=== design 1 ===
==> design_1/drive_strength.png <==
Bar = 20 µm.
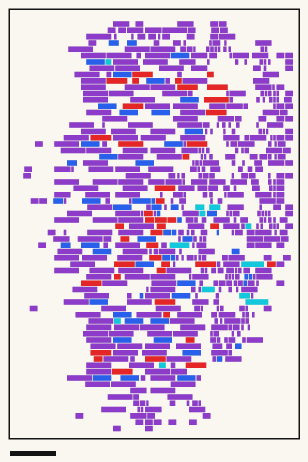
==> design_1/clock_map.png <==
Bar = 20 µm.
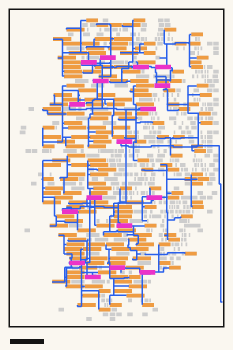
$ cat config.mk
export PLATFORM = sky130hd
export DESIGN_NAME = instr_dispatcher
export DESIGN_NICKNAME = d
export VERILOG_FILES = /design/src/rtl/instr_dispatcher.sv
export SDC_FILE = /design/constraint.sdc
export NUM_CORES = 1
export LEC_CHECK = 0
export CAP_MARGIN = 0
export CORE_ASPECT_RATIO = 1.5
export CORE_MARGIN = 2
export CORE_UTILIZATION = 35
export DETAILED_ROUTE_END_ITERATION = 8
export GPL_TIMING_DRIVEN = 0
export HOLD_SLACK_MARGIN = 0.05
export PLACE_DENSITY_LB_ADDON = 0.3
export SYNTH_ARGS = -nofsm -noshare
export SYNTH_HDL_FRONTEND = slang
export SYNTH_SLANG_ARGS = --single-unit
export TNS_END_PERCENT = 1
$ cat constraint.sdc
create_clock -name clk -period 3 [get_ports clk]
set_clock_uncertainty 0.2 [all_clocks]
set_input_delay 0.3 -clock clk [delete_from_list [all_inputs] [get_ports clk]]
set_output_delay 0.3 -clock clk [all_outputs]
set_load 0.02 [all_outputs]
$ cat src/rtl/instr_dispatcher.sv
// Instruction dispatcher: buffers host instruction words in a FIFO and feeds
// them one at a time to a cpu through its load/start/wait handshake.
module instr_dispatcher #(
    parameter int DEPTH   = 8,
    parameter int TIMEOUT = 64
) (
    input  logic        clk,
    input  logic        reset,
    input  logic        wr_en,
    input  logic [15:0] wr_data,
    output logic        full,
    output logic        empty,
    output logic [15:0] in,
    output logic        load,
    output logic        s,
    input  logic        w,
    input  logic [15:0] out,
    input  logic        N,
    input  logic        V,
    input  logic        Z,
    output logic        res_valid,
    output logic [15:0] res_data,
    output logic        res_N,
    output logic        res_V,
    output logic        res_Z,
    output logic [7:0]  retired,
    output logic        overflow,
    output logic        error
);
    localparam int AW = (DEPTH > 1) ? $clog2(DEPTH) : 1;
    localparam int CW = (TIMEOUT > 1) ? $clog2(TIMEOUT) : 1;

    typedef enum logic [2:0] {
        IDLE,
        LOAD,
        START,
        WAIT_BUSY,
        WAIT_DONE,
        HALT
    } state_t;

    state_t        state_reg;
    logic [15:0]   mem [DEPTH];
    logic [AW-1:0] wr_ptr_reg;
    logic [AW-1:0] rd_ptr_reg;
    logic [AW:0]   count_reg;
    logic [CW-1:0] wait_cnt_reg;

    logic push;
    logic fire;
    logic retire;
    logic waiting;
    logic timeout_hit;

    assign full  = (count_reg == (AW+1)'(DEPTH));
    assign empty = (count_reg == '0);

    // A push is judged against the occupancy at the start of the cycle, so a
    // same-cycle pop never rescues a push into a full queue.
    assign push        = wr_en && !full;
    assign fire        = (state_reg == IDLE) && !empty && w;
    assign retire      = (state_reg == WAIT_DONE) && w;
    assign waiting     = ((state_reg == WAIT_BUSY) && w) || ((state_reg == WAIT_DONE) && !w);
    assign timeout_hit = waiting && (wait_cnt_reg == CW'(TIMEOUT - 1));

    // Storage plus registered head read; the read register doubles as the
    // cpu instruction bus and is zeroed whenever no dispatch is in flight.
    always_ff @(posedge clk) begin
        if (push && !reset)
            mem[wr_ptr_reg] <= wr_data;
        if (reset || retire || timeout_hit)
            in <= '0;
        else if (fire)
            in <= mem[rd_ptr_reg];
    end

    always_ff @(posedge clk) begin
        if (reset) begin
            wr_ptr_reg <= '0;
            rd_ptr_reg <= '0;
            count_reg  <= '0;
            overflow   <= 1'b0;
        end else begin
            if (push)
                wr_ptr_reg <= wr_ptr_reg + AW'(1);
            if (retire)
                rd_ptr_reg <= rd_ptr_reg + AW'(1);
            case ({push, retire})
                2'b10:   count_reg <= count_reg + (AW+1)'(1);
                2'b01:   count_reg <= count_reg - (AW+1)'(1);
                default: count_reg <= count_reg;
            endcase
            if (wr_en && full)
                overflow <= 1'b1;
        end
    end

    always_ff @(posedge clk) begin
        if (reset) begin
            state_reg    <= IDLE;
            wait_cnt_reg <= '0;
            load         <= 1'b0;
            s            <= 1'b0;
            res_valid    <= 1'b0;
            res_data     <= '0;
            res_N        <= 1'b0;
            res_V        <= 1'b0;
            res_Z        <= 1'b0;
            retired      <= '0;
            error        <= 1'b0;
        end else begin
            load      <= 1'b0;
            s         <= 1'b0;
            res_valid <= 1'b0;
            case (state_reg)
                IDLE: begin
                    if (fire) begin
                        state_reg <= LOAD;
                        load      <= 1'b1;
                    end
                end
                LOAD: begin
                    state_reg <= START;
                    s         <= 1'b1;
                end
                START: begin
                    state_reg    <= WAIT_BUSY;
                    wait_cnt_reg <= '0;
                end
                WAIT_BUSY: begin
                    if (!w) begin
                        state_reg    <= WAIT_DONE;
                        wait_cnt_reg <= '0;
                    end else if (timeout_hit) begin
                        state_reg <= HALT;
                        error     <= 1'b1;
                    end else begin
                        wait_cnt_reg <= wait_cnt_reg + CW'(1);
                    end
                end
                WAIT_DONE: begin
                    if (retire) begin
                        state_reg <= IDLE;
                        res_valid <= 1'b1;
                        res_data  <= out;
                        res_N     <= N;
                        res_V     <= V;
                        res_Z     <= Z;
                        retired   <= retired + 8'd1;
                    end else if (timeout_hit) begin
                        state_reg <= HALT;
                        error     <= 1'b1;
                    end else begin
                        wait_cnt_reg <= wait_cnt_reg + CW'(1);
                    end
                end
                HALT: state_reg <= HALT;
                default: state_reg <= IDLE;
            endcase
        end
    end
endmodule

==> out/summary.txt <==
Largest regs = mem x128, in x16, res_data x16
Routed wl met3 = 956 µm
Final Non-Filler Cells = 919
Comb pwr = 0.441 mW
R2R Path End = count_reg[3]
CP Capture Type = flip-flop
Crit path DRT = 3170 ps
Mapped Area = 7570 µm²
Area fraction in mux cells = 0.0951
Vias = 4,684
CP Class = flip-flop to flip-flop
Die Ht = 184 µm
Adder share = 0.0142
Clock buffer count from CTS = 17
Global route overflow = 0
Dominant synthesized flop cell = edfxtp_1
Rows = 65
Max reg flops = 128
PwrDens = 592 nW/µm²
Crit path cell chain = buf_2, nand4bb_4, inv_2, buf_6, ha_1, ha_1, a21oi_1, a21oi_1, or4_1, a21oi_1
Most numerous logic cell after layout = edfxtp_1
Routed WL per cell = 18.9 µm
Status = complete, no violations
Area fraction in compound gates = 0.0591
Internal power = 4.38 mW
Clk pwr share = 0.401
First-pass GRT wire length = 26,500 µm
Synth Warn # = 0
Cell Type Count = 50
About design_1/drive_strength.png:
[drive 3 to 4] cyan | cells: 12 | share: 1.8%
[drive 6 and up] red | cells: 42 | share: 6.5%
[drive 2] blue | cells: 56 | share: 8.6%
[drive 1 or less] purple | cells: 541 | share: 83%

About design_1/clock_map.png:
[clock wires] blue | length: 2,150 µm
[cells driving clock nets] magenta | count: 17
[flip-flops] orange | count: 195
routed clock nets: 18


=== design 2 ===
==> design_2/zoom.png <==
Region (46, 5) to (76, 35) µm. Cells in gray, sequential cells in the stronger gray; small squares are vias.
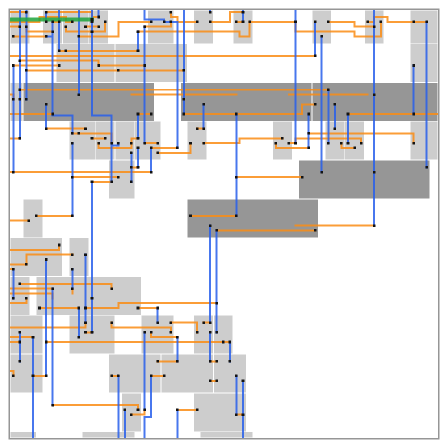
### src/rtl/fifo_dd_stream_out_if.sv
// ---------------------------------------------------------------------------
// fifo_dd_stream_out_if
// Valid/ready stream carrying double-width FIFO words out of the read-side
// adapter.
//   m_data  [2*WI-1:0]  stream data      (master -> slave)
//   m_valid             stream valid     (master -> slave)
//   m_ready             consumer ready   (slave  -> master)
// ---------------------------------------------------------------------------
interface fifo_dd_stream_out_if #(
    parameter int WI = 8
) ();
    logic [2*WI-1:0] m_data;
    logic            m_valid;
    logic            m_ready;

    modport master (output m_data, output m_valid, input m_ready);
    modport slave  (input m_data, input m_valid, output m_ready);
endinterface

### src/rtl/fifo_dd_stream_out.sv
// ---------------------------------------------------------------------------
// fifo_dd_stream_out
// Read-side adapter for the double-data-width synchronous FIFO. Issues pops
// from the FIFO empty/level flags and turns the show-ahead pop interface into
// a registered valid/ready stream through a two-entry buffer (head + skid),
// so a consumer stall never drops a word that is already being popped.
//
// Ports
//   clk, reset_n   clock, asynchronous active-low reset
//   enable         0: no new pops are issued (consumer pops still proceed)
//   clear          synchronous flush, issued together with the FIFO clear
//   fifo_rdata     FIFO show-ahead data, captured on every fifo_read cycle
//   fifo_empty     FIFO empty flag
//   fifo_level     FIFO fill level in write-width words
//   fifo_read      registered FIFO pop strobe
//   m_if           stream output (master modport)
//   beat_cnt       16-bit wrapping count of stream beats
//                  (present only when FIFO_DD_STREAM_CNT_EN is defined)
//
// Occupancy FSM
//   state   | meaning
//   S_EMPTY | no word buffered, m_valid=0
//   S_ONE   | head valid
//   S_TWO   | head and skid valid
// ---------------------------------------------------------------------------
module fifo_dd_stream_out #(
    parameter int WI         = 8,
    parameter int LEVLBITS   = 5,
    parameter int SAFE_LEVEL = 3
) (
    input  logic                clk,
    input  logic                reset_n,
    input  logic                enable,
    input  logic                clear,
    input  logic [2*WI-1:0]     fifo_rdata,
    input  logic                fifo_empty,
    input  logic [LEVLBITS-1:0] fifo_level,
    output logic                fifo_read,
`ifdef FIFO_DD_STREAM_CNT_EN
    output logic [15:0]         beat_cnt,
`endif
    fifo_dd_stream_out_if.master m_if
);

    typedef enum logic [1:0] {
        S_EMPTY = 2'd0,
        S_ONE   = 2'd1,
        S_TWO   = 2'd2
    } occ_e;

    occ_e            occ_q, occ_d;
    logic [2*WI-1:0] head_q, head_d;
    logic [2*WI-1:0] skid_q, skid_d;
    logic            fifo_read_q, fifo_read_d;

    logic            push;
    logic            pop;
    logic            m_valid_int;
    logic [2:0]      occ_cnt;
    logic [2:0]      credit_sum;
    logic            level_low;

    assign push = fifo_read_q;
    assign pop  = m_valid_int & m_if.m_ready;

    // state register
    always_ff @(posedge clk or negedge reset_n) begin
        if (!reset_n) begin
            occ_q       <= S_EMPTY;
            head_q      <= '0;
            skid_q      <= '0;
            fifo_read_q <= 1'b0;
        end else begin
            occ_q       <= occ_d;
            head_q      <= head_d;
            skid_q      <= skid_d;
            fifo_read_q <= fifo_read_d;
        end
    end

    // next state and pop issue
    always_comb begin
        occ_d  = occ_q;
        head_d = head_q;
        skid_d = skid_q;
        case (occ_q)
            S_EMPTY: begin
                if (push) begin
                    occ_d  = S_ONE;
                    head_d = fifo_rdata;
                end
            end
            S_ONE: begin
                if (push && !pop) begin
                    occ_d  = S_TWO;
                    skid_d = fifo_rdata;
                end else if (push && pop) begin
                    head_d = fifo_rdata;
                end else if (pop) begin
                    occ_d  = S_EMPTY;
                end
            end
            S_TWO: begin
                // The credit rule never lets a push land here.
                if (pop) begin
                    occ_d  = S_ONE;
                    head_d = skid_q;
                end
            end
            default: occ_d = S_EMPTY;
        endcase
        if (clear) begin
            occ_d = S_EMPTY;
        end

        // Words owned after this edge: buffered + in flight - leaving.
        credit_sum = occ_cnt + {2'b00, fifo_read_q} - {2'b00, pop};
        // With a pop already in flight, a low level means the flags may not
        // yet show the word it removes; skip one cycle rather than over-read.
        level_low  = (fifo_level <= LEVLBITS'(SAFE_LEVEL));
        fifo_read_d = enable & ~clear & ~fifo_empty & (credit_sum < 3'd2)
                    & ~(fifo_read_q & level_low);
    end

    // outputs
    always_comb begin
        m_valid_int = 1'b0;
        occ_cnt     = 3'd0;
        case (occ_q)
            S_ONE: begin
                m_valid_int = 1'b1;
                occ_cnt     = 3'd1;
            end
            S_TWO: begin
                m_valid_int = 1'b1;
                occ_cnt     = 3'd2;
            end
            default: begin
                m_valid_int = 1'b0;
                occ_cnt     = 3'd0;
            end
        endcase
        m_if.m_valid = m_valid_int;
        m_if.m_data  = head_q;
        fifo_read    = fifo_read_q;
    end

`ifdef FIFO_DD_STREAM_CNT_EN
    logic [15:0] beat_cnt_q, beat_cnt_d;

    always_comb begin
        beat_cnt_d = beat_cnt_q;
        if (clear) begin
            beat_cnt_d = '0;
        end else if (pop) begin
            beat_cnt_d = beat_cnt_q + 16'd1;
        end
    end

    always_ff @(posedge clk or negedge reset_n) begin
        if (!reset_n) begin
            beat_cnt_q <= '0;
        end else begin
            beat_cnt_q <= beat_cnt_d;
        end
    end

    assign beat_cnt = beat_cnt_q;
`endif

endmodule
### src/flat_wrapper.sv
// flat-port wrapper written by rule: the top's interface ports become plain ports
module fifo_dd_stream_out_flat 
#(
    parameter int WI         = 8,
    parameter int LEVLBITS   = 5,
    parameter int SAFE_LEVEL = 3
)
  (clk, reset_n, enable, clear, fifo_rdata, fifo_empty, fifo_level, fifo_read, m_if_m_data, m_if_m_valid, m_if_m_ready);
  fifo_dd_stream_out_if #(.WI(WI)) m_if_i ();
  input  logic clk;
  input  logic reset_n;
  input  logic enable;
  input  logic clear;
  input  logic [2*WI-1:0] fifo_rdata;
  input  logic fifo_empty;
  input  logic [LEVLBITS-1:0] fifo_level;
  output logic fifo_read;
  output wire logic [$bits(m_if_i.m_data)-1:0] m_if_m_data;
  output wire logic [$bits(m_if_i.m_valid)-1:0] m_if_m_valid;
  input wire logic [$bits(m_if_i.m_ready)-1:0] m_if_m_ready;
  assign m_if_m_data = m_if_i.m_data;
  assign m_if_m_valid = m_if_i.m_valid;
  assign m_if_i.m_ready = m_if_m_ready;
  fifo_dd_stream_out #(.WI(WI), .LEVLBITS(LEVLBITS), .SAFE_LEVEL(SAFE_LEVEL)) u_core (.clk(clk), .reset_n(reset_n), .enable(enable), .clear(clear), .fifo_rdata(fifo_rdata), .fifo_empty(fifo_empty), .fifo_level(fifo_level), .fifo_read(fifo_read), .m_if(m_if_i));
endmodule
### config.mk
export PLATFORM = sky130hd
export DESIGN_NAME = fifo_dd_stream_out_flat
export DESIGN_NICKNAME = d
export VERILOG_FILES = /design/src/rtl/fifo_dd_stream_out_if.sv /design/src/rtl/fifo_dd_stream_out.sv /design/src/flat_wrapper.sv
export SDC_FILE = /design/constraint.sdc
export NUM_CORES = 1
export LEC_CHECK = 0
export ABC_AREA = 1
export CORE_MARGIN = 2
export CORE_UTILIZATION = 30
export CTS_CLUSTER_SIZE = 20
export DETAILED_ROUTE_END_ITERATION = 16
export GPL_ROUTABILITY_DRIVEN = 0
export HOLD_SLACK_MARGIN = 0.03
export PLACE_DENSITY = 0.53
export SLEW_MARGIN = 15
export SYNTH_ARGS = -nofsm -noshare
export SYNTH_HDL_FRONTEND = slang
export SYNTH_SLANG_ARGS = --single-unit
export TNS_END_PERCENT = 50
### constraint.sdc
create_clock -name clk -period 5 [get_ports clk]
set_clock_uncertainty 0.1 [all_clocks]
set_input_delay 1.5 -clock clk [delete_from_list [all_inputs] [get_ports clk]]
set_output_delay 1.5 -clock clk [all_outputs]
set_load 0.05 [all_outputs]
==> out/summary.txt <==
Non-clk invs = 24
Final design utilization = 0.409
Clk sinks = 35
Met1 usage in global routing = 0.179
Total GRT Usage = 0.126
Dominant comb cell = simple AND/OR/NAND/NOR gates
Crit. path cell count = 3
PwrDens = 598 nW/µm²
Die Ht = 81.7 µm
Critical Path Sink = m_if_m_valid
Most numerous logic cell after layout = nand2_1
P_seq = 0.479 mW
Dominant synthesized flop cell = dfrtp_1
Chip Area = 6670 µm²
Top cells, area = dfrtp_1 (48%), nand2_1 (15%), ha_1 (5.5%)
Cell family with most CP delay = buffers and inverters
Cell Type Count = 23
Global route overflow = 0
Wire length on met2 = 1680 µm
Internal reg-to-reg setup slack = 2750 ps
Drt initial violations = 94
Total Power Consumption = 1.44 mW
Leading cell type by number of instances after synthesis = nand2_1
Hold_buf cts = 0
CP max-delay cell = clkdlybuf4s50_1
Diode count = 0
Status = complete, no violations
Adder share = 0.0663
Rows = 28
Final Non-Filler Cells = 341
Notes on design_2/zoom.png above:
[met1] orange
[met2] blue
[met3] green
sequential cells in the window: 5
cells with their middle in the window: 44
netlist names of flops here include: u_core.m_if.m_data (3)
most frequent: nand2_1 (13), clkdlybuf4s50_1 (6), dfrtp_1 (5)


=== design 3 ===
==> src/rtl/pe_pkg.sv <==
`default_nettype none
//============================================================================
// Module      : pe_pkg
// Description : Shared definitions for the PE stream feeder: FSM state
//               encoding and skid-buffer depth.
// Revision    : 1.0 - initial release
//============================================================================
package pe_pkg;

    // Words that may be buffered plus in flight from the SRAM at any time.
    localparam int SKID_DEPTH = 2;

    typedef enum logic [1:0] {
        ST_IDLE  = 2'd0,
        ST_RUN   = 2'd1,
        ST_DRAIN = 2'd2,
        ST_DONE  = 2'd3
    } feeder_state_t;

endpackage
`default_nettype wire

==> src/rtl/feeder_skid_fifo.sv <==
`default_nettype none
//============================================================================
// Module      : feeder_skid_fifo
// Description : 2-entry synchronous FIFO that absorbs the SRAM read latency
//               in front of the PE input. A simultaneous push and pop leaves
//               the count unchanged.
// Ports       : clk, rst_n (async, active low)
//               i_push / i_din   - write one word
//               i_pop            - remove the head word
//               o_dout           - head word (register output)
//               o_count[1:0]     - words currently held
// Revision    : 1.0 - initial release
//============================================================================
module feeder_skid_fifo
    import pe_pkg::*;
#(
    parameter int DATA_WIDTH = 16
) (
    input  logic                  clk,
    input  logic                  rst_n,
    input  logic                  i_push,
    input  logic [DATA_WIDTH-1:0] i_din,
    input  logic                  i_pop,
    output logic [DATA_WIDTH-1:0] o_dout,
    output logic [1:0]            o_count
);

    logic [DATA_WIDTH-1:0] r_mem [SKID_DEPTH];
    logic                  r_wr_ptr;
    logic                  r_rd_ptr;
    logic [1:0]            r_count;
    logic                  w_do_pop;
    logic                  w_do_push;

    assign w_do_pop  = i_pop && (r_count != 2'd0);
    // A push into a full buffer is only legal when the head leaves the same cycle.
    assign w_do_push = i_push && ((r_count != 2'(SKID_DEPTH)) || w_do_pop);

    always_ff @(posedge clk or negedge rst_n) begin
        if (!rst_n) begin
            for (int i = 0; i < SKID_DEPTH; i++) begin
                r_mem[i] <= '0;
            end
            r_wr_ptr <= 1'b0;
            r_rd_ptr <= 1'b0;
            r_count  <= 2'd0;
        end else begin
            if (w_do_push) begin
                r_mem[r_wr_ptr] <= i_din;
                r_wr_ptr        <= ~r_wr_ptr;
            end
            if (w_do_pop) begin
                r_rd_ptr <= ~r_rd_ptr;
            end
            case ({w_do_push, w_do_pop})
                2'b10:   r_count <= r_count + 2'd1;
                2'b01:   r_count <= r_count - 2'd1;
                default: r_count <= r_count;
            endcase
        end
    end

    assign o_dout  = r_mem[r_rd_ptr];
    assign o_count = r_count;

endmodule
`default_nettype wire

==> src/rtl/pe_stream_feeder.sv <==
`default_nettype none
//============================================================================
// Module      : pe_stream_feeder
// Description : Streams a run of words from a global-buffer SRAM (1-cycle
//               read latency) into one PE input FIFO, honouring the PE full
//               flag. At most two words are buffered or in flight, held in
//               a 2-entry skid buffer, so no word is ever dropped.
// Ports       : clk, rst_n (async, active low)
//               i_start, i_base_addr, i_length - transfer request (pulse)
//               i_stride      - address increment (FEEDER_STRIDE_EN only)
//               o_busy, o_done                 - transfer status
//               o_rd_en, o_rd_addr, i_rd_data  - SRAM read port
//               i_pe_full                      - PE backpressure
//               o_data_out, o_data_en          - word to the PE
// Config      : `define FEEDER_STRIDE_EN adds i_stride, latched at start;
//               otherwise the address advances by 1 per read.
// Revision    : 1.0 - initial release
//============================================================================
module pe_stream_feeder
    import pe_pkg::*;
#(
    parameter int DATA_WIDTH = 16,
    parameter int ADDR_WIDTH = 8,
    parameter int LEN_WIDTH  = 8
) (
    input  logic                  clk,
    input  logic                  rst_n,
    input  logic                  i_start,
    input  logic [ADDR_WIDTH-1:0] i_base_addr,
    input  logic [LEN_WIDTH-1:0]  i_length,
`ifdef FEEDER_STRIDE_EN
    input  logic [ADDR_WIDTH-1:0] i_stride,
`endif
    output logic                  o_busy,
    output logic                  o_done,
    output logic                  o_rd_en,
    output logic [ADDR_WIDTH-1:0] o_rd_addr,
    input  logic [DATA_WIDTH-1:0] i_rd_data,
    input  logic                  i_pe_full,
    output logic [DATA_WIDTH-1:0] o_data_out,
    output logic                  o_data_en
);

    feeder_state_t         r_state;
    feeder_state_t         w_state_nxt;
    logic [ADDR_WIDTH-1:0] r_addr;
    logic [ADDR_WIDTH-1:0] w_incr;
    logic [LEN_WIDTH-1:0]  r_len;
    logic [LEN_WIDTH:0]    r_issued;
    logic [LEN_WIDTH:0]    r_sent;
    logic [LEN_WIDTH:0]    w_len_ext;
    logic [LEN_WIDTH:0]    w_issued_nxt;
    logic [LEN_WIDTH:0]    w_sent_nxt;
    logic                  r_inflight;
    logic [1:0]            w_count;
    logic [2:0]            w_occ;
    logic                  w_accept;
    logic                  w_rd_en;
    logic                  w_pop;

`ifdef FEEDER_STRIDE_EN
    logic [ADDR_WIDTH-1:0] r_stride;
    assign w_incr = r_stride;
`else
    assign w_incr = ADDR_WIDTH'(1);
`endif

    assign w_accept  = (r_state == ST_IDLE) && i_start;
    assign w_pop     = !i_pe_full && (w_count != 2'd0);
    // Occupancy after this cycle's pop; counting the pop lets a new read
    // issue every cycle, giving one word per cycle while the PE keeps up.
    assign w_occ     = {1'b0, w_count} + {2'b00, r_inflight} - {2'b00, w_pop};
    assign w_len_ext = {1'b0, r_len};
    assign w_rd_en   = (r_state == ST_RUN) && (r_issued < w_len_ext)
                       && (w_occ < 3'(SKID_DEPTH));
    assign w_issued_nxt = r_issued + {{LEN_WIDTH{1'b0}}, w_rd_en};
    assign w_sent_nxt   = r_sent + {{LEN_WIDTH{1'b0}}, w_pop};

    always_ff @(posedge clk or negedge rst_n) begin
        if (!rst_n) begin
            r_state <= ST_IDLE;
        end else begin
            r_state <= w_state_nxt;
        end
    end

    always_comb begin
        w_state_nxt = r_state;
        o_busy      = 1'b0;
        o_done      = 1'b0;
        case (r_state)
            ST_IDLE: begin
                if (i_start) begin
                    w_state_nxt = (i_length == '0) ? ST_DONE : ST_RUN;
                end
            end
            ST_RUN: begin
                o_busy = 1'b1;
                if (w_issued_nxt == w_len_ext) begin
                    w_state_nxt = ST_DRAIN;
                end
            end
            ST_DRAIN: begin
                o_busy = 1'b1;
                // Leave as the last word is accepted so done follows it directly.
                if (w_sent_nxt == w_len_ext) begin
                    w_state_nxt = ST_DONE;
                end
            end
            ST_DONE: begin
                o_busy      = 1'b1;
                o_done      = 1'b1;
                w_state_nxt = ST_IDLE;
            end
            default: w_state_nxt = ST_IDLE;
        endcase
    end

    always_ff @(posedge clk or negedge rst_n) begin
        if (!rst_n) begin
            r_addr     <= '0;
            r_len      <= '0;
            r_issued   <= '0;
            r_sent     <= '0;
            r_inflight <= 1'b0;
`ifdef FEEDER_STRIDE_EN
            r_stride   <= '0;
`endif
        end else begin
            // Data for a read issued this cycle arrives next cycle.
            r_inflight <= w_rd_en;
            if (w_accept) begin
                r_addr   <= i_base_addr;
                r_len    <= i_length;
                r_issued <= '0;
                r_sent   <= '0;
`ifdef FEEDER_STRIDE_EN
                r_stride <= i_stride;
`endif
            end else begin
                if (w_rd_en) begin
                    r_addr   <= r_addr + w_incr;
                    r_issued <= w_issued_nxt;
                end
                if (w_pop) begin
                    r_sent <= w_sent_nxt;
                end
            end
        end
    end

    feeder_skid_fifo #(
        .DATA_WIDTH (DATA_WIDTH)
    ) u_skid (
        .clk     (clk),
        .rst_n   (rst_n),
        .i_push  (r_inflight),
        .i_din   (i_rd_data),
        .i_pop   (w_pop),
        .o_dout  (o_data_out),
        .o_count (w_count)
    );

    assign o_rd_en   = w_rd_en;
    assign o_rd_addr = r_addr;
    assign o_data_en = w_pop;

endmodule
`default_nettype wire

==> config.mk <==
export PLATFORM = sky130hd
export DESIGN_NAME = pe_stream_feeder
export DESIGN_NICKNAME = d
export VERILOG_FILES = /design/src/rtl/pe_pkg.sv /design/src/rtl/feeder_skid_fifo.sv /design/src/rtl/pe_stream_feeder.sv
export SDC_FILE = /design/constraint.sdc
export NUM_CORES = 1
export LEC_CHECK = 0
export ABC_AREA = 1
export CAP_MARGIN = 25
export CORE_ASPECT_RATIO = 1.2
export CORE_MARGIN = 2
export CORE_UTILIZATION = 40
export CTS_CLUSTER_DIAMETER = 150
export DETAILED_ROUTE_END_ITERATION = 12
export SYNTH_ARGS = -nofsm -noshare
export SYNTH_HDL_FRONTEND = slang
export SYNTH_SLANG_ARGS = --single-unit
==> constraint.sdc <==
create_clock -name clk -period 6.2 [get_ports clk]
set_input_delay 1.24 -clock clk [delete_from_list [all_inputs] [get_ports clk]]
set_output_delay 1.24 -clock clk [all_outputs]
set_load 0.005 [all_outputs]
==> design_3/clock_map.png <==
Bar = 20 µm.
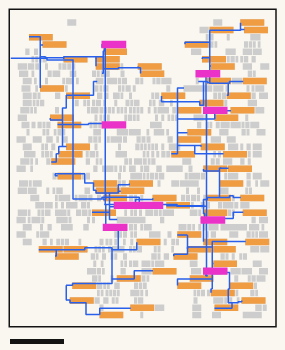
[flip-flops] orange | count: 73
[clock wires] blue | length: 1,040 µm
[cells driving clock nets] magenta | count: 9
flops lie: widely spread
routed clock nets: 10

==> design_3/registers.png <==
Bar = 20 µm. Other sequential cells in the stronger gray, the rest of the logic in the fainter gray.
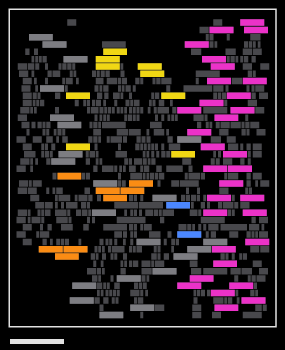
[r_len] orange | sequential cells: 8
[r_issued] yellow | sequential cells: 9
[u_skid.o_count] blue | sequential cells: 2
[u_skid.r_mem] magenta | sequential cells: 32 | where: a vertical strip on the right
not colored: 22

==> out/summary.txt <==
Area fraction in compound gates = 0.108
Internal power = 1.57 mW
Reg power frac = 0.331
CP Class = input port to output pin
M2 GR Usage = 0.299
Most numerous logic cells after layout = nand2_1 (151), inv_1 (73), dfrtp_1 (73)
Synth flops = 73
Dpl cell area = 5060 µm²
Met1 usage in global routing = 0.226
R2R Path End = r_state[0]
Seq cells = 73
PwrDens = 466 nW/µm²
Port Buf Inserts = 63
CP Capture Type = output pin
Xor/xnor share = 0.0183
Synthesized area per cell = 7.85 µm²
Clk pwr share = 0.223
Yosys cell count = 548
MI comb cells = 385
Routed wl met3 = 411 µm
Diode count = 0
Status = complete, no violations
Wire length on met2 = 4660 µm
==> design_3/final_clocks.png <==
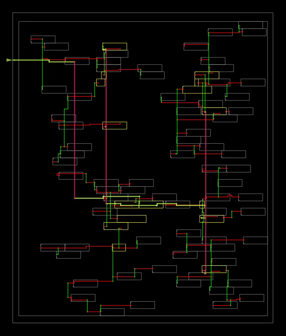
clock buffer count from CTS: 9
Late-Pin Clk Latency: 340 ps


=== design 4 ===
`src/rtl/mux_rr_arbiter.sv`:
```
// -----------------------------------------------------------------------------
// mux_rr_arbiter
//   Round-robin packet arbiter driving the select of an N:1 data mux. A
//   requester is locked for a whole packet (through its last beat). Priority
//   then rotates to the index after the one just served. The output beat is
//   registered and can be stalled by out_ready.
//
// Ports
//   clk        rising-edge clock
//   rst_n      asynchronous active-low reset
//   in_valid   [N]      per-requester beat valid
//   in_ready   [N]      per-requester beat accept (one-hot or zero)
//   in_data    [N*DW]   requester i on bits [i*DW +: DW]
//   in_last    [N]      per-requester end-of-packet flag
//   out_valid           registered output beat valid
//   out_ready           downstream accept
//   out_data   [DW]     registered muxed data
//   out_last            registered last flag of the beat
//   out_sel    [SELW]   requester that supplied the current output beat
//   busy                high while a packet is locked
// -----------------------------------------------------------------------------
module mux_rr_arbiter #(
    parameter int N  = 16,
    parameter int DW = 8,
    localparam int SELW = $clog2(N)
) (
    input  logic              clk,
    input  logic              rst_n,
    input  logic [N-1:0]      in_valid,
    output logic [N-1:0]      in_ready,
    input  logic [N*DW-1:0]   in_data,
    input  logic [N-1:0]      in_last,
    output logic              out_valid,
    input  logic              out_ready,
    output logic [DW-1:0]     out_data,
    output logic              out_last,
    output logic [SELW-1:0]   out_sel,
    output logic              busy
);

    typedef enum logic {
        ST_IDLE,
        ST_LOCK
    } state_t;

    state_t            r_state;
    state_t            w_state_nxt;
    logic [SELW-1:0]   r_grant;
    logic [SELW-1:0]   w_grant_nxt;
    logic [SELW-1:0]   r_ptr;
    logic [SELW-1:0]   w_ptr_nxt;

    logic              r_out_valid;
    logic [DW-1:0]     r_out_data;
    logic              r_out_last;
    logic [SELW-1:0]   r_out_sel;

    logic              w_found;
    logic [SELW-1:0]   w_pick;
    logic              w_accept;
    logic              w_xfer;

    // Round-robin scan: first valid index starting at r_ptr and wrapping.
    always_comb begin : p_pick
        int unsigned idx;
        w_found = 1'b0;
        w_pick  = '0;
        idx     = 0;
        for (int unsigned k = 0; k < N; k++) begin
            idx = 32'(r_ptr) + k;
            if (idx >= N) begin
                idx = idx - N;
            end
            if (!w_found && in_valid[idx]) begin
                w_found = 1'b1;
                w_pick  = SELW'(idx);
            end
        end
    end

    // The output register can take a new beat when empty or being drained.
    assign w_accept = ~r_out_valid | out_ready;
    assign w_xfer   = (r_state == ST_LOCK) & w_accept & in_valid[r_grant];

    always_comb begin
        in_ready = '0;
        if (r_state == ST_LOCK) begin
            in_ready[r_grant] = w_accept;
        end
    end

    // Next-state logic
    always_comb begin
        w_state_nxt = r_state;
        w_grant_nxt = r_grant;
        w_ptr_nxt   = r_ptr;
        case (r_state)
            ST_IDLE: begin
                if (w_found) begin
                    w_state_nxt = ST_LOCK;
                    w_grant_nxt = w_pick;
                end
            end
            ST_LOCK: begin
                if (w_xfer && in_last[r_grant]) begin
                    w_state_nxt = ST_IDLE;
                    w_ptr_nxt   = (r_grant == SELW'(N - 1)) ? '0 : r_grant + SELW'(1);
                end
            end
            default: w_state_nxt = ST_IDLE;
        endcase
    end

    always_ff @(posedge clk or negedge rst_n) begin
        if (!rst_n) begin
            r_state <= ST_IDLE;
            r_grant <= '0;
            r_ptr   <= '0;
        end else begin
            r_state <= w_state_nxt;
            r_grant <= w_grant_nxt;
            r_ptr   <= w_ptr_nxt;
        end
    end

    // Output beat register: load on transfer, clear valid when drained.
    always_ff @(posedge clk or negedge rst_n) begin
        if (!rst_n) begin
            r_out_valid <= 1'b0;
            r_out_data  <= '0;
            r_out_last  <= 1'b0;
            r_out_sel   <= '0;
        end else if (w_xfer) begin
            r_out_valid <= 1'b1;
            r_out_data  <= in_data[r_grant*DW +: DW];
            r_out_last  <= in_last[r_grant];
            r_out_sel   <= r_grant;
        end else if (out_ready) begin
            r_out_valid <= 1'b0;
        end
    end

    assign out_valid = r_out_valid;
    assign out_data  = r_out_data;
    assign out_last  = r_out_last;
    assign out_sel   = r_out_sel;
    assign busy      = (r_state == ST_LOCK);

endmodule

```
`config.mk`:
```
export PLATFORM = sky130hd
export DESIGN_NAME = mux_rr_arbiter
export DESIGN_NICKNAME = d
export VERILOG_FILES = /design/src/rtl/mux_rr_arbiter.sv
export SDC_FILE = /design/constraint.sdc
export NUM_CORES = 1
export LEC_CHECK = 0
export ABC_AREA = 1
export CAP_MARGIN = 40
export CORE_AREA = 2 2 98 100
export CTS_BUF_LIST = sky130_fd_sc_hd__clkbuf_4 sky130_fd_sc_hd__clkbuf_8 sky130_fd_sc_hd__clkbuf_16
export CTS_CLUSTER_DIAMETER = 120
export DETAILED_ROUTE_END_ITERATION = 7
export DIE_AREA = 0 0 100 102
export HOLD_SLACK_MARGIN = 0.03
export PLACE_DENSITY = 0.86
export SLEW_MARGIN = 0
export SYNTH_ARGS = -nofsm -noshare
export SYNTH_HDL_FRONTEND = slang
export SYNTH_SLANG_ARGS = --single-unit
```
`constraint.sdc`:
```
create_clock -name clk -period 6.3 [get_ports clk]
set_input_delay 0.945 -clock clk [delete_from_list [all_inputs] [get_ports clk]]
set_output_delay 0.945 -clock clk [all_outputs]
set_load 0.1 [all_outputs]
```
==> design_4/final_clocks.png <==
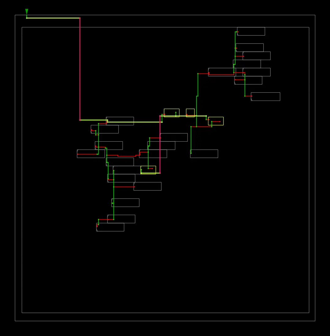
Clk. pwr: 0.0975 mW
Late-Pin Clk Latency: 270 ps
clk sinks: 23
Seq cells: 23

==> design_4/clock_map.png <==
Bar = 20 µm.
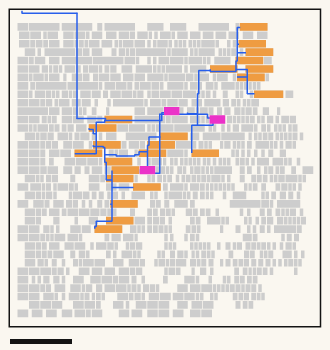
[flip-flops] orange | count: 23
[clock wires] blue | length: 324 µm
[cells driving clock nets] magenta | count: 3
routed clock nets: 4

==> out/summary.txt <==
Status = complete, no violations
Placer Congestion = 1.01
FFs w/ async S/R, synth = 1.00
CTS tree = built
Area grow syn2layout = 65.3%
Crit. path cell count = 20
Xor/xnor share = 0.0234
Sequential cell area share = 0.0860
Worst stage delay on the critical path = 860 ps
Switching fraction of total power = 0.638
Dpl cell area = 6660 µm²
Diode count = 0
Routed WL per cell = 18.2 µm
Number of synthesized flops with an enable pin = 0
Post-CTS Resized = 0
Setup TNS = 0 ps
Cycle use final = 0.684
DP Worst Slack = 2110 ps
Die x size = 100 µm
Most common cell on crit path = nand2_1
==> design_4/zoom.png <==
Region (60, 10) to (90, 40) µm. Cells in gray, sequential cells in the stronger gray; small squares are vias.
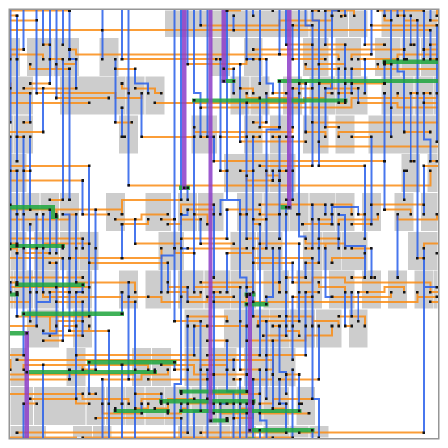
[met4] purple
[met3] green
[met1] orange
[met2] blue
most frequent: nand2_1 (39), nand3_1 (35), inv_1 (9)
sequential cells in the window: 0
cells with their middle in the window: 106


=== design 5 ===
==> design_5/clock_map.png <==
Bar = 50 µm.
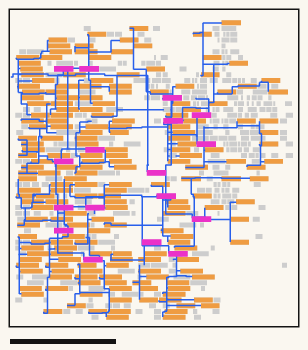
==> design_5/zoom.png <==
Region (87, 22) to (117, 52) µm. Cells in gray, sequential cells in the stronger gray; small squares are vias.
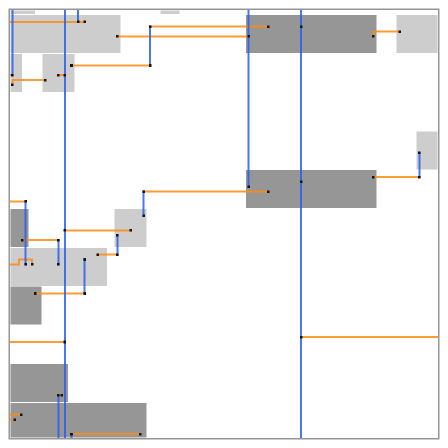
==> design_5/registers.png <==
Bar = 50 µm. Other sequential cells in the stronger gray, the rest of the logic in the fainter gray.
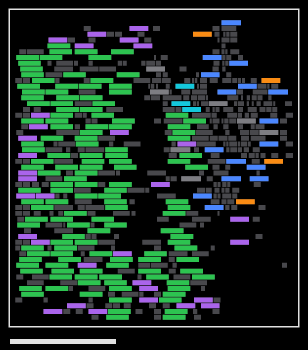
[src/rtl/router_pkg.sv]
// rtl/router_pkg.sv - shared types for the router dispatch block
package router_pkg;
  localparam int ROUTER_PORTS = 4;

  typedef logic [1:0] port_addr_t;
  typedef logic [3:0] credit_cnt_t;
endpackage

[src/rtl/router_sync_fifo.sv]
// rtl/router_sync_fifo.sv - synchronous FIFO, head visible on rdata_o, separate occupancy count
module router_sync_fifo #(
  parameter int WIDTH = 34,
  parameter int DEPTH = 4
) (
  input  logic                       clk,
  input  logic                       resetn,
  input  logic                       push_i,
  input  logic [WIDTH-1:0]           wdata_i,
  input  logic                       pop_i,
  output logic [WIDTH-1:0]           rdata_o,
  output logic                       full_o,
  output logic                       empty_o,
  output logic [$clog2(DEPTH+1)-1:0] count_o
);
  localparam int PW = $clog2(DEPTH);
  localparam int CW = $clog2(DEPTH+1);

  logic [WIDTH-1:0] mem_q [DEPTH];
  logic [PW-1:0]    wr_ptr_q, rd_ptr_q;
  logic [CW-1:0]    count_q;
  logic             do_push, do_pop;

  assign full_o  = (count_q == CW'(DEPTH));
  assign empty_o = (count_q == '0);
  assign count_o = count_q;
  assign rdata_o = mem_q[rd_ptr_q];
  assign do_push = push_i && !full_o;
  assign do_pop  = pop_i && !empty_o;

  // Pointers wrap naturally because DEPTH is a power of two.
  always_ff @(posedge clk or negedge resetn) begin
    if (!resetn) begin
      wr_ptr_q <= '0;
      rd_ptr_q <= '0;
      count_q  <= '0;
    end else begin
      if (do_push) wr_ptr_q <= wr_ptr_q + PW'(1);
      if (do_pop)  rd_ptr_q <= rd_ptr_q + PW'(1);
      case ({do_push, do_pop})
        2'b10:   count_q <= count_q + CW'(1);
        2'b01:   count_q <= count_q - CW'(1);
        default: count_q <= count_q;
      endcase
    end
  end

  always_ff @(posedge clk) begin
    if (do_push) mem_q[wr_ptr_q] <= wdata_i;
  end
endmodule

[src/rtl/router_dispatch.sv]
// rtl/router_dispatch.sv - credit-gated in-order feeder for the 4-port router
// Optional ROUTER_DISPATCH_STATS_EN adds stat_sent / stat_stall counters.
module router_dispatch
  import router_pkg::*;
#(
  parameter int DATA_WIDTH = 32,
  parameter int FIFO_DEPTH = 4,
  parameter int CREDITS    = 2
) (
  input  logic                            clk,
  input  logic                            resetn,
  input  logic [DATA_WIDTH-1:0]           s_data,
  input  logic [1:0]                      s_addr,
  input  logic                            s_valid,
  output logic                            s_ready,
  output logic [DATA_WIDTH-1:0]           din,
  output logic                            d_en,
  output logic [1:0]                      addr,
  input  logic [3:0]                      credit_ret,
  output logic [$clog2(FIFO_DEPTH+1)-1:0] fifo_level,
  output logic                            stall,
  output logic [3:0]                      credit_err
`ifdef ROUTER_DISPATCH_STATS_EN
  ,
  output logic [63:0]                     stat_sent,
  output logic [15:0]                     stat_stall
`endif
);
  localparam int          EW         = DATA_WIDTH + 2;
  localparam credit_cnt_t CREDIT_MAX = credit_cnt_t'(CREDITS);

  logic [EW-1:0]           head;
  logic [DATA_WIDTH-1:0]   head_data;
  port_addr_t              head_addr;
  logic                    fifo_full, fifo_empty, push, pop;
  logic [ROUTER_PORTS-1:0] disp_vec;

  credit_cnt_t             credit_q [ROUTER_PORTS];
  credit_cnt_t             credit_d [ROUTER_PORTS];
  logic [3:0]              credit_err_q, credit_err_d;
  logic                    d_en_q, d_en_d;
  logic [DATA_WIDTH-1:0]   din_q, din_d;
  port_addr_t              addr_q, addr_d;

  router_sync_fifo #(.WIDTH(EW), .DEPTH(FIFO_DEPTH)) u_fifo (
    .clk     (clk),
    .resetn  (resetn),
    .push_i  (push),
    .wdata_i ({s_data, s_addr}),
    .pop_i   (pop),
    .rdata_o (head),
    .full_o  (fifo_full),
    .empty_o (fifo_empty),
    .count_o (fifo_level)
  );

  assign head_addr = head[1:0];
  assign head_data = head[EW-1:2];
  assign s_ready   = !fifo_full;
  assign push      = s_valid && s_ready;
  assign pop       = !fifo_empty && (credit_q[head_addr] != '0);
  assign stall     = !fifo_empty && (credit_q[head_addr] == '0);
  assign disp_vec  = pop ? (ROUTER_PORTS'(1) << head_addr) : '0;

  always_comb begin
    credit_err_d = credit_err_q;
    d_en_d       = pop;
    din_d        = pop ? head_data : '0;
    addr_d       = pop ? head_addr : '0;
    for (int i = 0; i < ROUTER_PORTS; i++) begin
      credit_d[i] = credit_q[i];
      // A return that coincides with a dispatch to the same port cancels out.
      if (credit_ret[i] && !disp_vec[i]) begin
        if (credit_q[i] == CREDIT_MAX) credit_err_d[i] = 1'b1;
        else                           credit_d[i] = credit_q[i] + credit_cnt_t'(1);
      end else if (disp_vec[i] && !credit_ret[i]) begin
        credit_d[i] = credit_q[i] - credit_cnt_t'(1);
      end
    end
  end

  always_ff @(posedge clk or negedge resetn) begin
    if (!resetn) begin
      for (int i = 0; i < ROUTER_PORTS; i++) credit_q[i] <= CREDIT_MAX;
      credit_err_q <= '0;
      d_en_q       <= 1'b0;
      din_q        <= '0;
      addr_q       <= '0;
    end else begin
      for (int i = 0; i < ROUTER_PORTS; i++) credit_q[i] <= credit_d[i];
      credit_err_q <= credit_err_d;
      d_en_q       <= d_en_d;
      din_q        <= din_d;
      addr_q       <= addr_d;
    end
  end

  assign d_en       = d_en_q;
  assign din        = din_q;
  assign addr       = addr_q;
  assign credit_err = credit_err_q;

`ifdef ROUTER_DISPATCH_STATS_EN
  logic [15:0] sent_q [ROUTER_PORTS];
  logic [15:0] stall_cnt_q;

  always_ff @(posedge clk or negedge resetn) begin
    if (!resetn) begin
      for (int i = 0; i < ROUTER_PORTS; i++) sent_q[i] <= '0;
      stall_cnt_q <= '0;
    end else begin
      for (int i = 0; i < ROUTER_PORTS; i++) begin
        if (disp_vec[i]) sent_q[i] <= sent_q[i] + 16'd1;
      end
      if (stall && stall_cnt_q != 16'hFFFF) stall_cnt_q <= stall_cnt_q + 16'd1;
    end
  end

  assign stat_sent  = {sent_q[3], sent_q[2], sent_q[1], sent_q[0]};
  assign stat_stall = stall_cnt_q;
`endif
endmodule

[config.mk]
export PLATFORM = sky130hd
export DESIGN_NAME = router_dispatch
export DESIGN_NICKNAME = d
export VERILOG_FILES = /design/src/rtl/router_pkg.sv /design/src/rtl/router_sync_fifo.sv /design/src/rtl/router_dispatch.sv
export SDC_FILE = /design/constraint.sdc
export NUM_CORES = 1
export LEC_CHECK = 0
export CORE_ASPECT_RATIO = 1.1
export CORE_MARGIN = 2
export CORE_UTILIZATION = 41
export CTS_CLUSTER_SIZE = 40
export DETAILED_ROUTE_END_ITERATION = 12
export GPL_ROUTABILITY_DRIVEN = 0
export PLACE_DENSITY = 0.74
export SETUP_SLACK_MARGIN = 0.15
export SYNTH_ARGS = -nofsm -noshare
export SYNTH_HDL_FRONTEND = slang
export SYNTH_SLANG_ARGS = --single-unit
[constraint.sdc]
create_clock -name clk -period 3.1 [get_ports clk]
set_input_delay 0.31 -clock clk [delete_from_list [all_inputs] [get_ports clk]]
set_output_delay 0.31 -clock clk [all_outputs]
set_load 0.005 [all_outputs]
==> out/summary.txt <==
Status = complete, no violations
Final WS setup = 241 ps
Reg power frac = 0.403
Log Warnings = 30
Max Cap Violations = 0
Max FO, Critical Path = 10
Adder share = 0.0336
ClkCell Share = 0.0636
Net load switching power = 3.24 mW
Diode count = 0
Synth flops = 198
WL final = 14,700 µm
HPWL after DPL = 9410 µm
Seq cells = 198
Die Ht = 149 µm
Clock buffer count from CTS = 17
Synthesized area per cell = 18.5 µm²
Ports = 85
Switching fraction of total power = 0.323
Root buffer cell = clkbuf_16
CP startpoint = u_fifo.rd_ptr_q[0]
Cell family with most CP delay = multiplexers
About design_5/clock_map.png:
[clock wires] blue | length: 2,040 µm
[flip-flops] orange | count: 198
[cells driving clock nets] magenta | count: 17
routed clock nets: 18

About design_5/zoom.png:
[met1] orange
[met2] blue
sequential cells in the window: 3
cells with their middle in the window: 8
most frequent: nor2b_1 (2), dfrtp_1 (2)
netlist names of flops here include: din (2), u_fifo.mem_q (1)

About design_5/registers.png:
[u_fifo.count_o] cyan | sequential cells: 3
[u_fifo.mem_q] green | sequential cells: 136
[credit_err] orange | sequential cells: 4
[credit_q] blue | sequential cells: 16
[din] purple | sequential cells: 32 | where: widely spread
not colored: 7


=== design 6 ===
==> design_6/drive_strength.png <==
Bar = 20 µm.
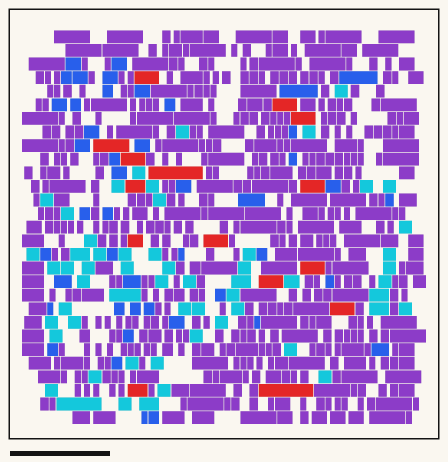
==> design_6/zoom.png <==
Region (49, 6) to (79, 36) µm. Cells in gray, sequential cells in the stronger gray; small squares are vias.
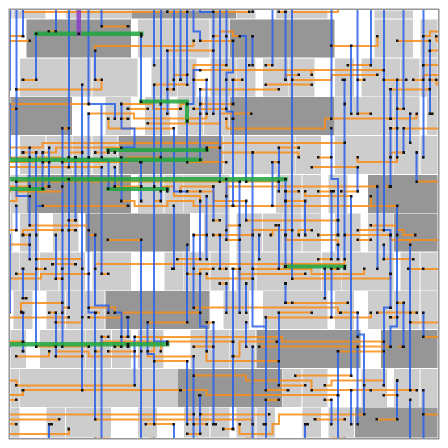
==> design_6/clock_map.png <==
Bar = 20 µm.
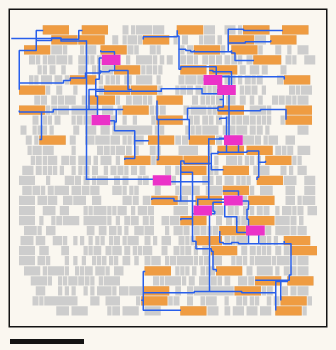
[config.mk]
export PLATFORM = sky130hd
export DESIGN_NAME = bcd_result_fmt
export DESIGN_NICKNAME = d
export VERILOG_FILES = /design/src/rtl/bcd_result_fmt_pkg.sv /design/src/rtl/bcd_result_fmt_add3_digit.sv /design/src/rtl/bcd_result_fmt.sv
export SDC_FILE = /design/constraint.sdc
export NUM_CORES = 1
export LEC_CHECK = 0
export ABC_AREA = 1
export CAP_MARGIN = 20
export CORE_MARGIN = 2
export CORE_UTILIZATION = 56
export CTS_CLUSTER_SIZE = 40
export DETAILED_ROUTE_END_ITERATION = 10
export MAX_ROUTING_LAYER = met4
export PLACE_DENSITY = 0.77
export RECOVER_POWER = 100
export SYNTH_ARGS = -nofsm -noshare
export SYNTH_HDL_FRONTEND = slang
export SYNTH_SLANG_ARGS = --single-unit
export TNS_END_PERCENT = 5
[constraint.sdc]
create_clock -name clk -period 1.7 [get_ports clk]
set_clock_uncertainty 0.1 [all_clocks]
set_input_delay 0.34 -clock clk [delete_from_list [all_inputs] [get_ports clk]]
set_output_delay 0.34 -clock clk [all_outputs]
set_load 0.02 [all_outputs]
[src/rtl/bcd_result_fmt_pkg.sv]
// Shared types and constants for the BCD result formatter (package bcd_pkg).
package bcd_pkg;

   typedef enum logic [1:0] {
      IDLE = 2'd0,
      CONV = 2'd1,
      DONE = 2'd2
   } state_e;

   localparam logic [1:0] OP_ADD  = 2'b00;
   localparam logic [1:0] OP_SUB  = 2'b01;
   localparam logic [1:0] OP_COMP = 2'b10;
   localparam logic [1:0] OP_CMP  = 2'b11;

   localparam logic [15:0] BCD_ERR = 16'hCCCC;
   localparam logic [15:0] CMP_GT  = 16'h0001;
   localparam logic [15:0] CMP_LT  = 16'hFFFF;
   localparam logic [15:0] CMP_EQ  = 16'h0000;

endpackage

[src/rtl/bcd_result_fmt_add3_digit.sv]
// Double-dabble digit correction: adds 3 to a BCD digit that is 5 or more.
module bcd_add3_digit (
   input  logic [3:0] digit_i,
   output logic [3:0] digit_o
);

   assign digit_o = (digit_i >= 4'd5) ? (digit_i + 4'd3) : digit_i;

endmodule

[src/rtl/bcd_result_fmt.sv]
// Binary-to-packed-BCD result formatter with sign/overflow/error flags.
// Optional macro BCD_FMT_SAT_EN: saturate out_bcd to all nines on overflow.
module bcd_result_fmt
   import bcd_pkg::*;
#(
   parameter int unsigned BITS_PER_CYC = 1,
   parameter int unsigned DIGITS       = 4
) (
   input  logic                  clk,
   input  logic                  rst,
   input  logic                  in_valid,
   output logic                  in_ready,
   input  logic [1:0]            in_op,
   input  logic [15:0]           in_c,
   output logic                  out_valid,
   input  logic                  out_ready,
   output logic [DIGITS*4-1:0]   out_bcd,
   output logic                  out_neg,
   output logic                  out_ovf,
   output logic                  out_err
);

   localparam int unsigned MAG_W = 16;
   localparam int unsigned SW    = (DIGITS + 1) * 4;
   localparam int unsigned OW    = DIGITS * 4;
   localparam int unsigned NCYC  = MAG_W / BITS_PER_CYC;
   localparam int unsigned CNT_W = (NCYC > 1) ? $clog2(NCYC) : 1;

   state_e                state_q, state_d;
   logic [CNT_W-1:0]      cnt_q, cnt_d;
   logic [SW-1:0]         scr_q, scr_d;
   logic [MAG_W-1:0]      mag_q, mag_d;
   logic                  neg_q, neg_d;
   logic                  err_q, err_d;
   logic                  out_valid_q, out_valid_d;
   logic [OW-1:0]         out_bcd_q, out_bcd_d;
   logic                  out_neg_q, out_neg_d;
   logic                  out_ovf_q, out_ovf_d;
   logic                  out_err_q, out_err_d;

   logic [SW-1:0]         scr_conv;
   logic [MAG_W-1:0]      mag_conv;
   logic                  ovf;

   // One combinational double-dabble step per consumed input bit.
   for (genvar b = 0; b < BITS_PER_CYC; b++) begin : g_step
      logic [SW-1:0]         scr_in, scr_adj, scr_out;
      logic [MAG_W-1:0]      mag_in, mag_out;
      logic [SW+MAG_W-1:0]   cat;

      if (b == 0) begin : g_first
         assign scr_in = scr_q;
         assign mag_in = mag_q;
      end else begin : g_chain
         assign scr_in = g_step[b-1].scr_out;
         assign mag_in = g_step[b-1].mag_out;
      end

      for (genvar d = 0; d < DIGITS + 1; d++) begin : g_dig
         bcd_add3_digit u_add3 (
            .digit_i (scr_in[d*4 +: 4]),
            .digit_o (scr_adj[d*4 +: 4])
         );
      end

      assign cat     = {scr_adj, mag_in} << 1;
      assign scr_out = cat[SW+MAG_W-1:MAG_W];
      assign mag_out = cat[MAG_W-1:0];
   end

   assign scr_conv = g_step[BITS_PER_CYC-1].scr_out;
   assign mag_conv = g_step[BITS_PER_CYC-1].mag_out;
   assign ovf      = (scr_q[SW-1:SW-4] != 4'h0);

   always_comb begin
      state_d     = state_q;
      cnt_d       = cnt_q;
      scr_d       = scr_q;
      mag_d       = mag_q;
      neg_d       = neg_q;
      err_d       = err_q;
      out_valid_d = out_valid_q;
      out_bcd_d   = out_bcd_q;
      out_neg_d   = out_neg_q;
      out_ovf_d   = out_ovf_q;
      out_err_d   = out_err_q;

      case (state_q)
         IDLE: begin
            if (in_valid) begin
               cnt_d = '0;
               if (in_c == BCD_ERR) begin
                  scr_d   = SW'(BCD_ERR);
                  neg_d   = 1'b0;
                  err_d   = 1'b1;
                  state_d = DONE;
               end else if (in_op == OP_CMP) begin
                  // Compare results reuse the scratch so DONE entry is uniform.
                  neg_d   = 1'b0;
                  err_d   = 1'b0;
                  state_d = DONE;
                  if (in_c == CMP_EQ) begin
                     scr_d = '0;
                  end else if (in_c == CMP_GT) begin
                     scr_d = SW'(16'h0001);
                  end else if (in_c == CMP_LT) begin
                     scr_d = SW'(16'h0001);
                     neg_d = 1'b1;
                  end else begin
                     scr_d = SW'(BCD_ERR);
                     err_d = 1'b1;
                  end
               end else begin
                  scr_d   = '0;
                  err_d   = 1'b0;
                  state_d = CONV;
                  if ((in_op == OP_SUB) && in_c[15]) begin
                     neg_d = 1'b1;
                     mag_d = (~in_c) + 16'd1;
                  end else begin
                     neg_d = 1'b0;
                     mag_d = in_c;
                  end
               end
            end
         end

         CONV: begin
            scr_d = scr_conv;
            mag_d = mag_conv;
            cnt_d = cnt_q + 1'b1;
            if (cnt_q == CNT_W'(NCYC - 1)) begin
               cnt_d   = '0;
               state_d = DONE;
            end
         end

         DONE: begin
            if (!out_valid_q) begin
               out_valid_d = 1'b1;
               out_ovf_d   = ovf;
               out_neg_d   = neg_q;
               out_err_d   = err_q;
`ifdef BCD_FMT_SAT_EN
               out_bcd_d   = ovf ? {DIGITS{4'h9}} : scr_q[OW-1:0];
`else
               out_bcd_d   = scr_q[OW-1:0];
`endif
            end else if (out_ready) begin
               out_valid_d = 1'b0;
               state_d     = IDLE;
            end
         end

         default: state_d = IDLE;
      endcase
   end

   always_ff @(posedge clk) begin
      if (rst) begin
         state_q     <= IDLE;
         cnt_q       <= '0;
         scr_q       <= '0;
         mag_q       <= '0;
         neg_q       <= 1'b0;
         err_q       <= 1'b0;
         out_valid_q <= 1'b0;
         out_bcd_q   <= '0;
         out_neg_q   <= 1'b0;
         out_ovf_q   <= 1'b0;
         out_err_q   <= 1'b0;
      end else begin
         state_q     <= state_d;
         cnt_q       <= cnt_d;
         scr_q       <= scr_d;
         mag_q       <= mag_d;
         neg_q       <= neg_d;
         err_q       <= err_d;
         out_valid_q <= out_valid_d;
         out_bcd_q   <= out_bcd_d;
         out_neg_q   <= out_neg_d;
         out_ovf_q   <= out_ovf_d;
         out_err_q   <= out_err_d;
      end
   end

   assign in_ready  = (state_q == IDLE) && !rst;
   assign out_valid = out_valid_q;
   assign out_bcd   = out_bcd_q;
   assign out_neg   = out_neg_q;
   assign out_ovf   = out_ovf_q;
   assign out_err   = out_err_q;

endmodule

==> out/summary.txt <==
Area fraction in compound gates = 0.206
Crit. path cell count = 9
DP Worst Slack = -515 ps
Largest cell class = logic gates
PwrDens = 1350 nW/µm²
Worst VDD drop = 1.03 mV
FF-to-FF path depth = 8
M2 GR Usage = 0.482
CP startpoint = in_c[12]
Max-area cell share = 0.344
Setup TNS = 0 ps
Status = complete, no violations
Initial antenna violation count = 0
Max Cap Violations = 0
Most numerous logic cell after layout = nand2_1
Max reg flops = 20
Arrival @ worst endpoint = 1770 ps
Metal-1 WL = 3980 µm
Cell taking the most area after synthesis = dfxtp_1
About design_6/drive_strength.png:
[drive 3 to 4] cyan | cells: 57 | share: 8.8%
[drive 6 and up] red | cells: 15 | share: 2.3%
[drive 2] blue | cells: 45 | share: 6.9%
[drive 1 or less] purple | cells: 532 | share: 82%

About design_6/zoom.png:
[met1] orange
[met2] blue
[met4] purple
[met3] green
netlist names of flops here include: g_step.scr_in (6), out_bcd (4)
cells with their middle in the window: 101
most frequent: inv_1 (17), o21ai_0 (15), a21oi_1 (15)
sequential cells in the window: 13

About design_6/clock_map.png:
[clock wires] blue | length: 886 µm
[cells driving clock nets] magenta | count: 9
[flip-flops] orange | count: 64
flops lie: widely spread
routed clock nets: 10


=== design 7 ===
**config.mk**
```make
export PLATFORM = sky130hd
export DESIGN_NAME = mac_result_collector
export DESIGN_NICKNAME = d
export VERILOG_FILES = /design/src/rtl/mac_collect_pkg.sv /design/src/rtl/sync_fifo.sv /design/src/rtl/mac_result_collector.sv
export SDC_FILE = /design/constraint.sdc
export NUM_CORES = 1
export LEC_CHECK = 0
export CORE_MARGIN = 2
export CORE_UTILIZATION = 27
export DETAILED_ROUTE_END_ITERATION = 10
export PLACE_DENSITY_LB_ADDON = 0.08
export SYNTH_ARGS = -nofsm -noshare
export SYNTH_HDL_FRONTEND = slang
export SYNTH_SLANG_ARGS = --single-unit
```
**constraint.sdc**
```tcl
create_clock -name clk -period 7.8 [get_ports clk]
set_input_delay 1.56 -clock clk [delete_from_list [all_inputs] [get_ports clk]]
set_output_delay 1.56 -clock clk [all_outputs]
set_load 0.02 [all_outputs]
```
**src/rtl/mac_collect_pkg.sv**
```systemverilog
// mac_collect_pkg
// Shared helpers for the MAC result collector: the count-width helper used
// to size occupancy counters, a ReLU helper and a saturating narrowing
// function. The arithmetic helpers work on a 32-bit signed carrier, so
// IN_WIDTH and OUT_WIDTH must both be at most 32.
package mac_collect_pkg;

  localparam int DEFAULT_DEPTH = 8;

  // Width needed to hold an occupancy count of 0..DEFAULT_DEPTH inclusive.
  localparam int FIFO_CNT_W = $clog2(DEFAULT_DEPTH + 1);

  // Width needed to hold an occupancy count of 0..depth inclusive.
  function automatic int count_width(input int depth);
    return $clog2(depth + 1);
  endfunction

  // Clamp negative values to zero when enabled, otherwise pass through.
  function automatic logic signed [31:0] relu(input logic signed [31:0] value,
                                              input logic enable);
    if (enable && (value < 32'sd0)) begin
      return '0;
    end
    return value;
  endfunction

  // Saturate a signed value into the signed range of out_width bits. The
  // caller keeps the low out_width bits of the result.
  function automatic logic signed [31:0] sat_narrow(input logic signed [31:0] value,
                                                    input int out_width);
    longint v;
    longint maxVal;
    longint minVal;
    v      = longint'(value);
    maxVal = (longint'(1) <<< (out_width - 1)) - 1;
    minVal = -(longint'(1) <<< (out_width - 1));
    if (v > maxVal) begin
      return 32'(maxVal);
    end
    if (v < minVal) begin
      return 32'(minVal);
    end
    return value;
  endfunction

endpackage

```
**src/rtl/sync_fifo.sv**
```systemverilog
// sync_fifo
// First-word-fall-through synchronous FIFO with occupancy count.
// Ports:
//   clk          clock
//   rst_n_i      asynchronous reset, active low (empties the FIFO)
//   push_i       write push_data_i this cycle (ignored when full without pop)
//   push_data_i  data to write
//   pop_i        remove the head entry (ignored when empty)
//   head_o       current head entry, 0 when empty
//   count_o      number of stored entries
//   full_o       count_o == DEPTH
//   empty_o      count_o == 0
module sync_fifo #(
  parameter int WIDTH = 8,
  parameter int DEPTH = 8
) (
  input  logic                         clk,
  input  logic                         rst_n_i,
  input  logic                         push_i,
  input  logic [WIDTH-1:0]             push_data_i,
  input  logic                         pop_i,
  output logic [WIDTH-1:0]             head_o,
  output logic [$clog2(DEPTH+1)-1:0]   count_o,
  output logic                         full_o,
  output logic                         empty_o
);

  localparam int CW = $clog2(DEPTH + 1);
  localparam int PW = $clog2(DEPTH);

  logic [WIDTH-1:0] mem_q [DEPTH];
  logic [PW-1:0]    wr_ptr_q, wr_ptr_d;
  logic [PW-1:0]    rd_ptr_q, rd_ptr_d;
  logic [CW-1:0]    count_q, count_d;
  logic             do_push;
  logic             do_pop;

  // Pointers wrap explicitly so non-power-of-two depths work.
  function automatic logic [PW-1:0] ptr_next(input logic [PW-1:0] ptr);
    return (ptr == PW'(DEPTH - 1)) ? '0 : ptr + 1'b1;
  endfunction

  assign full_o  = (count_q == CW'(DEPTH));
  assign empty_o = (count_q == '0);
  assign count_o = count_q;
  assign head_o  = empty_o ? '0 : mem_q[rd_ptr_q];

  // A push while full still succeeds when the head leaves in the same cycle.
  assign do_pop  = pop_i && !empty_o;
  assign do_push = push_i && (!full_o || do_pop);

  // Next-state for pointers and occupancy.
  always_comb begin
    wr_ptr_d = wr_ptr_q;
    rd_ptr_d = rd_ptr_q;
    count_d  = count_q;
    if (do_push) begin
      wr_ptr_d = ptr_next(wr_ptr_q);
    end
    if (do_pop) begin
      rd_ptr_d = ptr_next(rd_ptr_q);
    end
    case ({do_push, do_pop})
      2'b10:   count_d = count_q + 1'b1;
      2'b01:   count_d = count_q - 1'b1;
      default: count_d = count_q;
    endcase
  end

  // Storage needs no reset because the head is masked while empty.
  always_ff @(posedge clk) begin
    if (do_push) begin
      mem_q[wr_ptr_q] <= push_data_i;
    end
  end

  // Pointer and count registers.
  always_ff @(posedge clk or negedge rst_n_i) begin
    if (!rst_n_i) begin
      wr_ptr_q <= '0;
      rd_ptr_q <= '0;
      count_q  <= '0;
    end else begin
      wr_ptr_q <= wr_ptr_d;
      rd_ptr_q <= rd_ptr_d;
      count_q  <= count_d;
    end
  end

endmodule

```
**src/rtl/mac_result_collector.sv**
```systemverilog
// mac_result_collector
// Drain side of the pipelined MAC. Each accepted issue is tracked for
// LATENCY cycles, then mac_out is captured, optionally ReLU'd, saturated to
// OUT_WIDTH and pushed into a FWFT FIFO presented as a valid/ready stream.
// Issue credits cover both in-flight and buffered results, so a capture
// always finds room in the FIFO.
// Ports:
//   clk              clock
//   arst_n_in        asynchronous reset, active low
//   issue_valid      operand set issued into the MAC this cycle
//   issue_ready      credit available for an issue
//   mac_out          signed MAC result (IN_WIDTH)
//   relu_en          clamp negatives to zero at capture
//   cfg_num_results  results per tile, 0 means 2^CNT_WIDTH
//   out_valid        out_data holds a result
//   out_ready        consumer accepts the result
//   out_data         signed result at the FIFO head (OUT_WIDTH)
//   tile_done        one-cycle pulse after the last pop of a tile
//   overflow_err     sticky protocol/overflow error
module mac_result_collector
  import mac_collect_pkg::*;
#(
  parameter int IN_WIDTH  = 16,
  parameter int OUT_WIDTH = 8,
  parameter int LATENCY   = 5,
  parameter int DEPTH     = 8,
  parameter int CNT_WIDTH = 16
) (
  input  logic                 clk,
  input  logic                 arst_n_in,
  input  logic                 issue_valid,
  output logic                 issue_ready,
  input  logic [IN_WIDTH-1:0]  mac_out,
  input  logic                 relu_en,
  input  logic [CNT_WIDTH-1:0] cfg_num_results,
  output logic                 out_valid,
  input  logic                 out_ready,
  output logic [OUT_WIDTH-1:0] out_data,
  output logic                 tile_done,
  output logic                 overflow_err
);

  localparam int FCW = count_width(DEPTH);

  logic [LATENCY-1:0]   track_q, track_d;
  logic [FCW-1:0]       inflight_q, inflight_d;
  logic [CNT_WIDTH-1:0] tile_cnt_q, tile_cnt_d;
  logic [CNT_WIDTH-1:0] tile_cnt_inc;
  logic                 tile_done_q, tile_done_d;
  logic                 ovf_q, ovf_d;

  logic                 accept;
  logic                 capture;
  logic                 pop;
  logic                 violation;
  logic                 fifo_drop;
  logic                 tile_last;
  logic [FCW-1:0]       fifo_count;
  logic                 fifo_full;
  logic                 fifo_empty;
  logic [FCW:0]         budget_used;

  logic signed [31:0]   mac_ext;
  logic signed [31:0]   mac_relu;
  logic signed [31:0]   mac_sat;
  logic [OUT_WIDTH-1:0] cap_data;
  logic                 unused_sat_parity;

  // Credit covers results still in the MAC plus results already buffered.
  assign budget_used = {1'b0, inflight_q} + {1'b0, fifo_count};
  assign issue_ready = (budget_used < (FCW + 1)'(DEPTH));
  assign accept      = issue_valid && issue_ready;
  assign violation   = issue_valid && !issue_ready;
  assign capture     = track_q[LATENCY-1];
  assign pop         = out_valid && out_ready;

  // Capture datapath: sign-extend, optional ReLU, then saturate.
  assign mac_ext           = 32'(signed'(mac_out));
  assign mac_relu          = relu(mac_ext, relu_en);
  assign mac_sat           = sat_narrow(mac_relu, OUT_WIDTH);
  assign cap_data          = mac_sat[OUT_WIDTH-1:0];
  assign unused_sat_parity = ^mac_sat;

  // A full FIFO with no pop cannot take the capture; the credit rule should
  // make this impossible, so it is reported as an error.
  assign fifo_drop = capture && fifo_full && !pop;

  // Pending tracker: new accept enters at bit 0, the top bit is the capture.
  generate
    if (LATENCY == 1) begin : g_track_single
      assign track_d = accept;
    end else begin : g_track_shift
      assign track_d = {track_q[LATENCY-2:0], accept};
    end
  endgenerate

  // A tile counter that wraps to zero naturally matches cfg_num_results of
  // zero, which stands for a full 2^CNT_WIDTH tile.
  assign tile_cnt_inc = tile_cnt_q + 1'b1;
  assign tile_last    = pop && (tile_cnt_inc == cfg_num_results);

  // Next-state for in-flight count, tile counter, tile pulse and error flag.
  always_comb begin
    inflight_d  = inflight_q;
    tile_cnt_d  = tile_cnt_q;
    tile_done_d = tile_last;
    ovf_d       = ovf_q || violation || fifo_drop;
    case ({accept, capture})
      2'b10:   inflight_d = inflight_q + 1'b1;
      2'b01:   inflight_d = inflight_q - 1'b1;
      default: inflight_d = inflight_q;
    endcase
    if (pop) begin
      tile_cnt_d = tile_last ? '0 : tile_cnt_inc;
    end
  end

  // State registers; reset forgets every in-flight result.
  always_ff @(posedge clk or negedge arst_n_in) begin
    if (!arst_n_in) begin
      track_q     <= '0;
      inflight_q  <= '0;
      tile_cnt_q  <= '0;
      tile_done_q <= 1'b0;
      ovf_q       <= 1'b0;
    end else begin
      track_q     <= track_d;
      inflight_q  <= inflight_d;
      tile_cnt_q  <= tile_cnt_d;
      tile_done_q <= tile_done_d;
      ovf_q       <= ovf_d;
    end
  end

  sync_fifo #(
    .WIDTH (OUT_WIDTH),
    .DEPTH (DEPTH)
  ) u_fifo (
    .clk         (clk),
    .rst_n_i     (arst_n_in),
    .push_i      (capture),
    .push_data_i (cap_data),
    .pop_i       (pop),
    .head_o      (out_data),
    .count_o     (fifo_count),
    .full_o      (fifo_full),
    .empty_o     (fifo_empty)
  );

  assign out_valid    = !fifo_empty;
  assign tile_done    = tile_done_q;
  assign overflow_err = ovf_q;

endmodule

```
==> design_7/drive_strength.png <==
Bar = 50 µm.
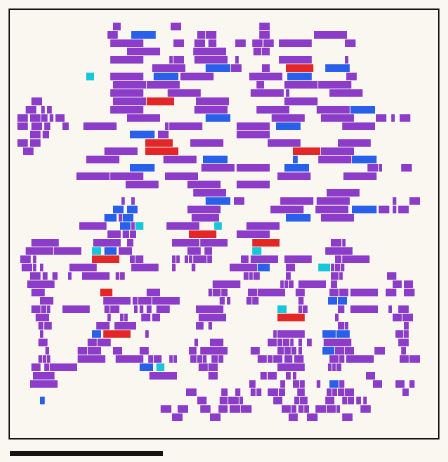
[drive 3 to 4] cyan | cells: 8 | share: 1.8%
[drive 2] blue | cells: 33 | share: 7.6%
[drive 1 or less] purple | cells: 382 | share: 88%
[drive 6 and up] red | cells: 11 | share: 2.5%

==> design_7/final_clocks.png <==
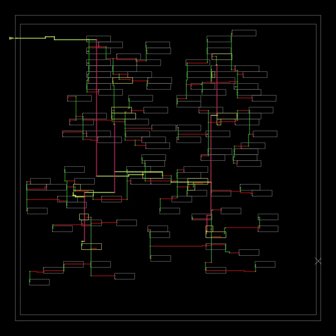
Final Skew: 11.1 ps
clk sinks: 101
Late-Pin Clk Latency: 350 ps
# clk buffers: 10

==> design_7/clock_map.png <==
Bar = 50 µm.
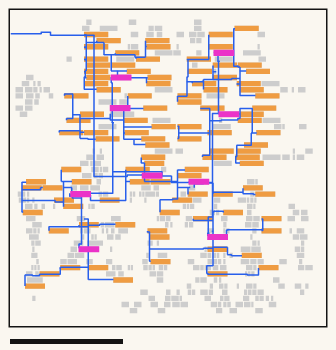
[flip-flops] orange | count: 101
[cells driving clock nets] magenta | count: 9
[clock wires] blue | length: 1,310 µm
routed clock nets: 10

==> out/summary.txt <==
Mapped Area = 5000 µm²
Dpl cell area = 5690 µm²
Comb pwr = 0.694 mW
Syn Inst Count = 384
Status = finished, violations left
Global route overflow = 0
M2 GR Usage = 0.203
CTS tree = built
DRC violations left = 1
Register area = 2850 µm²
Placer Congestion = 0.737
Die x size = 140 µm
Failing checks = DRC
Top cells, area = edfxtp_1 (38%), dfrtp_1 (19%), mux4_2 (7.2%)
Number of synthesized flops with an enable pin = 64
Total GRT Usage = 0.124
Leakage Power = 2.19 nW
DRT Pass-1 Iters = 9
Internal power = 1.26 mW
Placed cells = 647
Chip Area = 19,600 µm²

=== design 8 ===
==> design_8/zoom.png <==
Region (68, 13) to (98, 43) µm. Cells in gray, sequential cells in the stronger gray; small squares are vias.
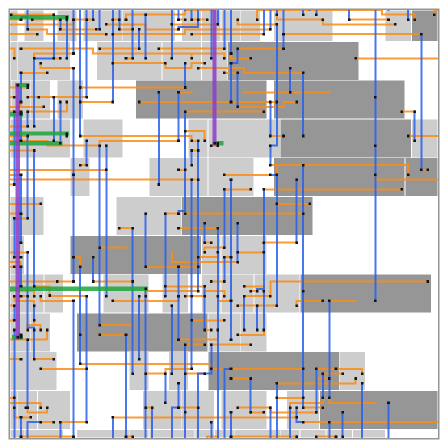
### config.mk
export PLATFORM = sky130hd
export DESIGN_NAME = led_vu_meter
export DESIGN_NICKNAME = d
export VERILOG_FILES = /design/src/rtl/eq_pkg.sv /design/src/rtl/led_vu_meter_peak_tracker.sv /design/src/rtl/led_vu_meter.sv
export SDC_FILE = /design/constraint.sdc
export NUM_CORES = 1
export LEC_CHECK = 0
export CAP_MARGIN = 20
export CORE_MARGIN = 3
export CORE_UTILIZATION = 61
export CTS_CLUSTER_DIAMETER = 30
export CTS_CLUSTER_SIZE = 40
export DETAILED_ROUTE_END_ITERATION = 10
export PLACE_DENSITY = 0.84
export SETUP_SLACK_MARGIN = 0.02
export SYNTH_ARGS = -nofsm -noshare
export SYNTH_HDL_FRONTEND = slang
export SYNTH_SLANG_ARGS = --single-unit
### constraint.sdc
create_clock -name clk -period 5.9 [get_ports clk]
set_input_delay 0.59 -clock clk [delete_from_list [all_inputs] [get_ports clk]]
set_output_delay 0.59 -clock clk [all_outputs]
set_load 0.01 [all_outputs]
### src/rtl/eq_pkg.sv
// Shared types and constants for the equalizer LED effect blocks.
package eq_pkg;

  localparam int SAMPLE_W = 16;
  localparam int MAG_W    = 15;
  localparam int LED_W    = 8;

  // Peak thresholds for the four bar segments, lowest first.
  localparam logic [MAG_W-1:0] LVL1 = 15'd256;
  localparam logic [MAG_W-1:0] LVL2 = 15'd1024;
  localparam logic [MAG_W-1:0] LVL3 = 15'd4096;
  localparam logic [MAG_W-1:0] LVL4 = 15'd16384;

  typedef enum logic {
    SWEEP = 1'b0,
    METER = 1'b1
  } vu_state_t;

  // Thermometer code for a 4-segment bar: the lowest segment lights first.
  function automatic logic [3:0] thermo4(input logic [2:0] lvl);
    logic [3:0] bar;
    case (lvl)
      3'd0:    bar = 4'b0000;
      3'd1:    bar = 4'b0001;
      3'd2:    bar = 4'b0011;
      3'd3:    bar = 4'b0111;
      default: bar = 4'b1111;
    endcase
    return bar;
  endfunction

endpackage

### src/rtl/led_vu_meter_peak_tracker.sv
// Per-channel decaying peak detector with 0..4 level encode.
module peak_tracker
  import eq_pkg::*;
#(
  parameter int DECAY_SHIFT = 3
) (
  input  logic                       clk,
  input  logic                       rst_n,
  input  logic                       valid,
  input  logic                       decay_step,
  input  logic signed [SAMPLE_W-1:0] sample,
  output logic [2:0]                 level
);

  logic [MAG_W-1:0] r_peak;
  logic [MAG_W-1:0] w_mag;
  logic [MAG_W-1:0] w_base;

  // |sample| in MAG_W bits; the most negative code saturates instead of wrapping to 0.
  function automatic logic [MAG_W-1:0] abs_sat(input logic signed [SAMPLE_W-1:0] s);
    logic [MAG_W-1:0] m;
    if (s == {1'b1, {(SAMPLE_W-1){1'b0}}})
      m = '1;
    else if (s[SAMPLE_W-1])
      m = MAG_W'(-s);
    else
      m = MAG_W'(s);
    return m;
  endfunction

  assign w_mag  = abs_sat(sample);
  // Decay is taken before the max so a loud sample in a decay cycle is kept intact.
  assign w_base = decay_step ? (r_peak - (r_peak >> DECAY_SHIFT)) : r_peak;

  // Peak register: updates only on valid, holds otherwise.
  always_ff @(posedge clk or negedge rst_n) begin
    if (!rst_n)
      r_peak <= '0;
    else if (valid)
      r_peak <= (w_mag > w_base) ? w_mag : w_base;
  end

  // Level encode from the registered peak.
  always_comb begin
    level = 3'd0;
    if (r_peak >= LVL4)      level = 3'd4;
    else if (r_peak >= LVL3) level = 3'd3;
    else if (r_peak >= LVL2) level = 3'd2;
    else if (r_peak >= LVL1) level = 3'd1;
  end

endmodule

### src/rtl/led_vu_meter.sv
// Stereo VU meter on an 8-LED bank: power-on sweep, then left bar on
// LED[7:4] and right bar on LED[3:0], each driven by a decaying peak.
module led_vu_meter
  import eq_pkg::*;
#(
  parameter int DECAY_SAMPLES = 1024,
  parameter int DECAY_SHIFT   = 3,
  parameter int SWEEP_CYCLES  = 6250000
) (
  input  logic                       clk,
  input  logic                       rst_n,
  input  logic                       valid,
  input  logic signed [SAMPLE_W-1:0] lft_out,
  input  logic signed [SAMPLE_W-1:0] rht_out,
  output logic [LED_W-1:0]           LED
);

  localparam int DCNT_W = $clog2(DECAY_SAMPLES);
  localparam int SCNT_W = (SWEEP_CYCLES > 1) ? $clog2(SWEEP_CYCLES) : 1;
  localparam logic [DCNT_W-1:0] DCNT_LAST = DCNT_W'(DECAY_SAMPLES - 1);
  localparam logic [SCNT_W-1:0] SCNT_LAST = SCNT_W'(SWEEP_CYCLES - 1);

  logic [DCNT_W-1:0] r_dcnt;
  logic [SCNT_W-1:0] r_scnt;
  logic [2:0]        r_sidx;
  vu_state_t         r_state;
  logic [LED_W-1:0]  r_led;
  logic              w_decay_step;
  logic [2:0]        w_lvl_l;
  logic [2:0]        w_lvl_r;

  assign w_decay_step = valid && (r_dcnt == DCNT_LAST);
  assign LED          = r_led;

  // Sample counter that paces the peak decay; explicit wrap allows any length.
  always_ff @(posedge clk or negedge rst_n) begin
    if (!rst_n)
      r_dcnt <= '0;
    else if (valid)
      r_dcnt <= w_decay_step ? '0 : r_dcnt + DCNT_W'(1);
  end

  peak_tracker #(
    .DECAY_SHIFT (DECAY_SHIFT)
  ) u_lft (
    .clk        (clk),
    .rst_n      (rst_n),
    .valid      (valid),
    .decay_step (w_decay_step),
    .sample     (lft_out),
    .level      (w_lvl_l)
  );

  peak_tracker #(
    .DECAY_SHIFT (DECAY_SHIFT)
  ) u_rht (
    .clk        (clk),
    .rst_n      (rst_n),
    .valid      (valid),
    .decay_step (w_decay_step),
    .sample     (rht_out),
    .level      (w_lvl_r)
  );

  // Display FSM: one pass of a walking LED, then the two bar graphs forever.
  always_ff @(posedge clk or negedge rst_n) begin
    if (!rst_n) begin
      r_state <= SWEEP;
      r_scnt  <= '0;
      r_sidx  <= 3'd0;
      r_led   <= '0;
    end else begin
      case (r_state)
        SWEEP: begin
          r_led <= LED_W'(1) << r_sidx;
          if (r_scnt == SCNT_LAST) begin
            r_scnt <= '0;
            r_sidx <= r_sidx + 3'd1;
            if (r_sidx == 3'd7)
              r_state <= METER;
          end else begin
            r_scnt <= r_scnt + SCNT_W'(1);
          end
        end
        default: begin
          r_led <= {thermo4(w_lvl_l), thermo4(w_lvl_r)};
        end
      endcase
    end
  end

endmodule

==> out/summary.txt <==
FFs w/ async S/R, synth = 1.00
Port Buf Inserts = 42
Routed Antenna Nets = 0
Mapped Area = 6720 µm²
Status = complete, no violations
Min Hold Slack = 376 ps
Top cell types by occurrence after synthesis = nand2_1 (82), dfrtp_1 (75), nor2_1 (65)
Internal power = 1.70 mW
Total GRT Usage = 0.266
Worst path bufs/invs = 3
Simple share = 0.228
Max FO, Critical Path = 19
Top sig layer = met4
Tap cells = 136
HP Class = input port to async pin
CTS tree = built
Area fraction in compound gates = 0.206
HPWL after DPL = 12,100 µm
Final Non-Filler Cells = 981
Leakage Power = 3.26 nW
Largest cell class = logic gates
Die x size = 111 µm
Non-clock buffers = 49
Adder share = 0.125
H-tree levels = 3
Arrival @ worst endpoint = 5340 ps
Switching fraction of total power = 0.469
About design_8/zoom.png:
[met3] green
[met2] blue
[met1] orange
[met4] purple
most frequent: dfrtp_1 (11), inv_1 (5), nor2_1 (5)
sequential cells in the window: 11
cells with their middle in the window: 61
netlist names of flops here include: r_dcnt (8), LED (3)


=== design 9 ===
==> design_9/zoom.png <==
Region (150, 40) to (180, 70) µm. Cells in gray, sequential cells in the stronger gray; small squares are vias.
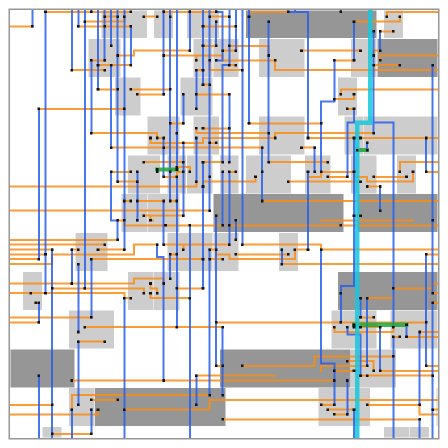
--- src/rtl/fetch_unit_pkg.sv ---
// Shared definitions for the instruction-fetch stage: default widths, reset PC,
// the NOP encoding reserved for bubble insertion, and the fetch FSM state type.
package fetch_unit_pkg;

   localparam int          DEF_PC_WIDTH    = 64;
   localparam int          DEF_INSTR_WIDTH = 32;
   localparam logic [63:0] DEF_RESET_PC    = 64'h0;
   localparam logic [31:0] NOP_INSTR       = 32'h00000013;

   typedef enum logic [1:0] {
      REQ  = 2'd0,
      WAIT = 2'd1,
      HOLD = 2'd2
   } fetch_state_e;

   // A fetch target is usable only when it sits on a 32-bit word boundary.
   function automatic logic is_misaligned(input logic [1:0] low_bits);
      return |low_bits;
   endfunction

endpackage

--- src/rtl/fetch_unit_if.sv ---
// Bundle of the fetch stage's control, instruction-memory and IF/ID signals.
// master: the fetch unit itself; slave: the surrounding pipeline and memory.
interface fetch_unit_if import fetch_unit_pkg::*; #(
   parameter int PC_WIDTH    = DEF_PC_WIDTH,
   parameter int INSTR_WIDTH = DEF_INSTR_WIDTH
);

   logic                   stall;
   logic                   redirect_valid;
   logic [PC_WIDTH-1:0]    redirect_target;
   logic                   imem_req_valid;
   logic                   imem_req_ready;
   logic [PC_WIDTH-1:0]    imem_addr;
   logic                   imem_rsp_valid;
   logic [INSTR_WIDTH-1:0] imem_rsp_data;
   logic [INSTR_WIDTH-1:0] instruction;
   logic [PC_WIDTH-1:0]    PC_Out;
   logic                   fetch_valid;
   logic                   fetch_misalign;

   modport master (
      input  stall, redirect_valid, redirect_target,
      input  imem_req_ready, imem_rsp_valid, imem_rsp_data,
      output imem_req_valid, imem_addr,
      output instruction, PC_Out, fetch_valid, fetch_misalign
   );

   modport slave (
      output stall, redirect_valid, redirect_target,
      output imem_req_ready, imem_rsp_valid, imem_rsp_data,
      input  imem_req_valid, imem_addr,
      input  instruction, PC_Out, fetch_valid, fetch_misalign
   );

endinterface

--- src/rtl/fetch_hold_buf.sv ---
// One-entry holding register that parks a fetched instruction and its PC while
// the IF/ID register is stalled and already occupied.
module fetch_hold_buf import fetch_unit_pkg::*; #(
   parameter int PC_WIDTH    = DEF_PC_WIDTH,
   parameter int INSTR_WIDTH = DEF_INSTR_WIDTH
) (
   input  logic                   clk,
   input  logic                   rst_n,
   input  logic                   i_load,
   input  logic                   i_unload,
   input  logic                   i_clear,
   input  logic [INSTR_WIDTH-1:0] i_instr,
   input  logic [PC_WIDTH-1:0]    i_pc,
   output logic [INSTR_WIDTH-1:0] o_instr,
   output logic [PC_WIDTH-1:0]    o_pc
);

   logic [INSTR_WIDTH-1:0] r_instr;
   logic [PC_WIDTH-1:0]    r_pc;

   // Empty the entry on unload or flush, otherwise capture on load.
   always_ff @(posedge clk or negedge rst_n) begin
      if (!rst_n) begin
         r_instr <= '0;
         r_pc    <= '0;
      end else if (i_clear || i_unload) begin
         r_instr <= '0;
         r_pc    <= '0;
      end else if (i_load) begin
         r_instr <= i_instr;
         r_pc    <= i_pc;
      end
   end

   assign o_instr = r_instr;
   assign o_pc    = r_pc;

endmodule

--- src/rtl/fetch_unit.sv ---
// Instruction-fetch stage feeding IF/ID. Owns the PC, issues one word fetch at a
// time, absorbs a stalled response in a hold buffer and squashes fetches on redirect.
// Optional macro FETCH_MISALIGN_CHK_EN: report misaligned redirect targets instead
// of silently word-aligning them.
module fetch_unit import fetch_unit_pkg::*; #(
   parameter int                  PC_WIDTH    = DEF_PC_WIDTH,
   parameter int                  INSTR_WIDTH = DEF_INSTR_WIDTH,
   parameter logic [PC_WIDTH-1:0] RESET_PC    = PC_WIDTH'(DEF_RESET_PC)
) (
   input  logic         clk,
   input  logic         reset,
   fetch_unit_if.master bus
);

   localparam logic [PC_WIDTH-1:0] ALIGN_MASK = ~PC_WIDTH'(3);

   fetch_state_e           r_state,       w_stateNext;
   logic [PC_WIDTH-1:0]    r_pc,          w_pcNext;
   logic                   r_squash,      w_squashNext;
   logic                   r_reqValid,    w_reqValidNext;
   logic [INSTR_WIDTH-1:0] r_instr,       w_instrNext;
   logic [PC_WIDTH-1:0]    r_pcOut,       w_pcOutNext;
   logic                   r_fetchValid,  w_fetchValidNext;
`ifdef FETCH_MISALIGN_CHK_EN
   logic                   r_misalign,    w_misalignNext;
   logic                   r_parked,      w_parkedNext;
`endif

   logic                   w_holdLoad;
   logic                   w_holdUnload;
   logic                   w_holdClear;
   logic [INSTR_WIDTH-1:0] w_holdInstr;
   logic [PC_WIDTH-1:0]    w_holdPc;
   logic [PC_WIDTH-1:0]    w_target;
   logic [PC_WIDTH-1:0]    w_pcPlus4;
   logic                   w_reqFire;
   logic                   w_slotFree;

`ifdef FETCH_MISALIGN_CHK_EN
   assign w_target = bus.redirect_target;
`else
   assign w_target = bus.redirect_target & ALIGN_MASK;
`endif

   assign w_pcPlus4  = r_pc + PC_WIDTH'(4);
   assign w_reqFire  = r_reqValid & bus.imem_req_ready;
   assign w_slotFree = ~bus.stall | ~r_fetchValid;

   fetch_hold_buf #(
      .PC_WIDTH    (PC_WIDTH),
      .INSTR_WIDTH (INSTR_WIDTH)
   ) u_holdBuf (
      .clk      (clk),
      .rst_n    (reset),
      .i_load   (w_holdLoad),
      .i_unload (w_holdUnload),
      .i_clear  (w_holdClear),
      .i_instr  (bus.imem_rsp_data),
      .i_pc     (r_pc),
      .o_instr  (w_holdInstr),
      .o_pc     (w_holdPc)
   );

   // Next-state, PC and IF/ID output decisions; redirect outranks everything else.
   always_comb begin
      w_stateNext      = r_state;
      w_pcNext         = r_pc;
      w_squashNext     = r_squash;
      w_instrNext      = r_instr;
      w_pcOutNext      = r_pcOut;
      w_fetchValidNext = r_fetchValid;
      w_holdLoad       = 1'b0;
      w_holdUnload     = 1'b0;
      w_holdClear      = 1'b0;
`ifdef FETCH_MISALIGN_CHK_EN
      w_misalignNext   = r_misalign;
      w_parkedNext     = r_parked;
`endif

      if (!bus.stall) begin
         w_fetchValidNext = 1'b0;
         w_instrNext      = '0;
`ifdef FETCH_MISALIGN_CHK_EN
         w_misalignNext   = 1'b0;
`endif
      end

      if (bus.redirect_valid) begin
         w_pcNext         = w_target;
         w_fetchValidNext = 1'b0;
         w_instrNext      = '0;
         w_holdClear      = 1'b1;
`ifdef FETCH_MISALIGN_CHK_EN
         w_misalignNext   = 1'b0;
`endif
         case (r_state)
            REQ: begin
               if (w_reqFire) begin
                  w_stateNext  = WAIT;
                  w_squashNext = 1'b1;
               end
            end
            WAIT: begin
               if (bus.imem_rsp_valid) begin
                  w_stateNext  = REQ;
                  w_squashNext = 1'b0;
               end else begin
                  w_squashNext = 1'b1;
               end
            end
            HOLD: w_stateNext = REQ;
            default: w_stateNext = REQ;
         endcase
`ifdef FETCH_MISALIGN_CHK_EN
         if (is_misaligned(w_target[1:0])) begin
            w_fetchValidNext = 1'b1;
            w_pcOutNext      = w_target;
            w_misalignNext   = 1'b1;
            w_stateNext      = REQ;
            w_squashNext     = 1'b0;
            w_parkedNext     = 1'b1;
         end else begin
            w_parkedNext     = 1'b0;
         end
`endif
      end else begin
         case (r_state)
            REQ: begin
               if (w_reqFire) begin
                  w_stateNext = WAIT;
               end
            end
            WAIT: begin
               if (bus.imem_rsp_valid) begin
                  if (r_squash) begin
                     w_squashNext = 1'b0;
                     w_stateNext  = REQ;
                  end else if (w_slotFree) begin
                     w_instrNext      = bus.imem_rsp_data;
                     w_pcOutNext      = r_pc;
                     w_fetchValidNext = 1'b1;
`ifdef FETCH_MISALIGN_CHK_EN
                     w_misalignNext   = 1'b0;
`endif
                     w_pcNext         = w_pcPlus4;
                     w_stateNext      = REQ;
                  end else begin
                     w_holdLoad  = 1'b1;
                     w_pcNext    = w_pcPlus4;
                     w_stateNext = HOLD;
                  end
               end
            end
            HOLD: begin
               if (!bus.stall) begin
                  w_instrNext      = w_holdInstr;
                  w_pcOutNext      = w_holdPc;
                  w_fetchValidNext = 1'b1;
                  w_holdUnload     = 1'b1;
                  w_stateNext      = REQ;
               end
            end
            default: w_stateNext = REQ;
         endcase
      end

      w_reqValidNext = (w_stateNext == REQ);
`ifdef FETCH_MISALIGN_CHK_EN
      if (w_parkedNext) begin
         w_reqValidNext = 1'b0;
      end
`endif
   end

   // State, PC and IF/ID output registers; reset empties the stage immediately.
   always_ff @(posedge clk or negedge reset) begin
      if (!reset) begin
         r_state      <= REQ;
         r_pc         <= RESET_PC;
         r_squash     <= 1'b0;
         r_reqValid   <= 1'b0;
         r_instr      <= '0;
         r_pcOut      <= '0;
         r_fetchValid <= 1'b0;
`ifdef FETCH_MISALIGN_CHK_EN
         r_misalign   <= 1'b0;
         r_parked     <= 1'b0;
`endif
      end else begin
         r_state      <= w_stateNext;
         r_pc         <= w_pcNext;
         r_squash     <= w_squashNext;
         r_reqValid   <= w_reqValidNext;
         r_instr      <= w_instrNext;
         r_pcOut      <= w_pcOutNext;
         r_fetchValid <= w_fetchValidNext;
`ifdef FETCH_MISALIGN_CHK_EN
         r_misalign   <= w_misalignNext;
         r_parked     <= w_parkedNext;
`endif
      end
   end

   assign bus.imem_req_valid = r_reqValid;
   assign bus.imem_addr      = r_pc;
   assign bus.instruction    = r_instr;
   assign bus.PC_Out         = r_pcOut;
   assign bus.fetch_valid    = r_fetchValid;
`ifdef FETCH_MISALIGN_CHK_EN
   assign bus.fetch_misalign = r_misalign;
`else
   assign bus.fetch_misalign = 1'b0;
`endif

endmodule

--- src/flat_wrapper.sv ---
// flat-port wrapper written by rule: the top's interface ports become plain ports
module fetch_unit_flat import fetch_unit_pkg::*;
#(
   parameter int                  PC_WIDTH    = DEF_PC_WIDTH,
   parameter int                  INSTR_WIDTH = DEF_INSTR_WIDTH,
   parameter logic [PC_WIDTH-1:0] RESET_PC    = PC_WIDTH'(DEF_RESET_PC)
)
  (clk, reset, bus_stall, bus_redirect_valid, bus_redirect_target, bus_imem_req_ready, bus_imem_rsp_valid, bus_imem_rsp_data, bus_imem_req_valid, bus_imem_addr, bus_instruction, bus_PC_Out, bus_fetch_valid, bus_fetch_misalign);
  fetch_unit_if #(.PC_WIDTH(PC_WIDTH), .INSTR_WIDTH(INSTR_WIDTH)) bus_i ();
  input  logic clk;
  input  logic reset;
  input wire logic [$bits(bus_i.stall)-1:0] bus_stall;
  input wire logic [$bits(bus_i.redirect_valid)-1:0] bus_redirect_valid;
  input wire logic [$bits(bus_i.redirect_target)-1:0] bus_redirect_target;
  input wire logic [$bits(bus_i.imem_req_ready)-1:0] bus_imem_req_ready;
  input wire logic [$bits(bus_i.imem_rsp_valid)-1:0] bus_imem_rsp_valid;
  input wire logic [$bits(bus_i.imem_rsp_data)-1:0] bus_imem_rsp_data;
  output wire logic [$bits(bus_i.imem_req_valid)-1:0] bus_imem_req_valid;
  output wire logic [$bits(bus_i.imem_addr)-1:0] bus_imem_addr;
  output wire logic [$bits(bus_i.instruction)-1:0] bus_instruction;
  output wire logic [$bits(bus_i.PC_Out)-1:0] bus_PC_Out;
  output wire logic [$bits(bus_i.fetch_valid)-1:0] bus_fetch_valid;
  output wire logic [$bits(bus_i.fetch_misalign)-1:0] bus_fetch_misalign;
  assign bus_i.stall = bus_stall;
  assign bus_i.redirect_valid = bus_redirect_valid;
  assign bus_i.redirect_target = bus_redirect_target;
  assign bus_i.imem_req_ready = bus_imem_req_ready;
  assign bus_i.imem_rsp_valid = bus_imem_rsp_valid;
  assign bus_i.imem_rsp_data = bus_imem_rsp_data;
  assign bus_imem_req_valid = bus_i.imem_req_valid;
  assign bus_imem_addr = bus_i.imem_addr;
  assign bus_instruction = bus_i.instruction;
  assign bus_PC_Out = bus_i.PC_Out;
  assign bus_fetch_valid = bus_i.fetch_valid;
  assign bus_fetch_misalign = bus_i.fetch_misalign;
  fetch_unit #(.PC_WIDTH(PC_WIDTH), .INSTR_WIDTH(INSTR_WIDTH), .RESET_PC(RESET_PC)) u_core (.clk(clk), .reset(reset), .bus(bus_i));
endmodule
--- config.mk ---
export PLATFORM = sky130hd
export DESIGN_NAME = fetch_unit_flat
export DESIGN_NICKNAME = d
export VERILOG_FILES = /design/src/rtl/fetch_unit_pkg.sv /design/src/rtl/fetch_unit_if.sv /design/src/rtl/fetch_hold_buf.sv /design/src/rtl/fetch_unit.sv /design/src/flat_wrapper.sv
export SDC_FILE = /design/constraint.sdc
export NUM_CORES = 1
export LEC_CHECK = 0
export CAP_MARGIN = 25
export CORE_MARGIN = 10
export CORE_UTILIZATION = 30
export DETAILED_ROUTE_END_ITERATION = 10
export GPL_TIMING_DRIVEN = 1
export PLACE_DENSITY = 0.6
export SLEW_MARGIN = 20
export SYNTH_ARGS = -nofsm -noshare
export SYNTH_HDL_FRONTEND = slang
export SYNTH_SLANG_ARGS = --single-unit
--- constraint.sdc ---
create_clock -name clk -period 3.7 [get_ports clk]
set_clock_uncertainty 0.1 [all_clocks]
set_input_delay 0.37 -clock clk [delete_from_list [all_inputs] [get_ports clk]]
set_output_delay 0.37 -clock clk [all_outputs]
set_load 0.05 [all_outputs]
==> out/summary.txt <==
Vias = 9,752
Adder share = 0.00523
Max-area cell share = 0.537
Top pwr grp = combinational logic
Layout cell share with drive strength beyond 1 = 0.0668
Diode count = 1
Root buffer cell = clkbuf_16
Drt initial violations = 582
Status = complete, no violations
Dpl cell area = 15,100 µm²
Met3 Use GR = 0.0463
Area fraction in compound gates = 0.178
Met1 usage in global routing = 0.203
Worst VDD drop = 0.300 mV
Ports = 265
Most common cell on crit path = or4_1
Area fraction in mux cells = 0.0606
Net load switching power = 4.01 mW
Most numerous logic cells after layout = clkdlybuf4s50_1 (257), dfrtp_1 (257), nand2_1 (140)
Post-CTS Resized = 0
Max FO, Critical Path = 8
Synthesized area per cell = 10.4 µm²
Maximum clock path buffer count = 3
Slew Viols, Final = 0
## Picture notes: design_9/zoom.png
[met4] cyan
[met2] blue
[met1] orange
[met3] green
sequential cells in the window: 6
most frequent: nand2_1 (8), dfrtp_1 (6), xnor2_1 (5)
netlist names of flops here include: u_core.bus.imem_addr (4), u_core.u_holdBuf.o_pc (2)
cells with their middle in the window: 46


=== design 10 ===
$ cat config.mk
export PLATFORM = sky130hd
export DESIGN_NAME = cmp_minmax_ctrl_flat
export DESIGN_NICKNAME = d
export VERILOG_FILES = /design/src/rtl/cmp_minmax_ctrl_pkg.sv /design/src/rtl/cmp_minmax_ctrl_if.sv /design/src/rtl/cmp_4_bit.sv /design/src/rtl/cmp_minmax_ctrl.sv /design/src/flat_wrapper.sv
export SDC_FILE = /design/constraint.sdc
export NUM_CORES = 1
export LEC_CHECK = 0
export ABC_AREA = 1
export CORE_MARGIN = 2
export CORE_UTILIZATION = 50
export DETAILED_ROUTE_END_ITERATION = 12
export PLACE_DENSITY = 0.78
export RECOVER_POWER = 100
export SLEW_MARGIN = 20
export SYNTH_ARGS = -nofsm -noshare
export SYNTH_HDL_FRONTEND = slang
export SYNTH_SLANG_ARGS = --single-unit
$ cat constraint.sdc
create_clock -name clk -period 4.04 [get_ports clk]
set_clock_uncertainty 0.1 [all_clocks]
set_input_delay 1.01 -clock clk [delete_from_list [all_inputs] [get_ports clk]]
set_output_delay 1.01 -clock clk [all_outputs]
set_load 0.05 [all_outputs]
$ cat src/rtl/cmp_minmax_ctrl_pkg.sv
// rtl/cmp_minmax_ctrl_pkg.sv - shared constants for the burst min/max controller
package cmp_minmax_ctrl_pkg;
  localparam logic [1:0] ST_IDLE  = 2'd0;
  localparam logic [1:0] ST_FIRST = 2'd1;
  localparam logic [1:0] ST_RUN   = 2'd2;
  localparam logic [1:0] ST_DONE  = 2'd3;
  localparam int         DATA_W   = 4;
endpackage

$ cat src/rtl/cmp_minmax_ctrl_if.sv
// rtl/cmp_minmax_ctrl_if.sv - sample handshake and result bus of the min/max controller
interface cmp_minmax_ctrl_if #(
  parameter int LEN_W = 4
);
  import cmp_minmax_ctrl_pkg::*;

  logic              start;
  logic [LEN_W-1:0]  len;
  logic              in_valid;
  logic [DATA_W-1:0] in_data;
  logic              in_ready;
  logic              busy;
  logic              done;
  logic [DATA_W-1:0] max_val;
  logic [DATA_W-1:0] min_val;
  logic [LEN_W-1:0]  max_idx;
  logic [LEN_W-1:0]  min_idx;
  logic              all_eq;

  modport master (
    output start, len, in_valid, in_data,
    input  in_ready, busy, done, max_val, min_val, max_idx, min_idx, all_eq
  );

  modport slave (
    input  start, len, in_valid, in_data,
    output in_ready, busy, done, max_val, min_val, max_idx, min_idx, all_eq
  );
endinterface

$ cat src/rtl/cmp_4_bit.sv
// rtl/cmp_4_bit.sv - shared 4-bit unsigned magnitude comparator, outputs forced low when disabled
module cmp_4_bit (
  input  logic       i_en,
  input  logic [3:0] i_a,
  input  logic [3:0] i_b,
  output logic       o_gt,
  output logic       o_eq,
  output logic       o_lt
);
  assign o_gt = i_en & (i_a >  i_b);
  assign o_eq = i_en & (i_a == i_b);
  assign o_lt = i_en & (i_a <  i_b);
endmodule

$ cat src/rtl/cmp_minmax_ctrl.sv
// rtl/cmp_minmax_ctrl.sv - streams a sample burst through two comparators, reports max/min/index/all-equal
module cmp_minmax_ctrl
  import cmp_minmax_ctrl_pkg::*;
#(
  parameter int LEN_W = 4
) (
  input logic               clk,
  input logic               rst_n,
  cmp_minmax_ctrl_if.slave  bus
);
  logic [1:0]        r_state;
  logic [1:0]        w_state_nxt;
  logic [LEN_W-1:0]  r_len;
  logic [LEN_W-1:0]  r_cnt;
  logic [LEN_W-1:0]  w_cnt_inc;
  logic [DATA_W-1:0] r_max_val;
  logic [DATA_W-1:0] r_min_val;
  logic [LEN_W-1:0]  r_max_idx;
  logic [LEN_W-1:0]  r_min_idx;
  logic              r_all_eq;
  logic              w_ready;
  logic              w_xfer;
  logic              w_run;
  logic              w_max_gt;
  logic              w_max_eq;
  logic              w_max_lt;
  logic              w_min_gt;
  logic              w_min_eq;
  logic              w_min_lt;
  logic              w_unused_cmp;

  assign w_ready   = (r_state == ST_FIRST) || (r_state == ST_RUN);
  assign w_xfer    = w_ready && bus.in_valid;
  assign w_run     = (r_state == ST_RUN);
  assign w_cnt_inc = r_cnt + LEN_W'(1);

  cmp_4_bit U_MAX (
    .i_en (w_run),
    .i_a  (bus.in_data),
    .i_b  (r_max_val),
    .o_gt (w_max_gt),
    .o_eq (w_max_eq),
    .o_lt (w_max_lt)
  );

  cmp_4_bit U_MIN (
    .i_en (w_run),
    .i_a  (bus.in_data),
    .i_b  (r_min_val),
    .o_gt (w_min_gt),
    .o_eq (w_min_eq),
    .o_lt (w_min_lt)
  );

  assign w_unused_cmp = ^{w_max_lt, w_min_gt, w_min_eq};

  always_ff @(posedge clk or negedge rst_n) begin
    if (!rst_n) r_state <= ST_IDLE;
    else        r_state <= w_state_nxt;
  end

  always_comb begin
    w_state_nxt = r_state;
    case (r_state)
      ST_IDLE:  if (bus.start) w_state_nxt = (bus.len == '0) ? ST_DONE : ST_FIRST;
      ST_FIRST: if (w_xfer)    w_state_nxt = (r_len == LEN_W'(1)) ? ST_DONE : ST_RUN;
      ST_RUN:   if (w_xfer && (w_cnt_inc == r_len)) w_state_nxt = ST_DONE;
      default:  w_state_nxt = ST_IDLE;
    endcase
  end

  // Ties never update a result, so the earliest index of the extreme value is kept
  always_ff @(posedge clk or negedge rst_n) begin
    if (!rst_n) begin
      r_len     <= '0;
      r_cnt     <= '0;
      r_max_val <= '0;
      r_min_val <= '0;
      r_max_idx <= '0;
      r_min_idx <= '0;
      r_all_eq  <= 1'b0;
    end else begin
      case (r_state)
        ST_IDLE: if (bus.start) begin
          r_len <= bus.len;
          r_cnt <= '0;
          if (bus.len == '0) begin
            r_max_val <= '0;
            r_min_val <= '0;
            r_max_idx <= '0;
            r_min_idx <= '0;
            r_all_eq  <= 1'b0;
          end
        end
        ST_FIRST: if (w_xfer) begin
          r_max_val <= bus.in_data;
          r_min_val <= bus.in_data;
          r_max_idx <= '0;
          r_min_idx <= '0;
          r_all_eq  <= 1'b1;
          r_cnt     <= LEN_W'(1);
        end
        ST_RUN: if (w_xfer) begin
          if (w_max_gt) begin
            r_max_val <= bus.in_data;
            r_max_idx <= r_cnt;
          end
          if (w_min_lt) begin
            r_min_val <= bus.in_data;
            r_min_idx <= r_cnt;
          end
          if (!w_max_eq) r_all_eq <= 1'b0;
          r_cnt <= w_cnt_inc;
        end
        default: ;
      endcase
    end
  end

  assign bus.in_ready = w_ready;
  assign bus.busy     = (r_state != ST_IDLE);
  assign bus.done     = (r_state == ST_DONE);
  assign bus.max_val  = r_max_val;
  assign bus.min_val  = r_min_val;
  assign bus.max_idx  = r_max_idx;
  assign bus.min_idx  = r_min_idx;
  assign bus.all_eq   = r_all_eq;
endmodule

$ cat src/flat_wrapper.sv
// flat-port wrapper written by rule: the top's interface ports become plain ports
module cmp_minmax_ctrl_flat import cmp_minmax_ctrl_pkg::*;
#(
  parameter int LEN_W = 4
)
  (clk, rst_n, bus_start, bus_len, bus_in_valid, bus_in_data, bus_in_ready, bus_busy, bus_done, bus_max_val, bus_min_val, bus_max_idx, bus_min_idx, bus_all_eq);
  cmp_minmax_ctrl_if #(.LEN_W(LEN_W)) bus_i ();
  input logic clk;
  input logic rst_n;
  input wire logic [$bits(bus_i.start)-1:0] bus_start;
  input wire logic [$bits(bus_i.len)-1:0] bus_len;
  input wire logic [$bits(bus_i.in_valid)-1:0] bus_in_valid;
  input wire logic [$bits(bus_i.in_data)-1:0] bus_in_data;
  output wire logic [$bits(bus_i.in_ready)-1:0] bus_in_ready;
  output wire logic [$bits(bus_i.busy)-1:0] bus_busy;
  output wire logic [$bits(bus_i.done)-1:0] bus_done;
  output wire logic [$bits(bus_i.max_val)-1:0] bus_max_val;
  output wire logic [$bits(bus_i.min_val)-1:0] bus_min_val;
  output wire logic [$bits(bus_i.max_idx)-1:0] bus_max_idx;
  output wire logic [$bits(bus_i.min_idx)-1:0] bus_min_idx;
  output wire logic [$bits(bus_i.all_eq)-1:0] bus_all_eq;
  assign bus_i.start = bus_start;
  assign bus_i.len = bus_len;
  assign bus_i.in_valid = bus_in_valid;
  assign bus_i.in_data = bus_in_data;
  assign bus_in_ready = bus_i.in_ready;
  assign bus_busy = bus_i.busy;
  assign bus_done = bus_i.done;
  assign bus_max_val = bus_i.max_val;
  assign bus_min_val = bus_i.min_val;
  assign bus_max_idx = bus_i.max_idx;
  assign bus_min_idx = bus_i.min_idx;
  assign bus_all_eq = bus_i.all_eq;
  cmp_minmax_ctrl #(.LEN_W(LEN_W)) u_core (.clk(clk), .rst_n(rst_n), .bus(bus_i));
endmodule
==> design_10/clock_map.png <==
Bar = 20 µm.
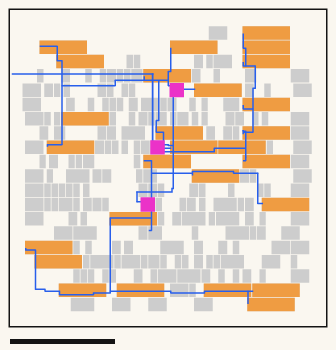
[flip-flops] orange | count: 27
[cells driving clock nets] magenta | count: 3
[clock wires] blue | length: 320 µm
routed clock nets: 4
flops lie: widely spread

==> out/summary.txt <==
Status = complete, no violations
Ports = 32
Number of synthesized flops with an enable pin = 0
Internal reg-to-reg setup slack = 1280 ps
Non-clock buffers = 32
Final design utilization = 0.616
Final setup vio count = 0
Cells on Worst Hold Path = 2
CTS clk-pin slew, worst paths = 150 ps
HPWL after DPL = 2270 µm
HP Class = flip-flop to flip-flop
Register area = 676 µm²
Seq cells = 27
Tap cells = 44
FFs w/ async S/R, synth = 1.00
Crit path DRT = 2930 ps
Rows = 20
Top cell types by occurrence after synthesis = nand2_1 (55), dfrtp_1 (27), inv_1 (27)
Max FO, Critical Path = 9
Area fraction in compound gates = 0.139
Layout cell share with drive strength beyond 1 = 0.0315
Chip Area = 3620 µm²
Slew Viols, Final = 0
Clk sinks = 27
Crit. path cell count = 3
Syn Inst Count = 191
Largest cell class = logic gates
Worst stage delay on the critical path = 930 ps
Comb/total area = 0.369
Cell family with most CP delay = buffers and inverters

=== design 11 ===
==> design_11/clock_map.png <==
Bar = 20 µm.
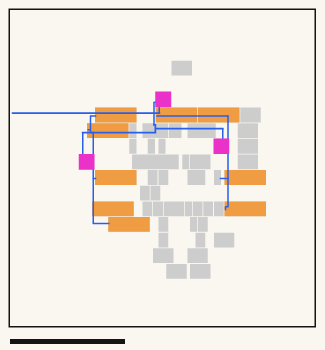
==> design_11/drive_strength.png <==
Bar = 20 µm.
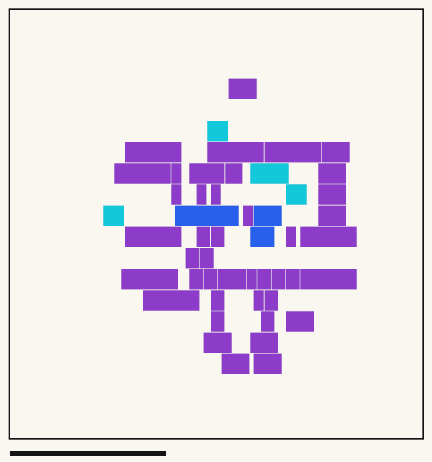
`config.mk`:
```
export PLATFORM = sky130hd
export DESIGN_NAME = piso_tx
export DESIGN_NICKNAME = d
export VERILOG_FILES = /design/src/rtl/piso_tx.sv
export SDC_FILE = /design/constraint.sdc
export NUM_CORES = 1
export LEC_CHECK = 0
export CAP_MARGIN = 15
export CORE_AREA = 8 8 45 47
export DETAILED_ROUTE_END_ITERATION = 10
export DIE_AREA = 0 0 53 55
export SLEW_MARGIN = 40
export SYNTH_ARGS = -nofsm -noshare
export SYNTH_HDL_FRONTEND = slang
export SYNTH_SLANG_ARGS = --single-unit
```
`constraint.sdc`:
```
create_clock -name clk -period 3.51 [get_ports clk]
set_input_delay 0.702 -clock clk [delete_from_list [all_inputs] [get_ports clk]]
set_output_delay 0.702 -clock clk [all_outputs]
set_load 0.02 [all_outputs]
```
`src/rtl/piso_tx.sv`:
```
// piso_tx: parallel-in serial-out transmitter with valid/ready input and gapless word streaming
module piso_tx #(
    parameter int WIDTH     = 4,
    parameter bit MSB_FIRST = 1
) (
    input  logic             clk,
    input  logic             rst,
    input  logic [WIDTH-1:0] p_in,
    input  logic             p_valid,
    output logic             p_ready,
    output logic             s_out,
    output logic             s_valid,
    output logic             s_last,
    output logic             busy
);
    typedef enum logic {IDLE, SHIFT} state_t;
    localparam int CW = $clog2(WIDTH);
    localparam logic [CW-1:0] LAST = CW'(WIDTH - 1);
    state_t          state;
    logic [WIDTH-1:0] sreg;
    logic [CW-1:0]   cnt;
    logic [CW-1:0]   nxt;
    logic            accept;
    function automatic logic pick(input logic [WIDTH-1:0] w, input logic [CW-1:0] i);
        logic [CW-1:0] idx;
        idx = MSB_FIRST ? LAST - i : i;
        return w[idx];
    endfunction
    always_comb begin
        busy    = state == SHIFT;
        p_ready = (state == IDLE) || (state == SHIFT && s_last);
        accept  = p_valid && p_ready;
        nxt     = cnt + 1'b1;
    end
    // cnt always holds the index of the bit currently on s_out
    always_ff @(posedge clk) begin
        if (!rst) begin
            state   <= IDLE;
            sreg    <= '0;
            cnt     <= '0;
            s_out   <= 1'b0;
            s_valid <= 1'b0;
            s_last  <= 1'b0;
        end else if (accept) begin
            state   <= SHIFT;
            sreg    <= p_in;
            cnt     <= '0;
            s_out   <= pick(p_in, '0);
            s_valid <= 1'b1;
            s_last  <= 1'b0;
        end else if (state == SHIFT && !s_last) begin
            cnt    <= nxt;
            s_out  <= pick(sreg, nxt);
            s_last <= nxt == LAST;
        end else begin
            state   <= IDLE;
            cnt     <= '0;
            s_out   <= 1'b0;
            s_valid <= 1'b0;
            s_last  <= 1'b0;
        end
    end
endmodule

```
==> out/summary.txt <==
Min Hold Slack = 463 ps
Critical Path Sink = p_ready
Die x size = 53 µm
Arrival @ worst endpoint = 1510 ps
Net load switching power = 0.0510 mW
Nets at Floorplan = 44
DRC violations left = 0
Metal-1 WL = 288 µm
Vias in the first global route = 272
Fp_density = 0.255
Root buffer cell = clkbuf_4
Combinational power share = 0.149
Area fraction in compound gates = 0.152
Hold_buf cts = 0
Status = complete, no violations
Worst path bufs/invs = 2
Reg power frac = 0.501
Largest reg by FF count = sreg
Die Ht = 55 µm
Clock buffer count from CTS = 3
Number of synthesized flops with an enable pin = 0
Placed cells = 62
Top cell types by occurrence after synthesis = dfxtp_1 (9), a21oi_1 (5), inv_1 (4), nand3_1 (4), o21ai_0 (4)
Internal power = 0.168 mW
Crit path cell chain = nor2b_4, inv_1, clkdlybuf4s50_1
Non-clk invs = 4
About design_11/clock_map.png:
[clock wires] blue | length: 124 µm
[flip-flops] orange | count: 9
[cells driving clock nets] magenta | count: 3
routed clock nets: 4

About design_11/drive_strength.png:
[drive 1 or less] purple | cells: 43 | share: 86%
[drive 2] blue | cells: 3 | share: 6.0%
[drive 3 to 4] cyan | cells: 4 | share: 8.0%


=== design 12 ===
`src/rtl/insn_fifo_pkg.sv`:
```
// Shared constants, count type and pointer-wrap helper for the instruction byte queue.
// ptr_add is also used by the decoder-side IP tracking.
package insn_fifo_pkg;

    localparam int INSN_FIFO_DEPTH = 6;
    localparam int INSN_FIFO_SLACK = 1;
    localparam int INSN_FIFO_CNT_W = $clog2(INSN_FIFO_DEPTH + 1);

    typedef logic [INSN_FIFO_CNT_W-1:0] insn_cnt_t;

    // Callers pass n <= depth, so one conditional subtract is enough to wrap.
    function automatic int ptr_add(input int ptr, input int n, input int depth);
        return (ptr + n >= depth) ? (ptr + n - depth) : (ptr + n);
    endfunction

endpackage

```
`src/rtl/insn_fifo.sv`:
```
// Instruction byte queue between prefetch and decode.
// Takes one byte in per cycle, shows a 2-byte little-endian lookahead, and lets the consumer pop 1 or 2 bytes.
module insn_fifo
    import insn_fifo_pkg::*;
#(
    parameter int DEPTH      = INSN_FIFO_DEPTH,
    parameter int FULL_SLACK = INSN_FIFO_SLACK
) (
    input  logic                         clk,
    input  logic                         reset,
    input  logic                         flush,
    input  logic                         wr_en,
    input  logic [7:0]                   wr_data,
    output logic                         full,
    input  logic                         rd_en,
    input  logic                         rd_word,
    output logic [15:0]                  rd_data,
    output logic                         byte_valid,
    output logic                         word_valid,
    output logic                         empty,
    output logic [$clog2(DEPTH+1)-1:0]   count,
    output logic                         overflow
);

    localparam int PW = (DEPTH > 1) ? $clog2(DEPTH) : 1;
    localparam int CW = $clog2(DEPTH + 1);

    logic [7:0]    mem_q [DEPTH];
    logic [PW-1:0] rdPtr_q, rdPtr_d;
    logic [PW-1:0] wrPtr_q, wrPtr_d;
    logic [PW-1:0] rdPtrNext;
    logic [CW-1:0] count_q, count_d;
    logic [CW-1:0] countAfterPop;
    logic          overflow_q, overflow_d;
    logic [1:0]    popN;
    logic          pushOk;

    // A pop that asks for more bytes than are held is simply ignored.
    // The pop is applied before the push, so a same-cycle pop frees a slot for the push.
    always_comb begin
        popN = 2'd0;
        if (rd_en && rd_word && count_q >= CW'(2)) begin
            popN = 2'd2;
        end else if (rd_en && !rd_word && count_q >= CW'(1)) begin
            popN = 2'd1;
        end
        countAfterPop = count_q - CW'(popN);
        pushOk        = wr_en && !flush && (countAfterPop < CW'(DEPTH));

        rdPtr_d    = PW'(ptr_add(int'(rdPtr_q), int'(popN), DEPTH));
        wrPtr_d    = pushOk ? PW'(ptr_add(int'(wrPtr_q), 1, DEPTH)) : wrPtr_q;
        count_d    = countAfterPop + CW'(pushOk);
        overflow_d = overflow_q | (wr_en && !flush && !pushOk);

        if (flush) begin
            rdPtr_d    = '0;
            wrPtr_d    = '0;
            count_d    = '0;
            overflow_d = 1'b0;
        end
    end

    always_ff @(posedge clk or posedge reset) begin
        if (reset) begin
            for (int i = 0; i < DEPTH; i++) begin
                mem_q[i] <= '0;
            end
            rdPtr_q    <= '0;
            wrPtr_q    <= '0;
            count_q    <= '0;
            overflow_q <= 1'b0;
        end else begin
            if (pushOk) begin
                mem_q[wrPtr_q] <= wr_data;
            end
            rdPtr_q    <= rdPtr_d;
            wrPtr_q    <= wrPtr_d;
            count_q    <= count_d;
            overflow_q <= overflow_d;
        end
    end

    // Flags come from the registered count only; there is no write-to-read bypass.
    always_comb begin
        rdPtrNext  = PW'(ptr_add(int'(rdPtr_q), 1, DEPTH));
        rd_data    = {mem_q[rdPtrNext], mem_q[rdPtr_q]};
        count      = count_q;
        overflow   = overflow_q;
        empty      = (count_q == '0);
        byte_valid = (count_q >= CW'(1));
        word_valid = (count_q >= CW'(2));
        full       = (count_q >= CW'(DEPTH - FULL_SLACK));
    end

endmodule

```
`config.mk`:
```
export PLATFORM = sky130hd
export DESIGN_NAME = insn_fifo
export DESIGN_NICKNAME = d
export VERILOG_FILES = /design/src/rtl/insn_fifo_pkg.sv /design/src/rtl/insn_fifo.sv
export SDC_FILE = /design/constraint.sdc
export NUM_CORES = 1
export LEC_CHECK = 0
export ABC_CLOCK_PERIOD_IN_PS = 3400
export CORE_MARGIN = 8
export CORE_UTILIZATION = 42
export DETAILED_ROUTE_END_ITERATION = 7
export SYNTH_ARGS = -nofsm -noshare
export SYNTH_HDL_FRONTEND = slang
export SYNTH_SLANG_ARGS = --single-unit
```
`constraint.sdc`:
```
create_clock -name clk -period 3.4 [get_ports clk]
set_clock_uncertainty 0.15 [all_clocks]
set_input_delay 1.02 -clock clk [delete_from_list [all_inputs] [get_ports clk]]
set_output_delay 1.02 -clock clk [all_outputs]
set_load 0.02 [all_outputs]
```
==> design_12/zoom.png <==
Region (65, 12) to (95, 42) µm. Cells in gray, sequential cells in the stronger gray; small squares are vias.
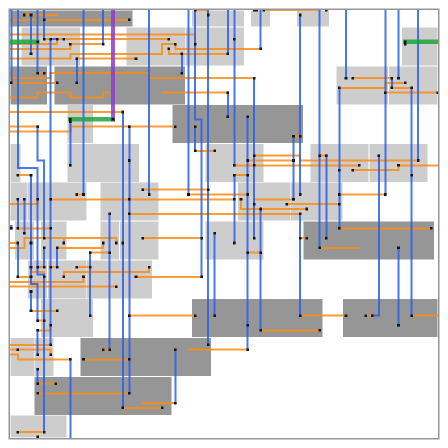
[met1] orange
[met2] blue
[met4] purple
[met3] green
cells with their middle in the window: 35
sequential cells in the window: 7
most frequent: mux2_2 (7), dfrtp_1 (6), mux2i_1 (5)
netlist names of flops here include: mem_q (6), rdPtr_q (1)

==> out/summary.txt <==
Status = finished, violations left
Failing checks = setup timing
Diode count = 0
Setup TNS = -654 ps
Final setup vio count = 7
Yosys stat area = 3430 µm²
Final WS setup = -117 ps
Layout cell share with drive strength beyond 1 = 0.478
Top sig layer = met4
Synthesized area per cell = 12.4 µm²
Net load switching power = 1.45 mW
Area fraction in mux cells = 0.338
Synth flops = 58
Internal power = 2.34 mW
PwrDens = 824 nW/µm²
H-tree levels = 3
DRC violations left = 0

=== design 13 ===
### config.mk
export PLATFORM = sky130hd
export DESIGN_NAME = am2940_ctrl
export DESIGN_NICKNAME = d
export VERILOG_FILES = /design/src/rtl/am2940_pkg.sv /design/src/rtl/am2940_term.sv /design/src/rtl/am2940_ctrl.sv
export SDC_FILE = /design/constraint.sdc
export NUM_CORES = 1
export LEC_CHECK = 0
export CORE_MARGIN = 2
export CORE_UTILIZATION = 45
export DETAILED_ROUTE_END_ITERATION = 7
export DONT_BUFFER_PORTS = 1
export PLACE_DENSITY = 0.64
export SLEW_MARGIN = 10
export SYNTH_ARGS = -nofsm -noshare
export SYNTH_HDL_FRONTEND = slang
export SYNTH_SLANG_ARGS = --single-unit
### constraint.sdc
create_clock -name clk -period 3.4 [get_ports clk]
set_input_delay 0.68 -clock clk [delete_from_list [all_inputs] [get_ports clk]]
set_output_delay 0.68 -clock clk [all_outputs]
set_load 0.05 [all_outputs]
### src/rtl/am2940_pkg.sv
// Shared encodings for the Am2940 DMA address generator control unit:
// opcodes, word-count modes, output-select codes and the transfer state.
package am2940_pkg;

  localparam logic [2:0] OP_WRCR   = 3'd0;
  localparam logic [2:0] OP_RDCR   = 3'd1;
  localparam logic [2:0] OP_RDWC   = 3'd2;
  localparam logic [2:0] OP_RDAC   = 3'd3;
  localparam logic [2:0] OP_REINIT = 3'd4;
  localparam logic [2:0] OP_LDADDR = 3'd5;
  localparam logic [2:0] OP_LDWC   = 3'd6;
  localparam logic [2:0] OP_ENABLE = 3'd7;

  localparam logic [1:0] WM_DEC_TO_ONE = 2'b00;
  localparam logic [1:0] WM_INC_TO_REG = 2'b01;
  localparam logic [1:0] WM_INC_TO_MAX = 2'b10;
  localparam logic [1:0] WM_HOLD       = 2'b11;

  localparam logic [1:0] OE_NONE = 2'b00;
  localparam logic [1:0] OE_CR   = 2'b01;
  localparam logic [1:0] OE_WC   = 2'b10;
  localparam logic [1:0] OE_AC   = 2'b11;

  typedef enum logic [1:0] {
    ST_IDLE  = 2'd0,
    ST_ARMED = 2'd1,
    ST_DONE  = 2'd2
  } state_e;

endpackage

### src/rtl/am2940_term.sv
// Terminal-count detector for the word counter, selected by the word mode.
module am2940_term
  import am2940_pkg::*;
#(
  parameter int W = 8
) (
  input  logic [1:0]   mode_i,
  input  logic [W-1:0] wc_val_i,
  input  logic [W-1:0] wr_val_i,
  output logic         term_o
);

  logic [W-1:0] wcNext;

  // The W-bit wrap makes wr_val == 0 terminate at wc_val == all ones.
  assign wcNext = wc_val_i + W'(1);

  always_comb begin
    term_o = 1'b0;
    case (mode_i)
      WM_DEC_TO_ONE: term_o = (wc_val_i == W'(1));
      WM_INC_TO_REG: term_o = (wcNext == wr_val_i);
      WM_INC_TO_MAX: term_o = (wc_val_i == {W{1'b1}});
      default:       term_o = 1'b0;
    endcase
  end

endmodule

### src/rtl/am2940_ctrl.sv
// Am2940 control unit: instruction decode, control register, transfer
// state and the Mealy strobe decoder driving the address/word datapath.
module am2940_ctrl
  import am2940_pkg::*;
#(
  parameter int W = 8
) (
  input  logic         clk,
  input  logic         res,
  input  logic         ien,
  input  logic [2:0]   instr,
  input  logic [W-1:0] di,
  input  logic [W-1:0] wc_val,
  input  logic [W-1:0] wr_val,
  output logic [2:0]   cr,
  output logic         ar_pl,
  output logic         wr_pl,
  output logic         ac_pl,
  output logic         wc_pl,
  output logic         ac_src,
  output logic         wc_src,
  output logic         wc_res,
  output logic         ac_en,
  output logic         ac_inc,
  output logic         ac_dec,
  output logic         wc_en,
  output logic         wc_inc,
  output logic         wc_dec,
  output logic [1:0]   oe_sel,
  output logic         done,
  output logic         busy
);

  logic [2:0] cr_q, cr_d;
  state_e     state_q, state_d;
  logic       done_q, done_d;
  logic       term;
  logic       armed;

  am2940_term #(.W(W)) u_term (
    .mode_i   (cr_q[1:0]),
    .wc_val_i (wc_val),
    .wr_val_i (wr_val),
    .term_o   (term)
  );

  assign armed = (state_q == ST_ARMED);

  always_comb begin
    cr_d    = cr_q;
    state_d = state_q;
    done_d  = done_q;
    if (ien) begin
      case (instr)
        OP_WRCR: cr_d = di[2:0];
        OP_LDWC, OP_REINIT: begin
          done_d  = 1'b0;
          state_d = ST_ARMED;
        end
        OP_ENABLE: begin
          if (armed && term) begin
            done_d  = 1'b1;
            state_d = ST_DONE;
          end
        end
        default: ;
      endcase
    end
  end

  always_ff @(posedge clk or negedge res) begin
    if (!res) begin
      cr_q    <= 3'b000;
      state_q <= ST_IDLE;
      done_q  <= 1'b0;
    end else begin
      cr_q    <= cr_d;
      state_q <= state_d;
      done_q  <= done_d;
    end
  end

  // Strobes are held low while reset is asserted, not just after it.
  always_comb begin
    ar_pl  = 1'b0;
    wr_pl  = 1'b0;
    ac_pl  = 1'b0;
    wc_pl  = 1'b0;
    ac_src = 1'b0;
    wc_src = 1'b0;
    wc_res = 1'b0;
    ac_en  = 1'b0;
    ac_inc = 1'b0;
    ac_dec = 1'b0;
    wc_en  = 1'b0;
    wc_inc = 1'b0;
    wc_dec = 1'b0;
    oe_sel = OE_NONE;
    if (res && ien) begin
      case (instr)
        OP_RDCR: oe_sel = OE_CR;
        OP_RDWC: oe_sel = OE_WC;
        OP_RDAC: oe_sel = OE_AC;
        OP_LDADDR: begin
          ar_pl = 1'b1;
          ac_pl = 1'b1;
        end
        OP_LDWC: begin
          wr_pl = 1'b1;
          wc_pl = 1'b1;
        end
        OP_REINIT: begin
          ac_pl  = 1'b1;
          ac_src = 1'b1;
          if (cr_q[1:0] == WM_INC_TO_REG) begin
            wc_res = 1'b1;
          end else begin
            wc_pl  = 1'b1;
            wc_src = 1'b1;
          end
        end
        OP_ENABLE: begin
          if (armed) begin
            ac_en  = 1'b1;
            ac_inc = ~cr_q[2];
            ac_dec = cr_q[2];
            case (cr_q[1:0])
              WM_DEC_TO_ONE: begin
                wc_en  = 1'b1;
                wc_dec = 1'b1;
              end
              WM_INC_TO_REG, WM_INC_TO_MAX: begin
                wc_en  = 1'b1;
                wc_inc = 1'b1;
              end
              default: ;
            endcase
          end
        end
        default: ;
      endcase
    end
  end

  assign cr   = cr_q;
  assign done = done_q;
  assign busy = armed;

endmodule

==> design_13/met2.png <==
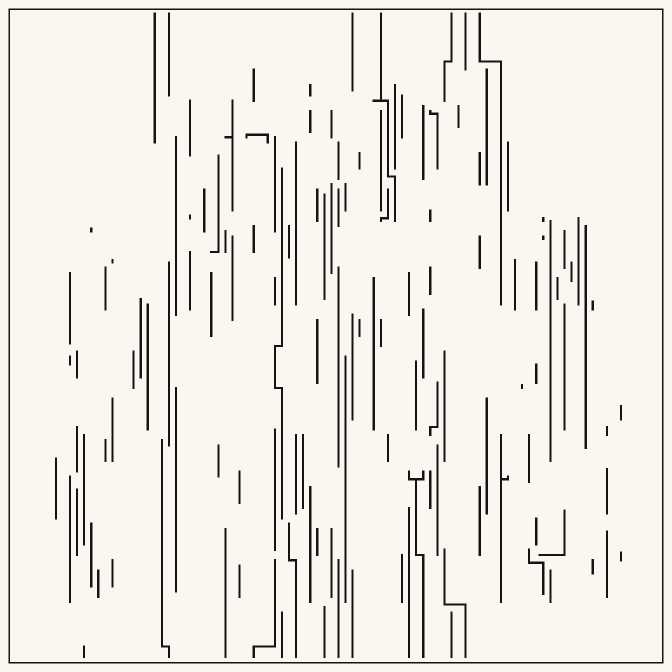
nets with wire on the layer: 100
share of all routed wire: 43%
longest straight run: 16.0 µm

==> design_13/drive_strength.png <==
Bar = 10 µm.
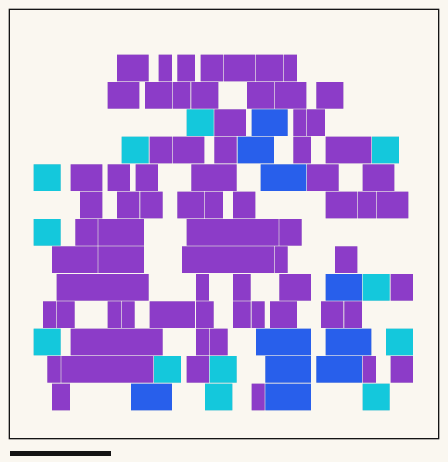
[drive 1 or less] purple | cells: 72 | share: 77%
[drive 3 to 4] cyan | cells: 12 | share: 13%
[drive 2] blue | cells: 10 | share: 11%

==> out/summary.txt <==
Met1 usage in global routing = 0.216
Status = complete, no violations
M2 GR Usage = 0.258
Sequential cell area share = 0.156
Clk pwr share = 0.281
Final-layout fill cell count = 132
Root buffer cell = clkbuf_4
Fp_density = 0.499
MI comb cells = 73
Min Hold Slack = 126 ps
Internal power = 0.142 mW
Dpl cell area = 773 µm²
Register area = 125 µm²
Adder share = 0.113
P_seq = 0.105 mW
Placer Congestion = 0.711
Placed cells = 105
H-tree levels = 1
Tap cells = 15
Vias in the first global route = 565
FF-to-FF path depth = 6
Worst VDD drop = 0.289 mV
Final Skew = 6.19 ps
Clk. pwr = 0.0696 mW
Startpoint Class = flip-flop
Final design utilization = 0.599
Worst path bufs/invs = 2
Nets at Floorplan = 118
Max FO, Critical Path = 5
==> design_13/registers.png <==
Bar = 10 µm. Other cells in gray.
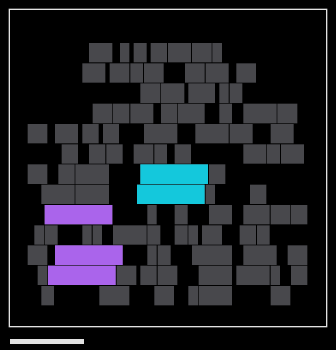
[state_q] cyan | sequential cells: 2
[cr] purple | sequential cells: 3



==> layout pictures side by side <==
Sizing map.
panel A
Bar = 50 µm.
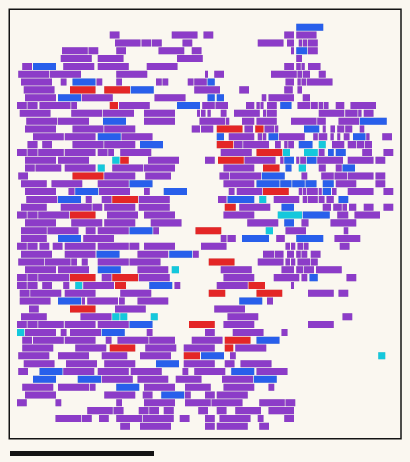
panel B
Bar = 50 µm.
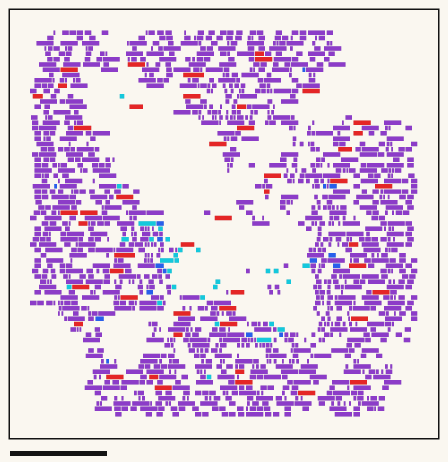
panel C
Bar = 20 µm.
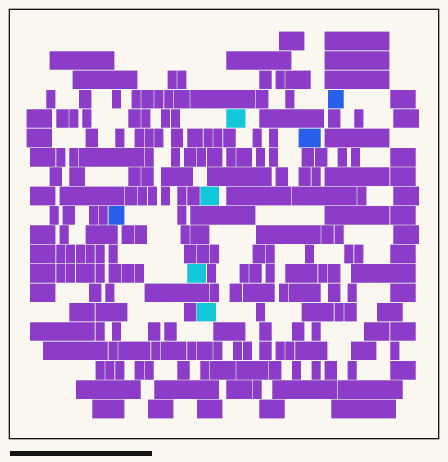
panel D
Bar = 20 µm.
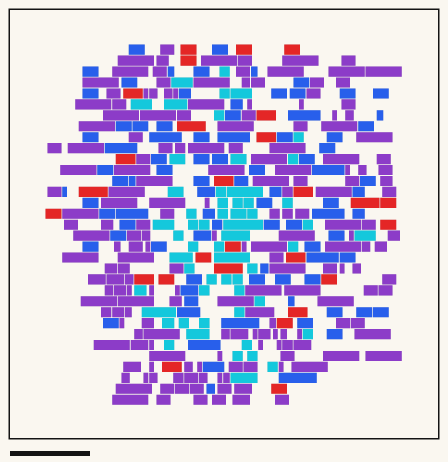
panel E
Bar = 20 µm.
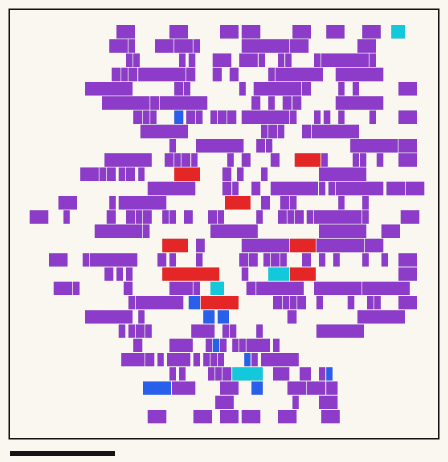
panel F
Bar = 20 µm.
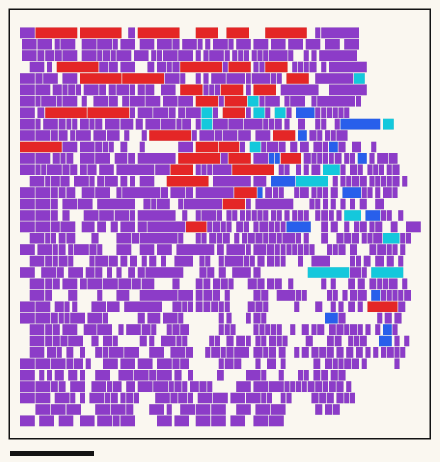
Panel F is design 4.
Panel B is design 9.
Panel E is design 2.
Panel A is design 5.
Panel C is design 10.
Panel D is design 12.


==> gallery <==
Clock wires, drivers and flops.
(a)
Bar = 20 µm.
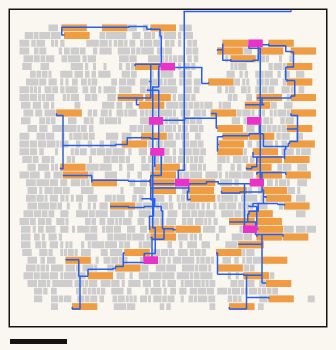
(b)
Bar = 50 µm.
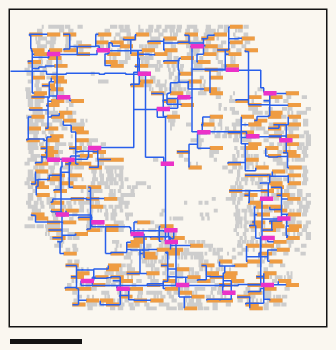
(c)
Bar = 20 µm.
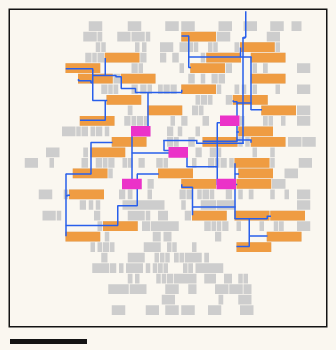
(d)
Bar = 20 µm.
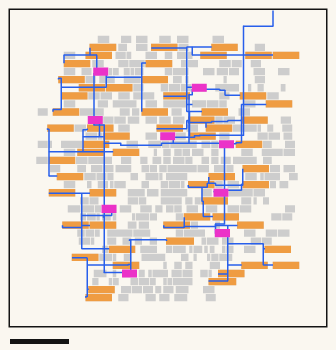
(e)
Bar = 10 µm.
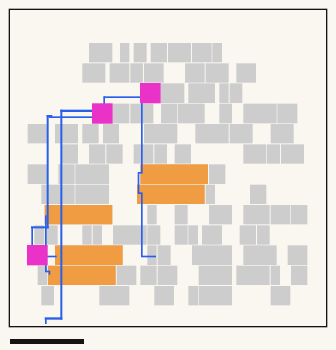
(b) comes from design 9.
(c) comes from design 2.
(d) comes from design 12.
(e) comes from design 13.
(a) comes from design 8.
- fewest sequential cells: (e)

Power is estimated from default activity; no workload was simulated.
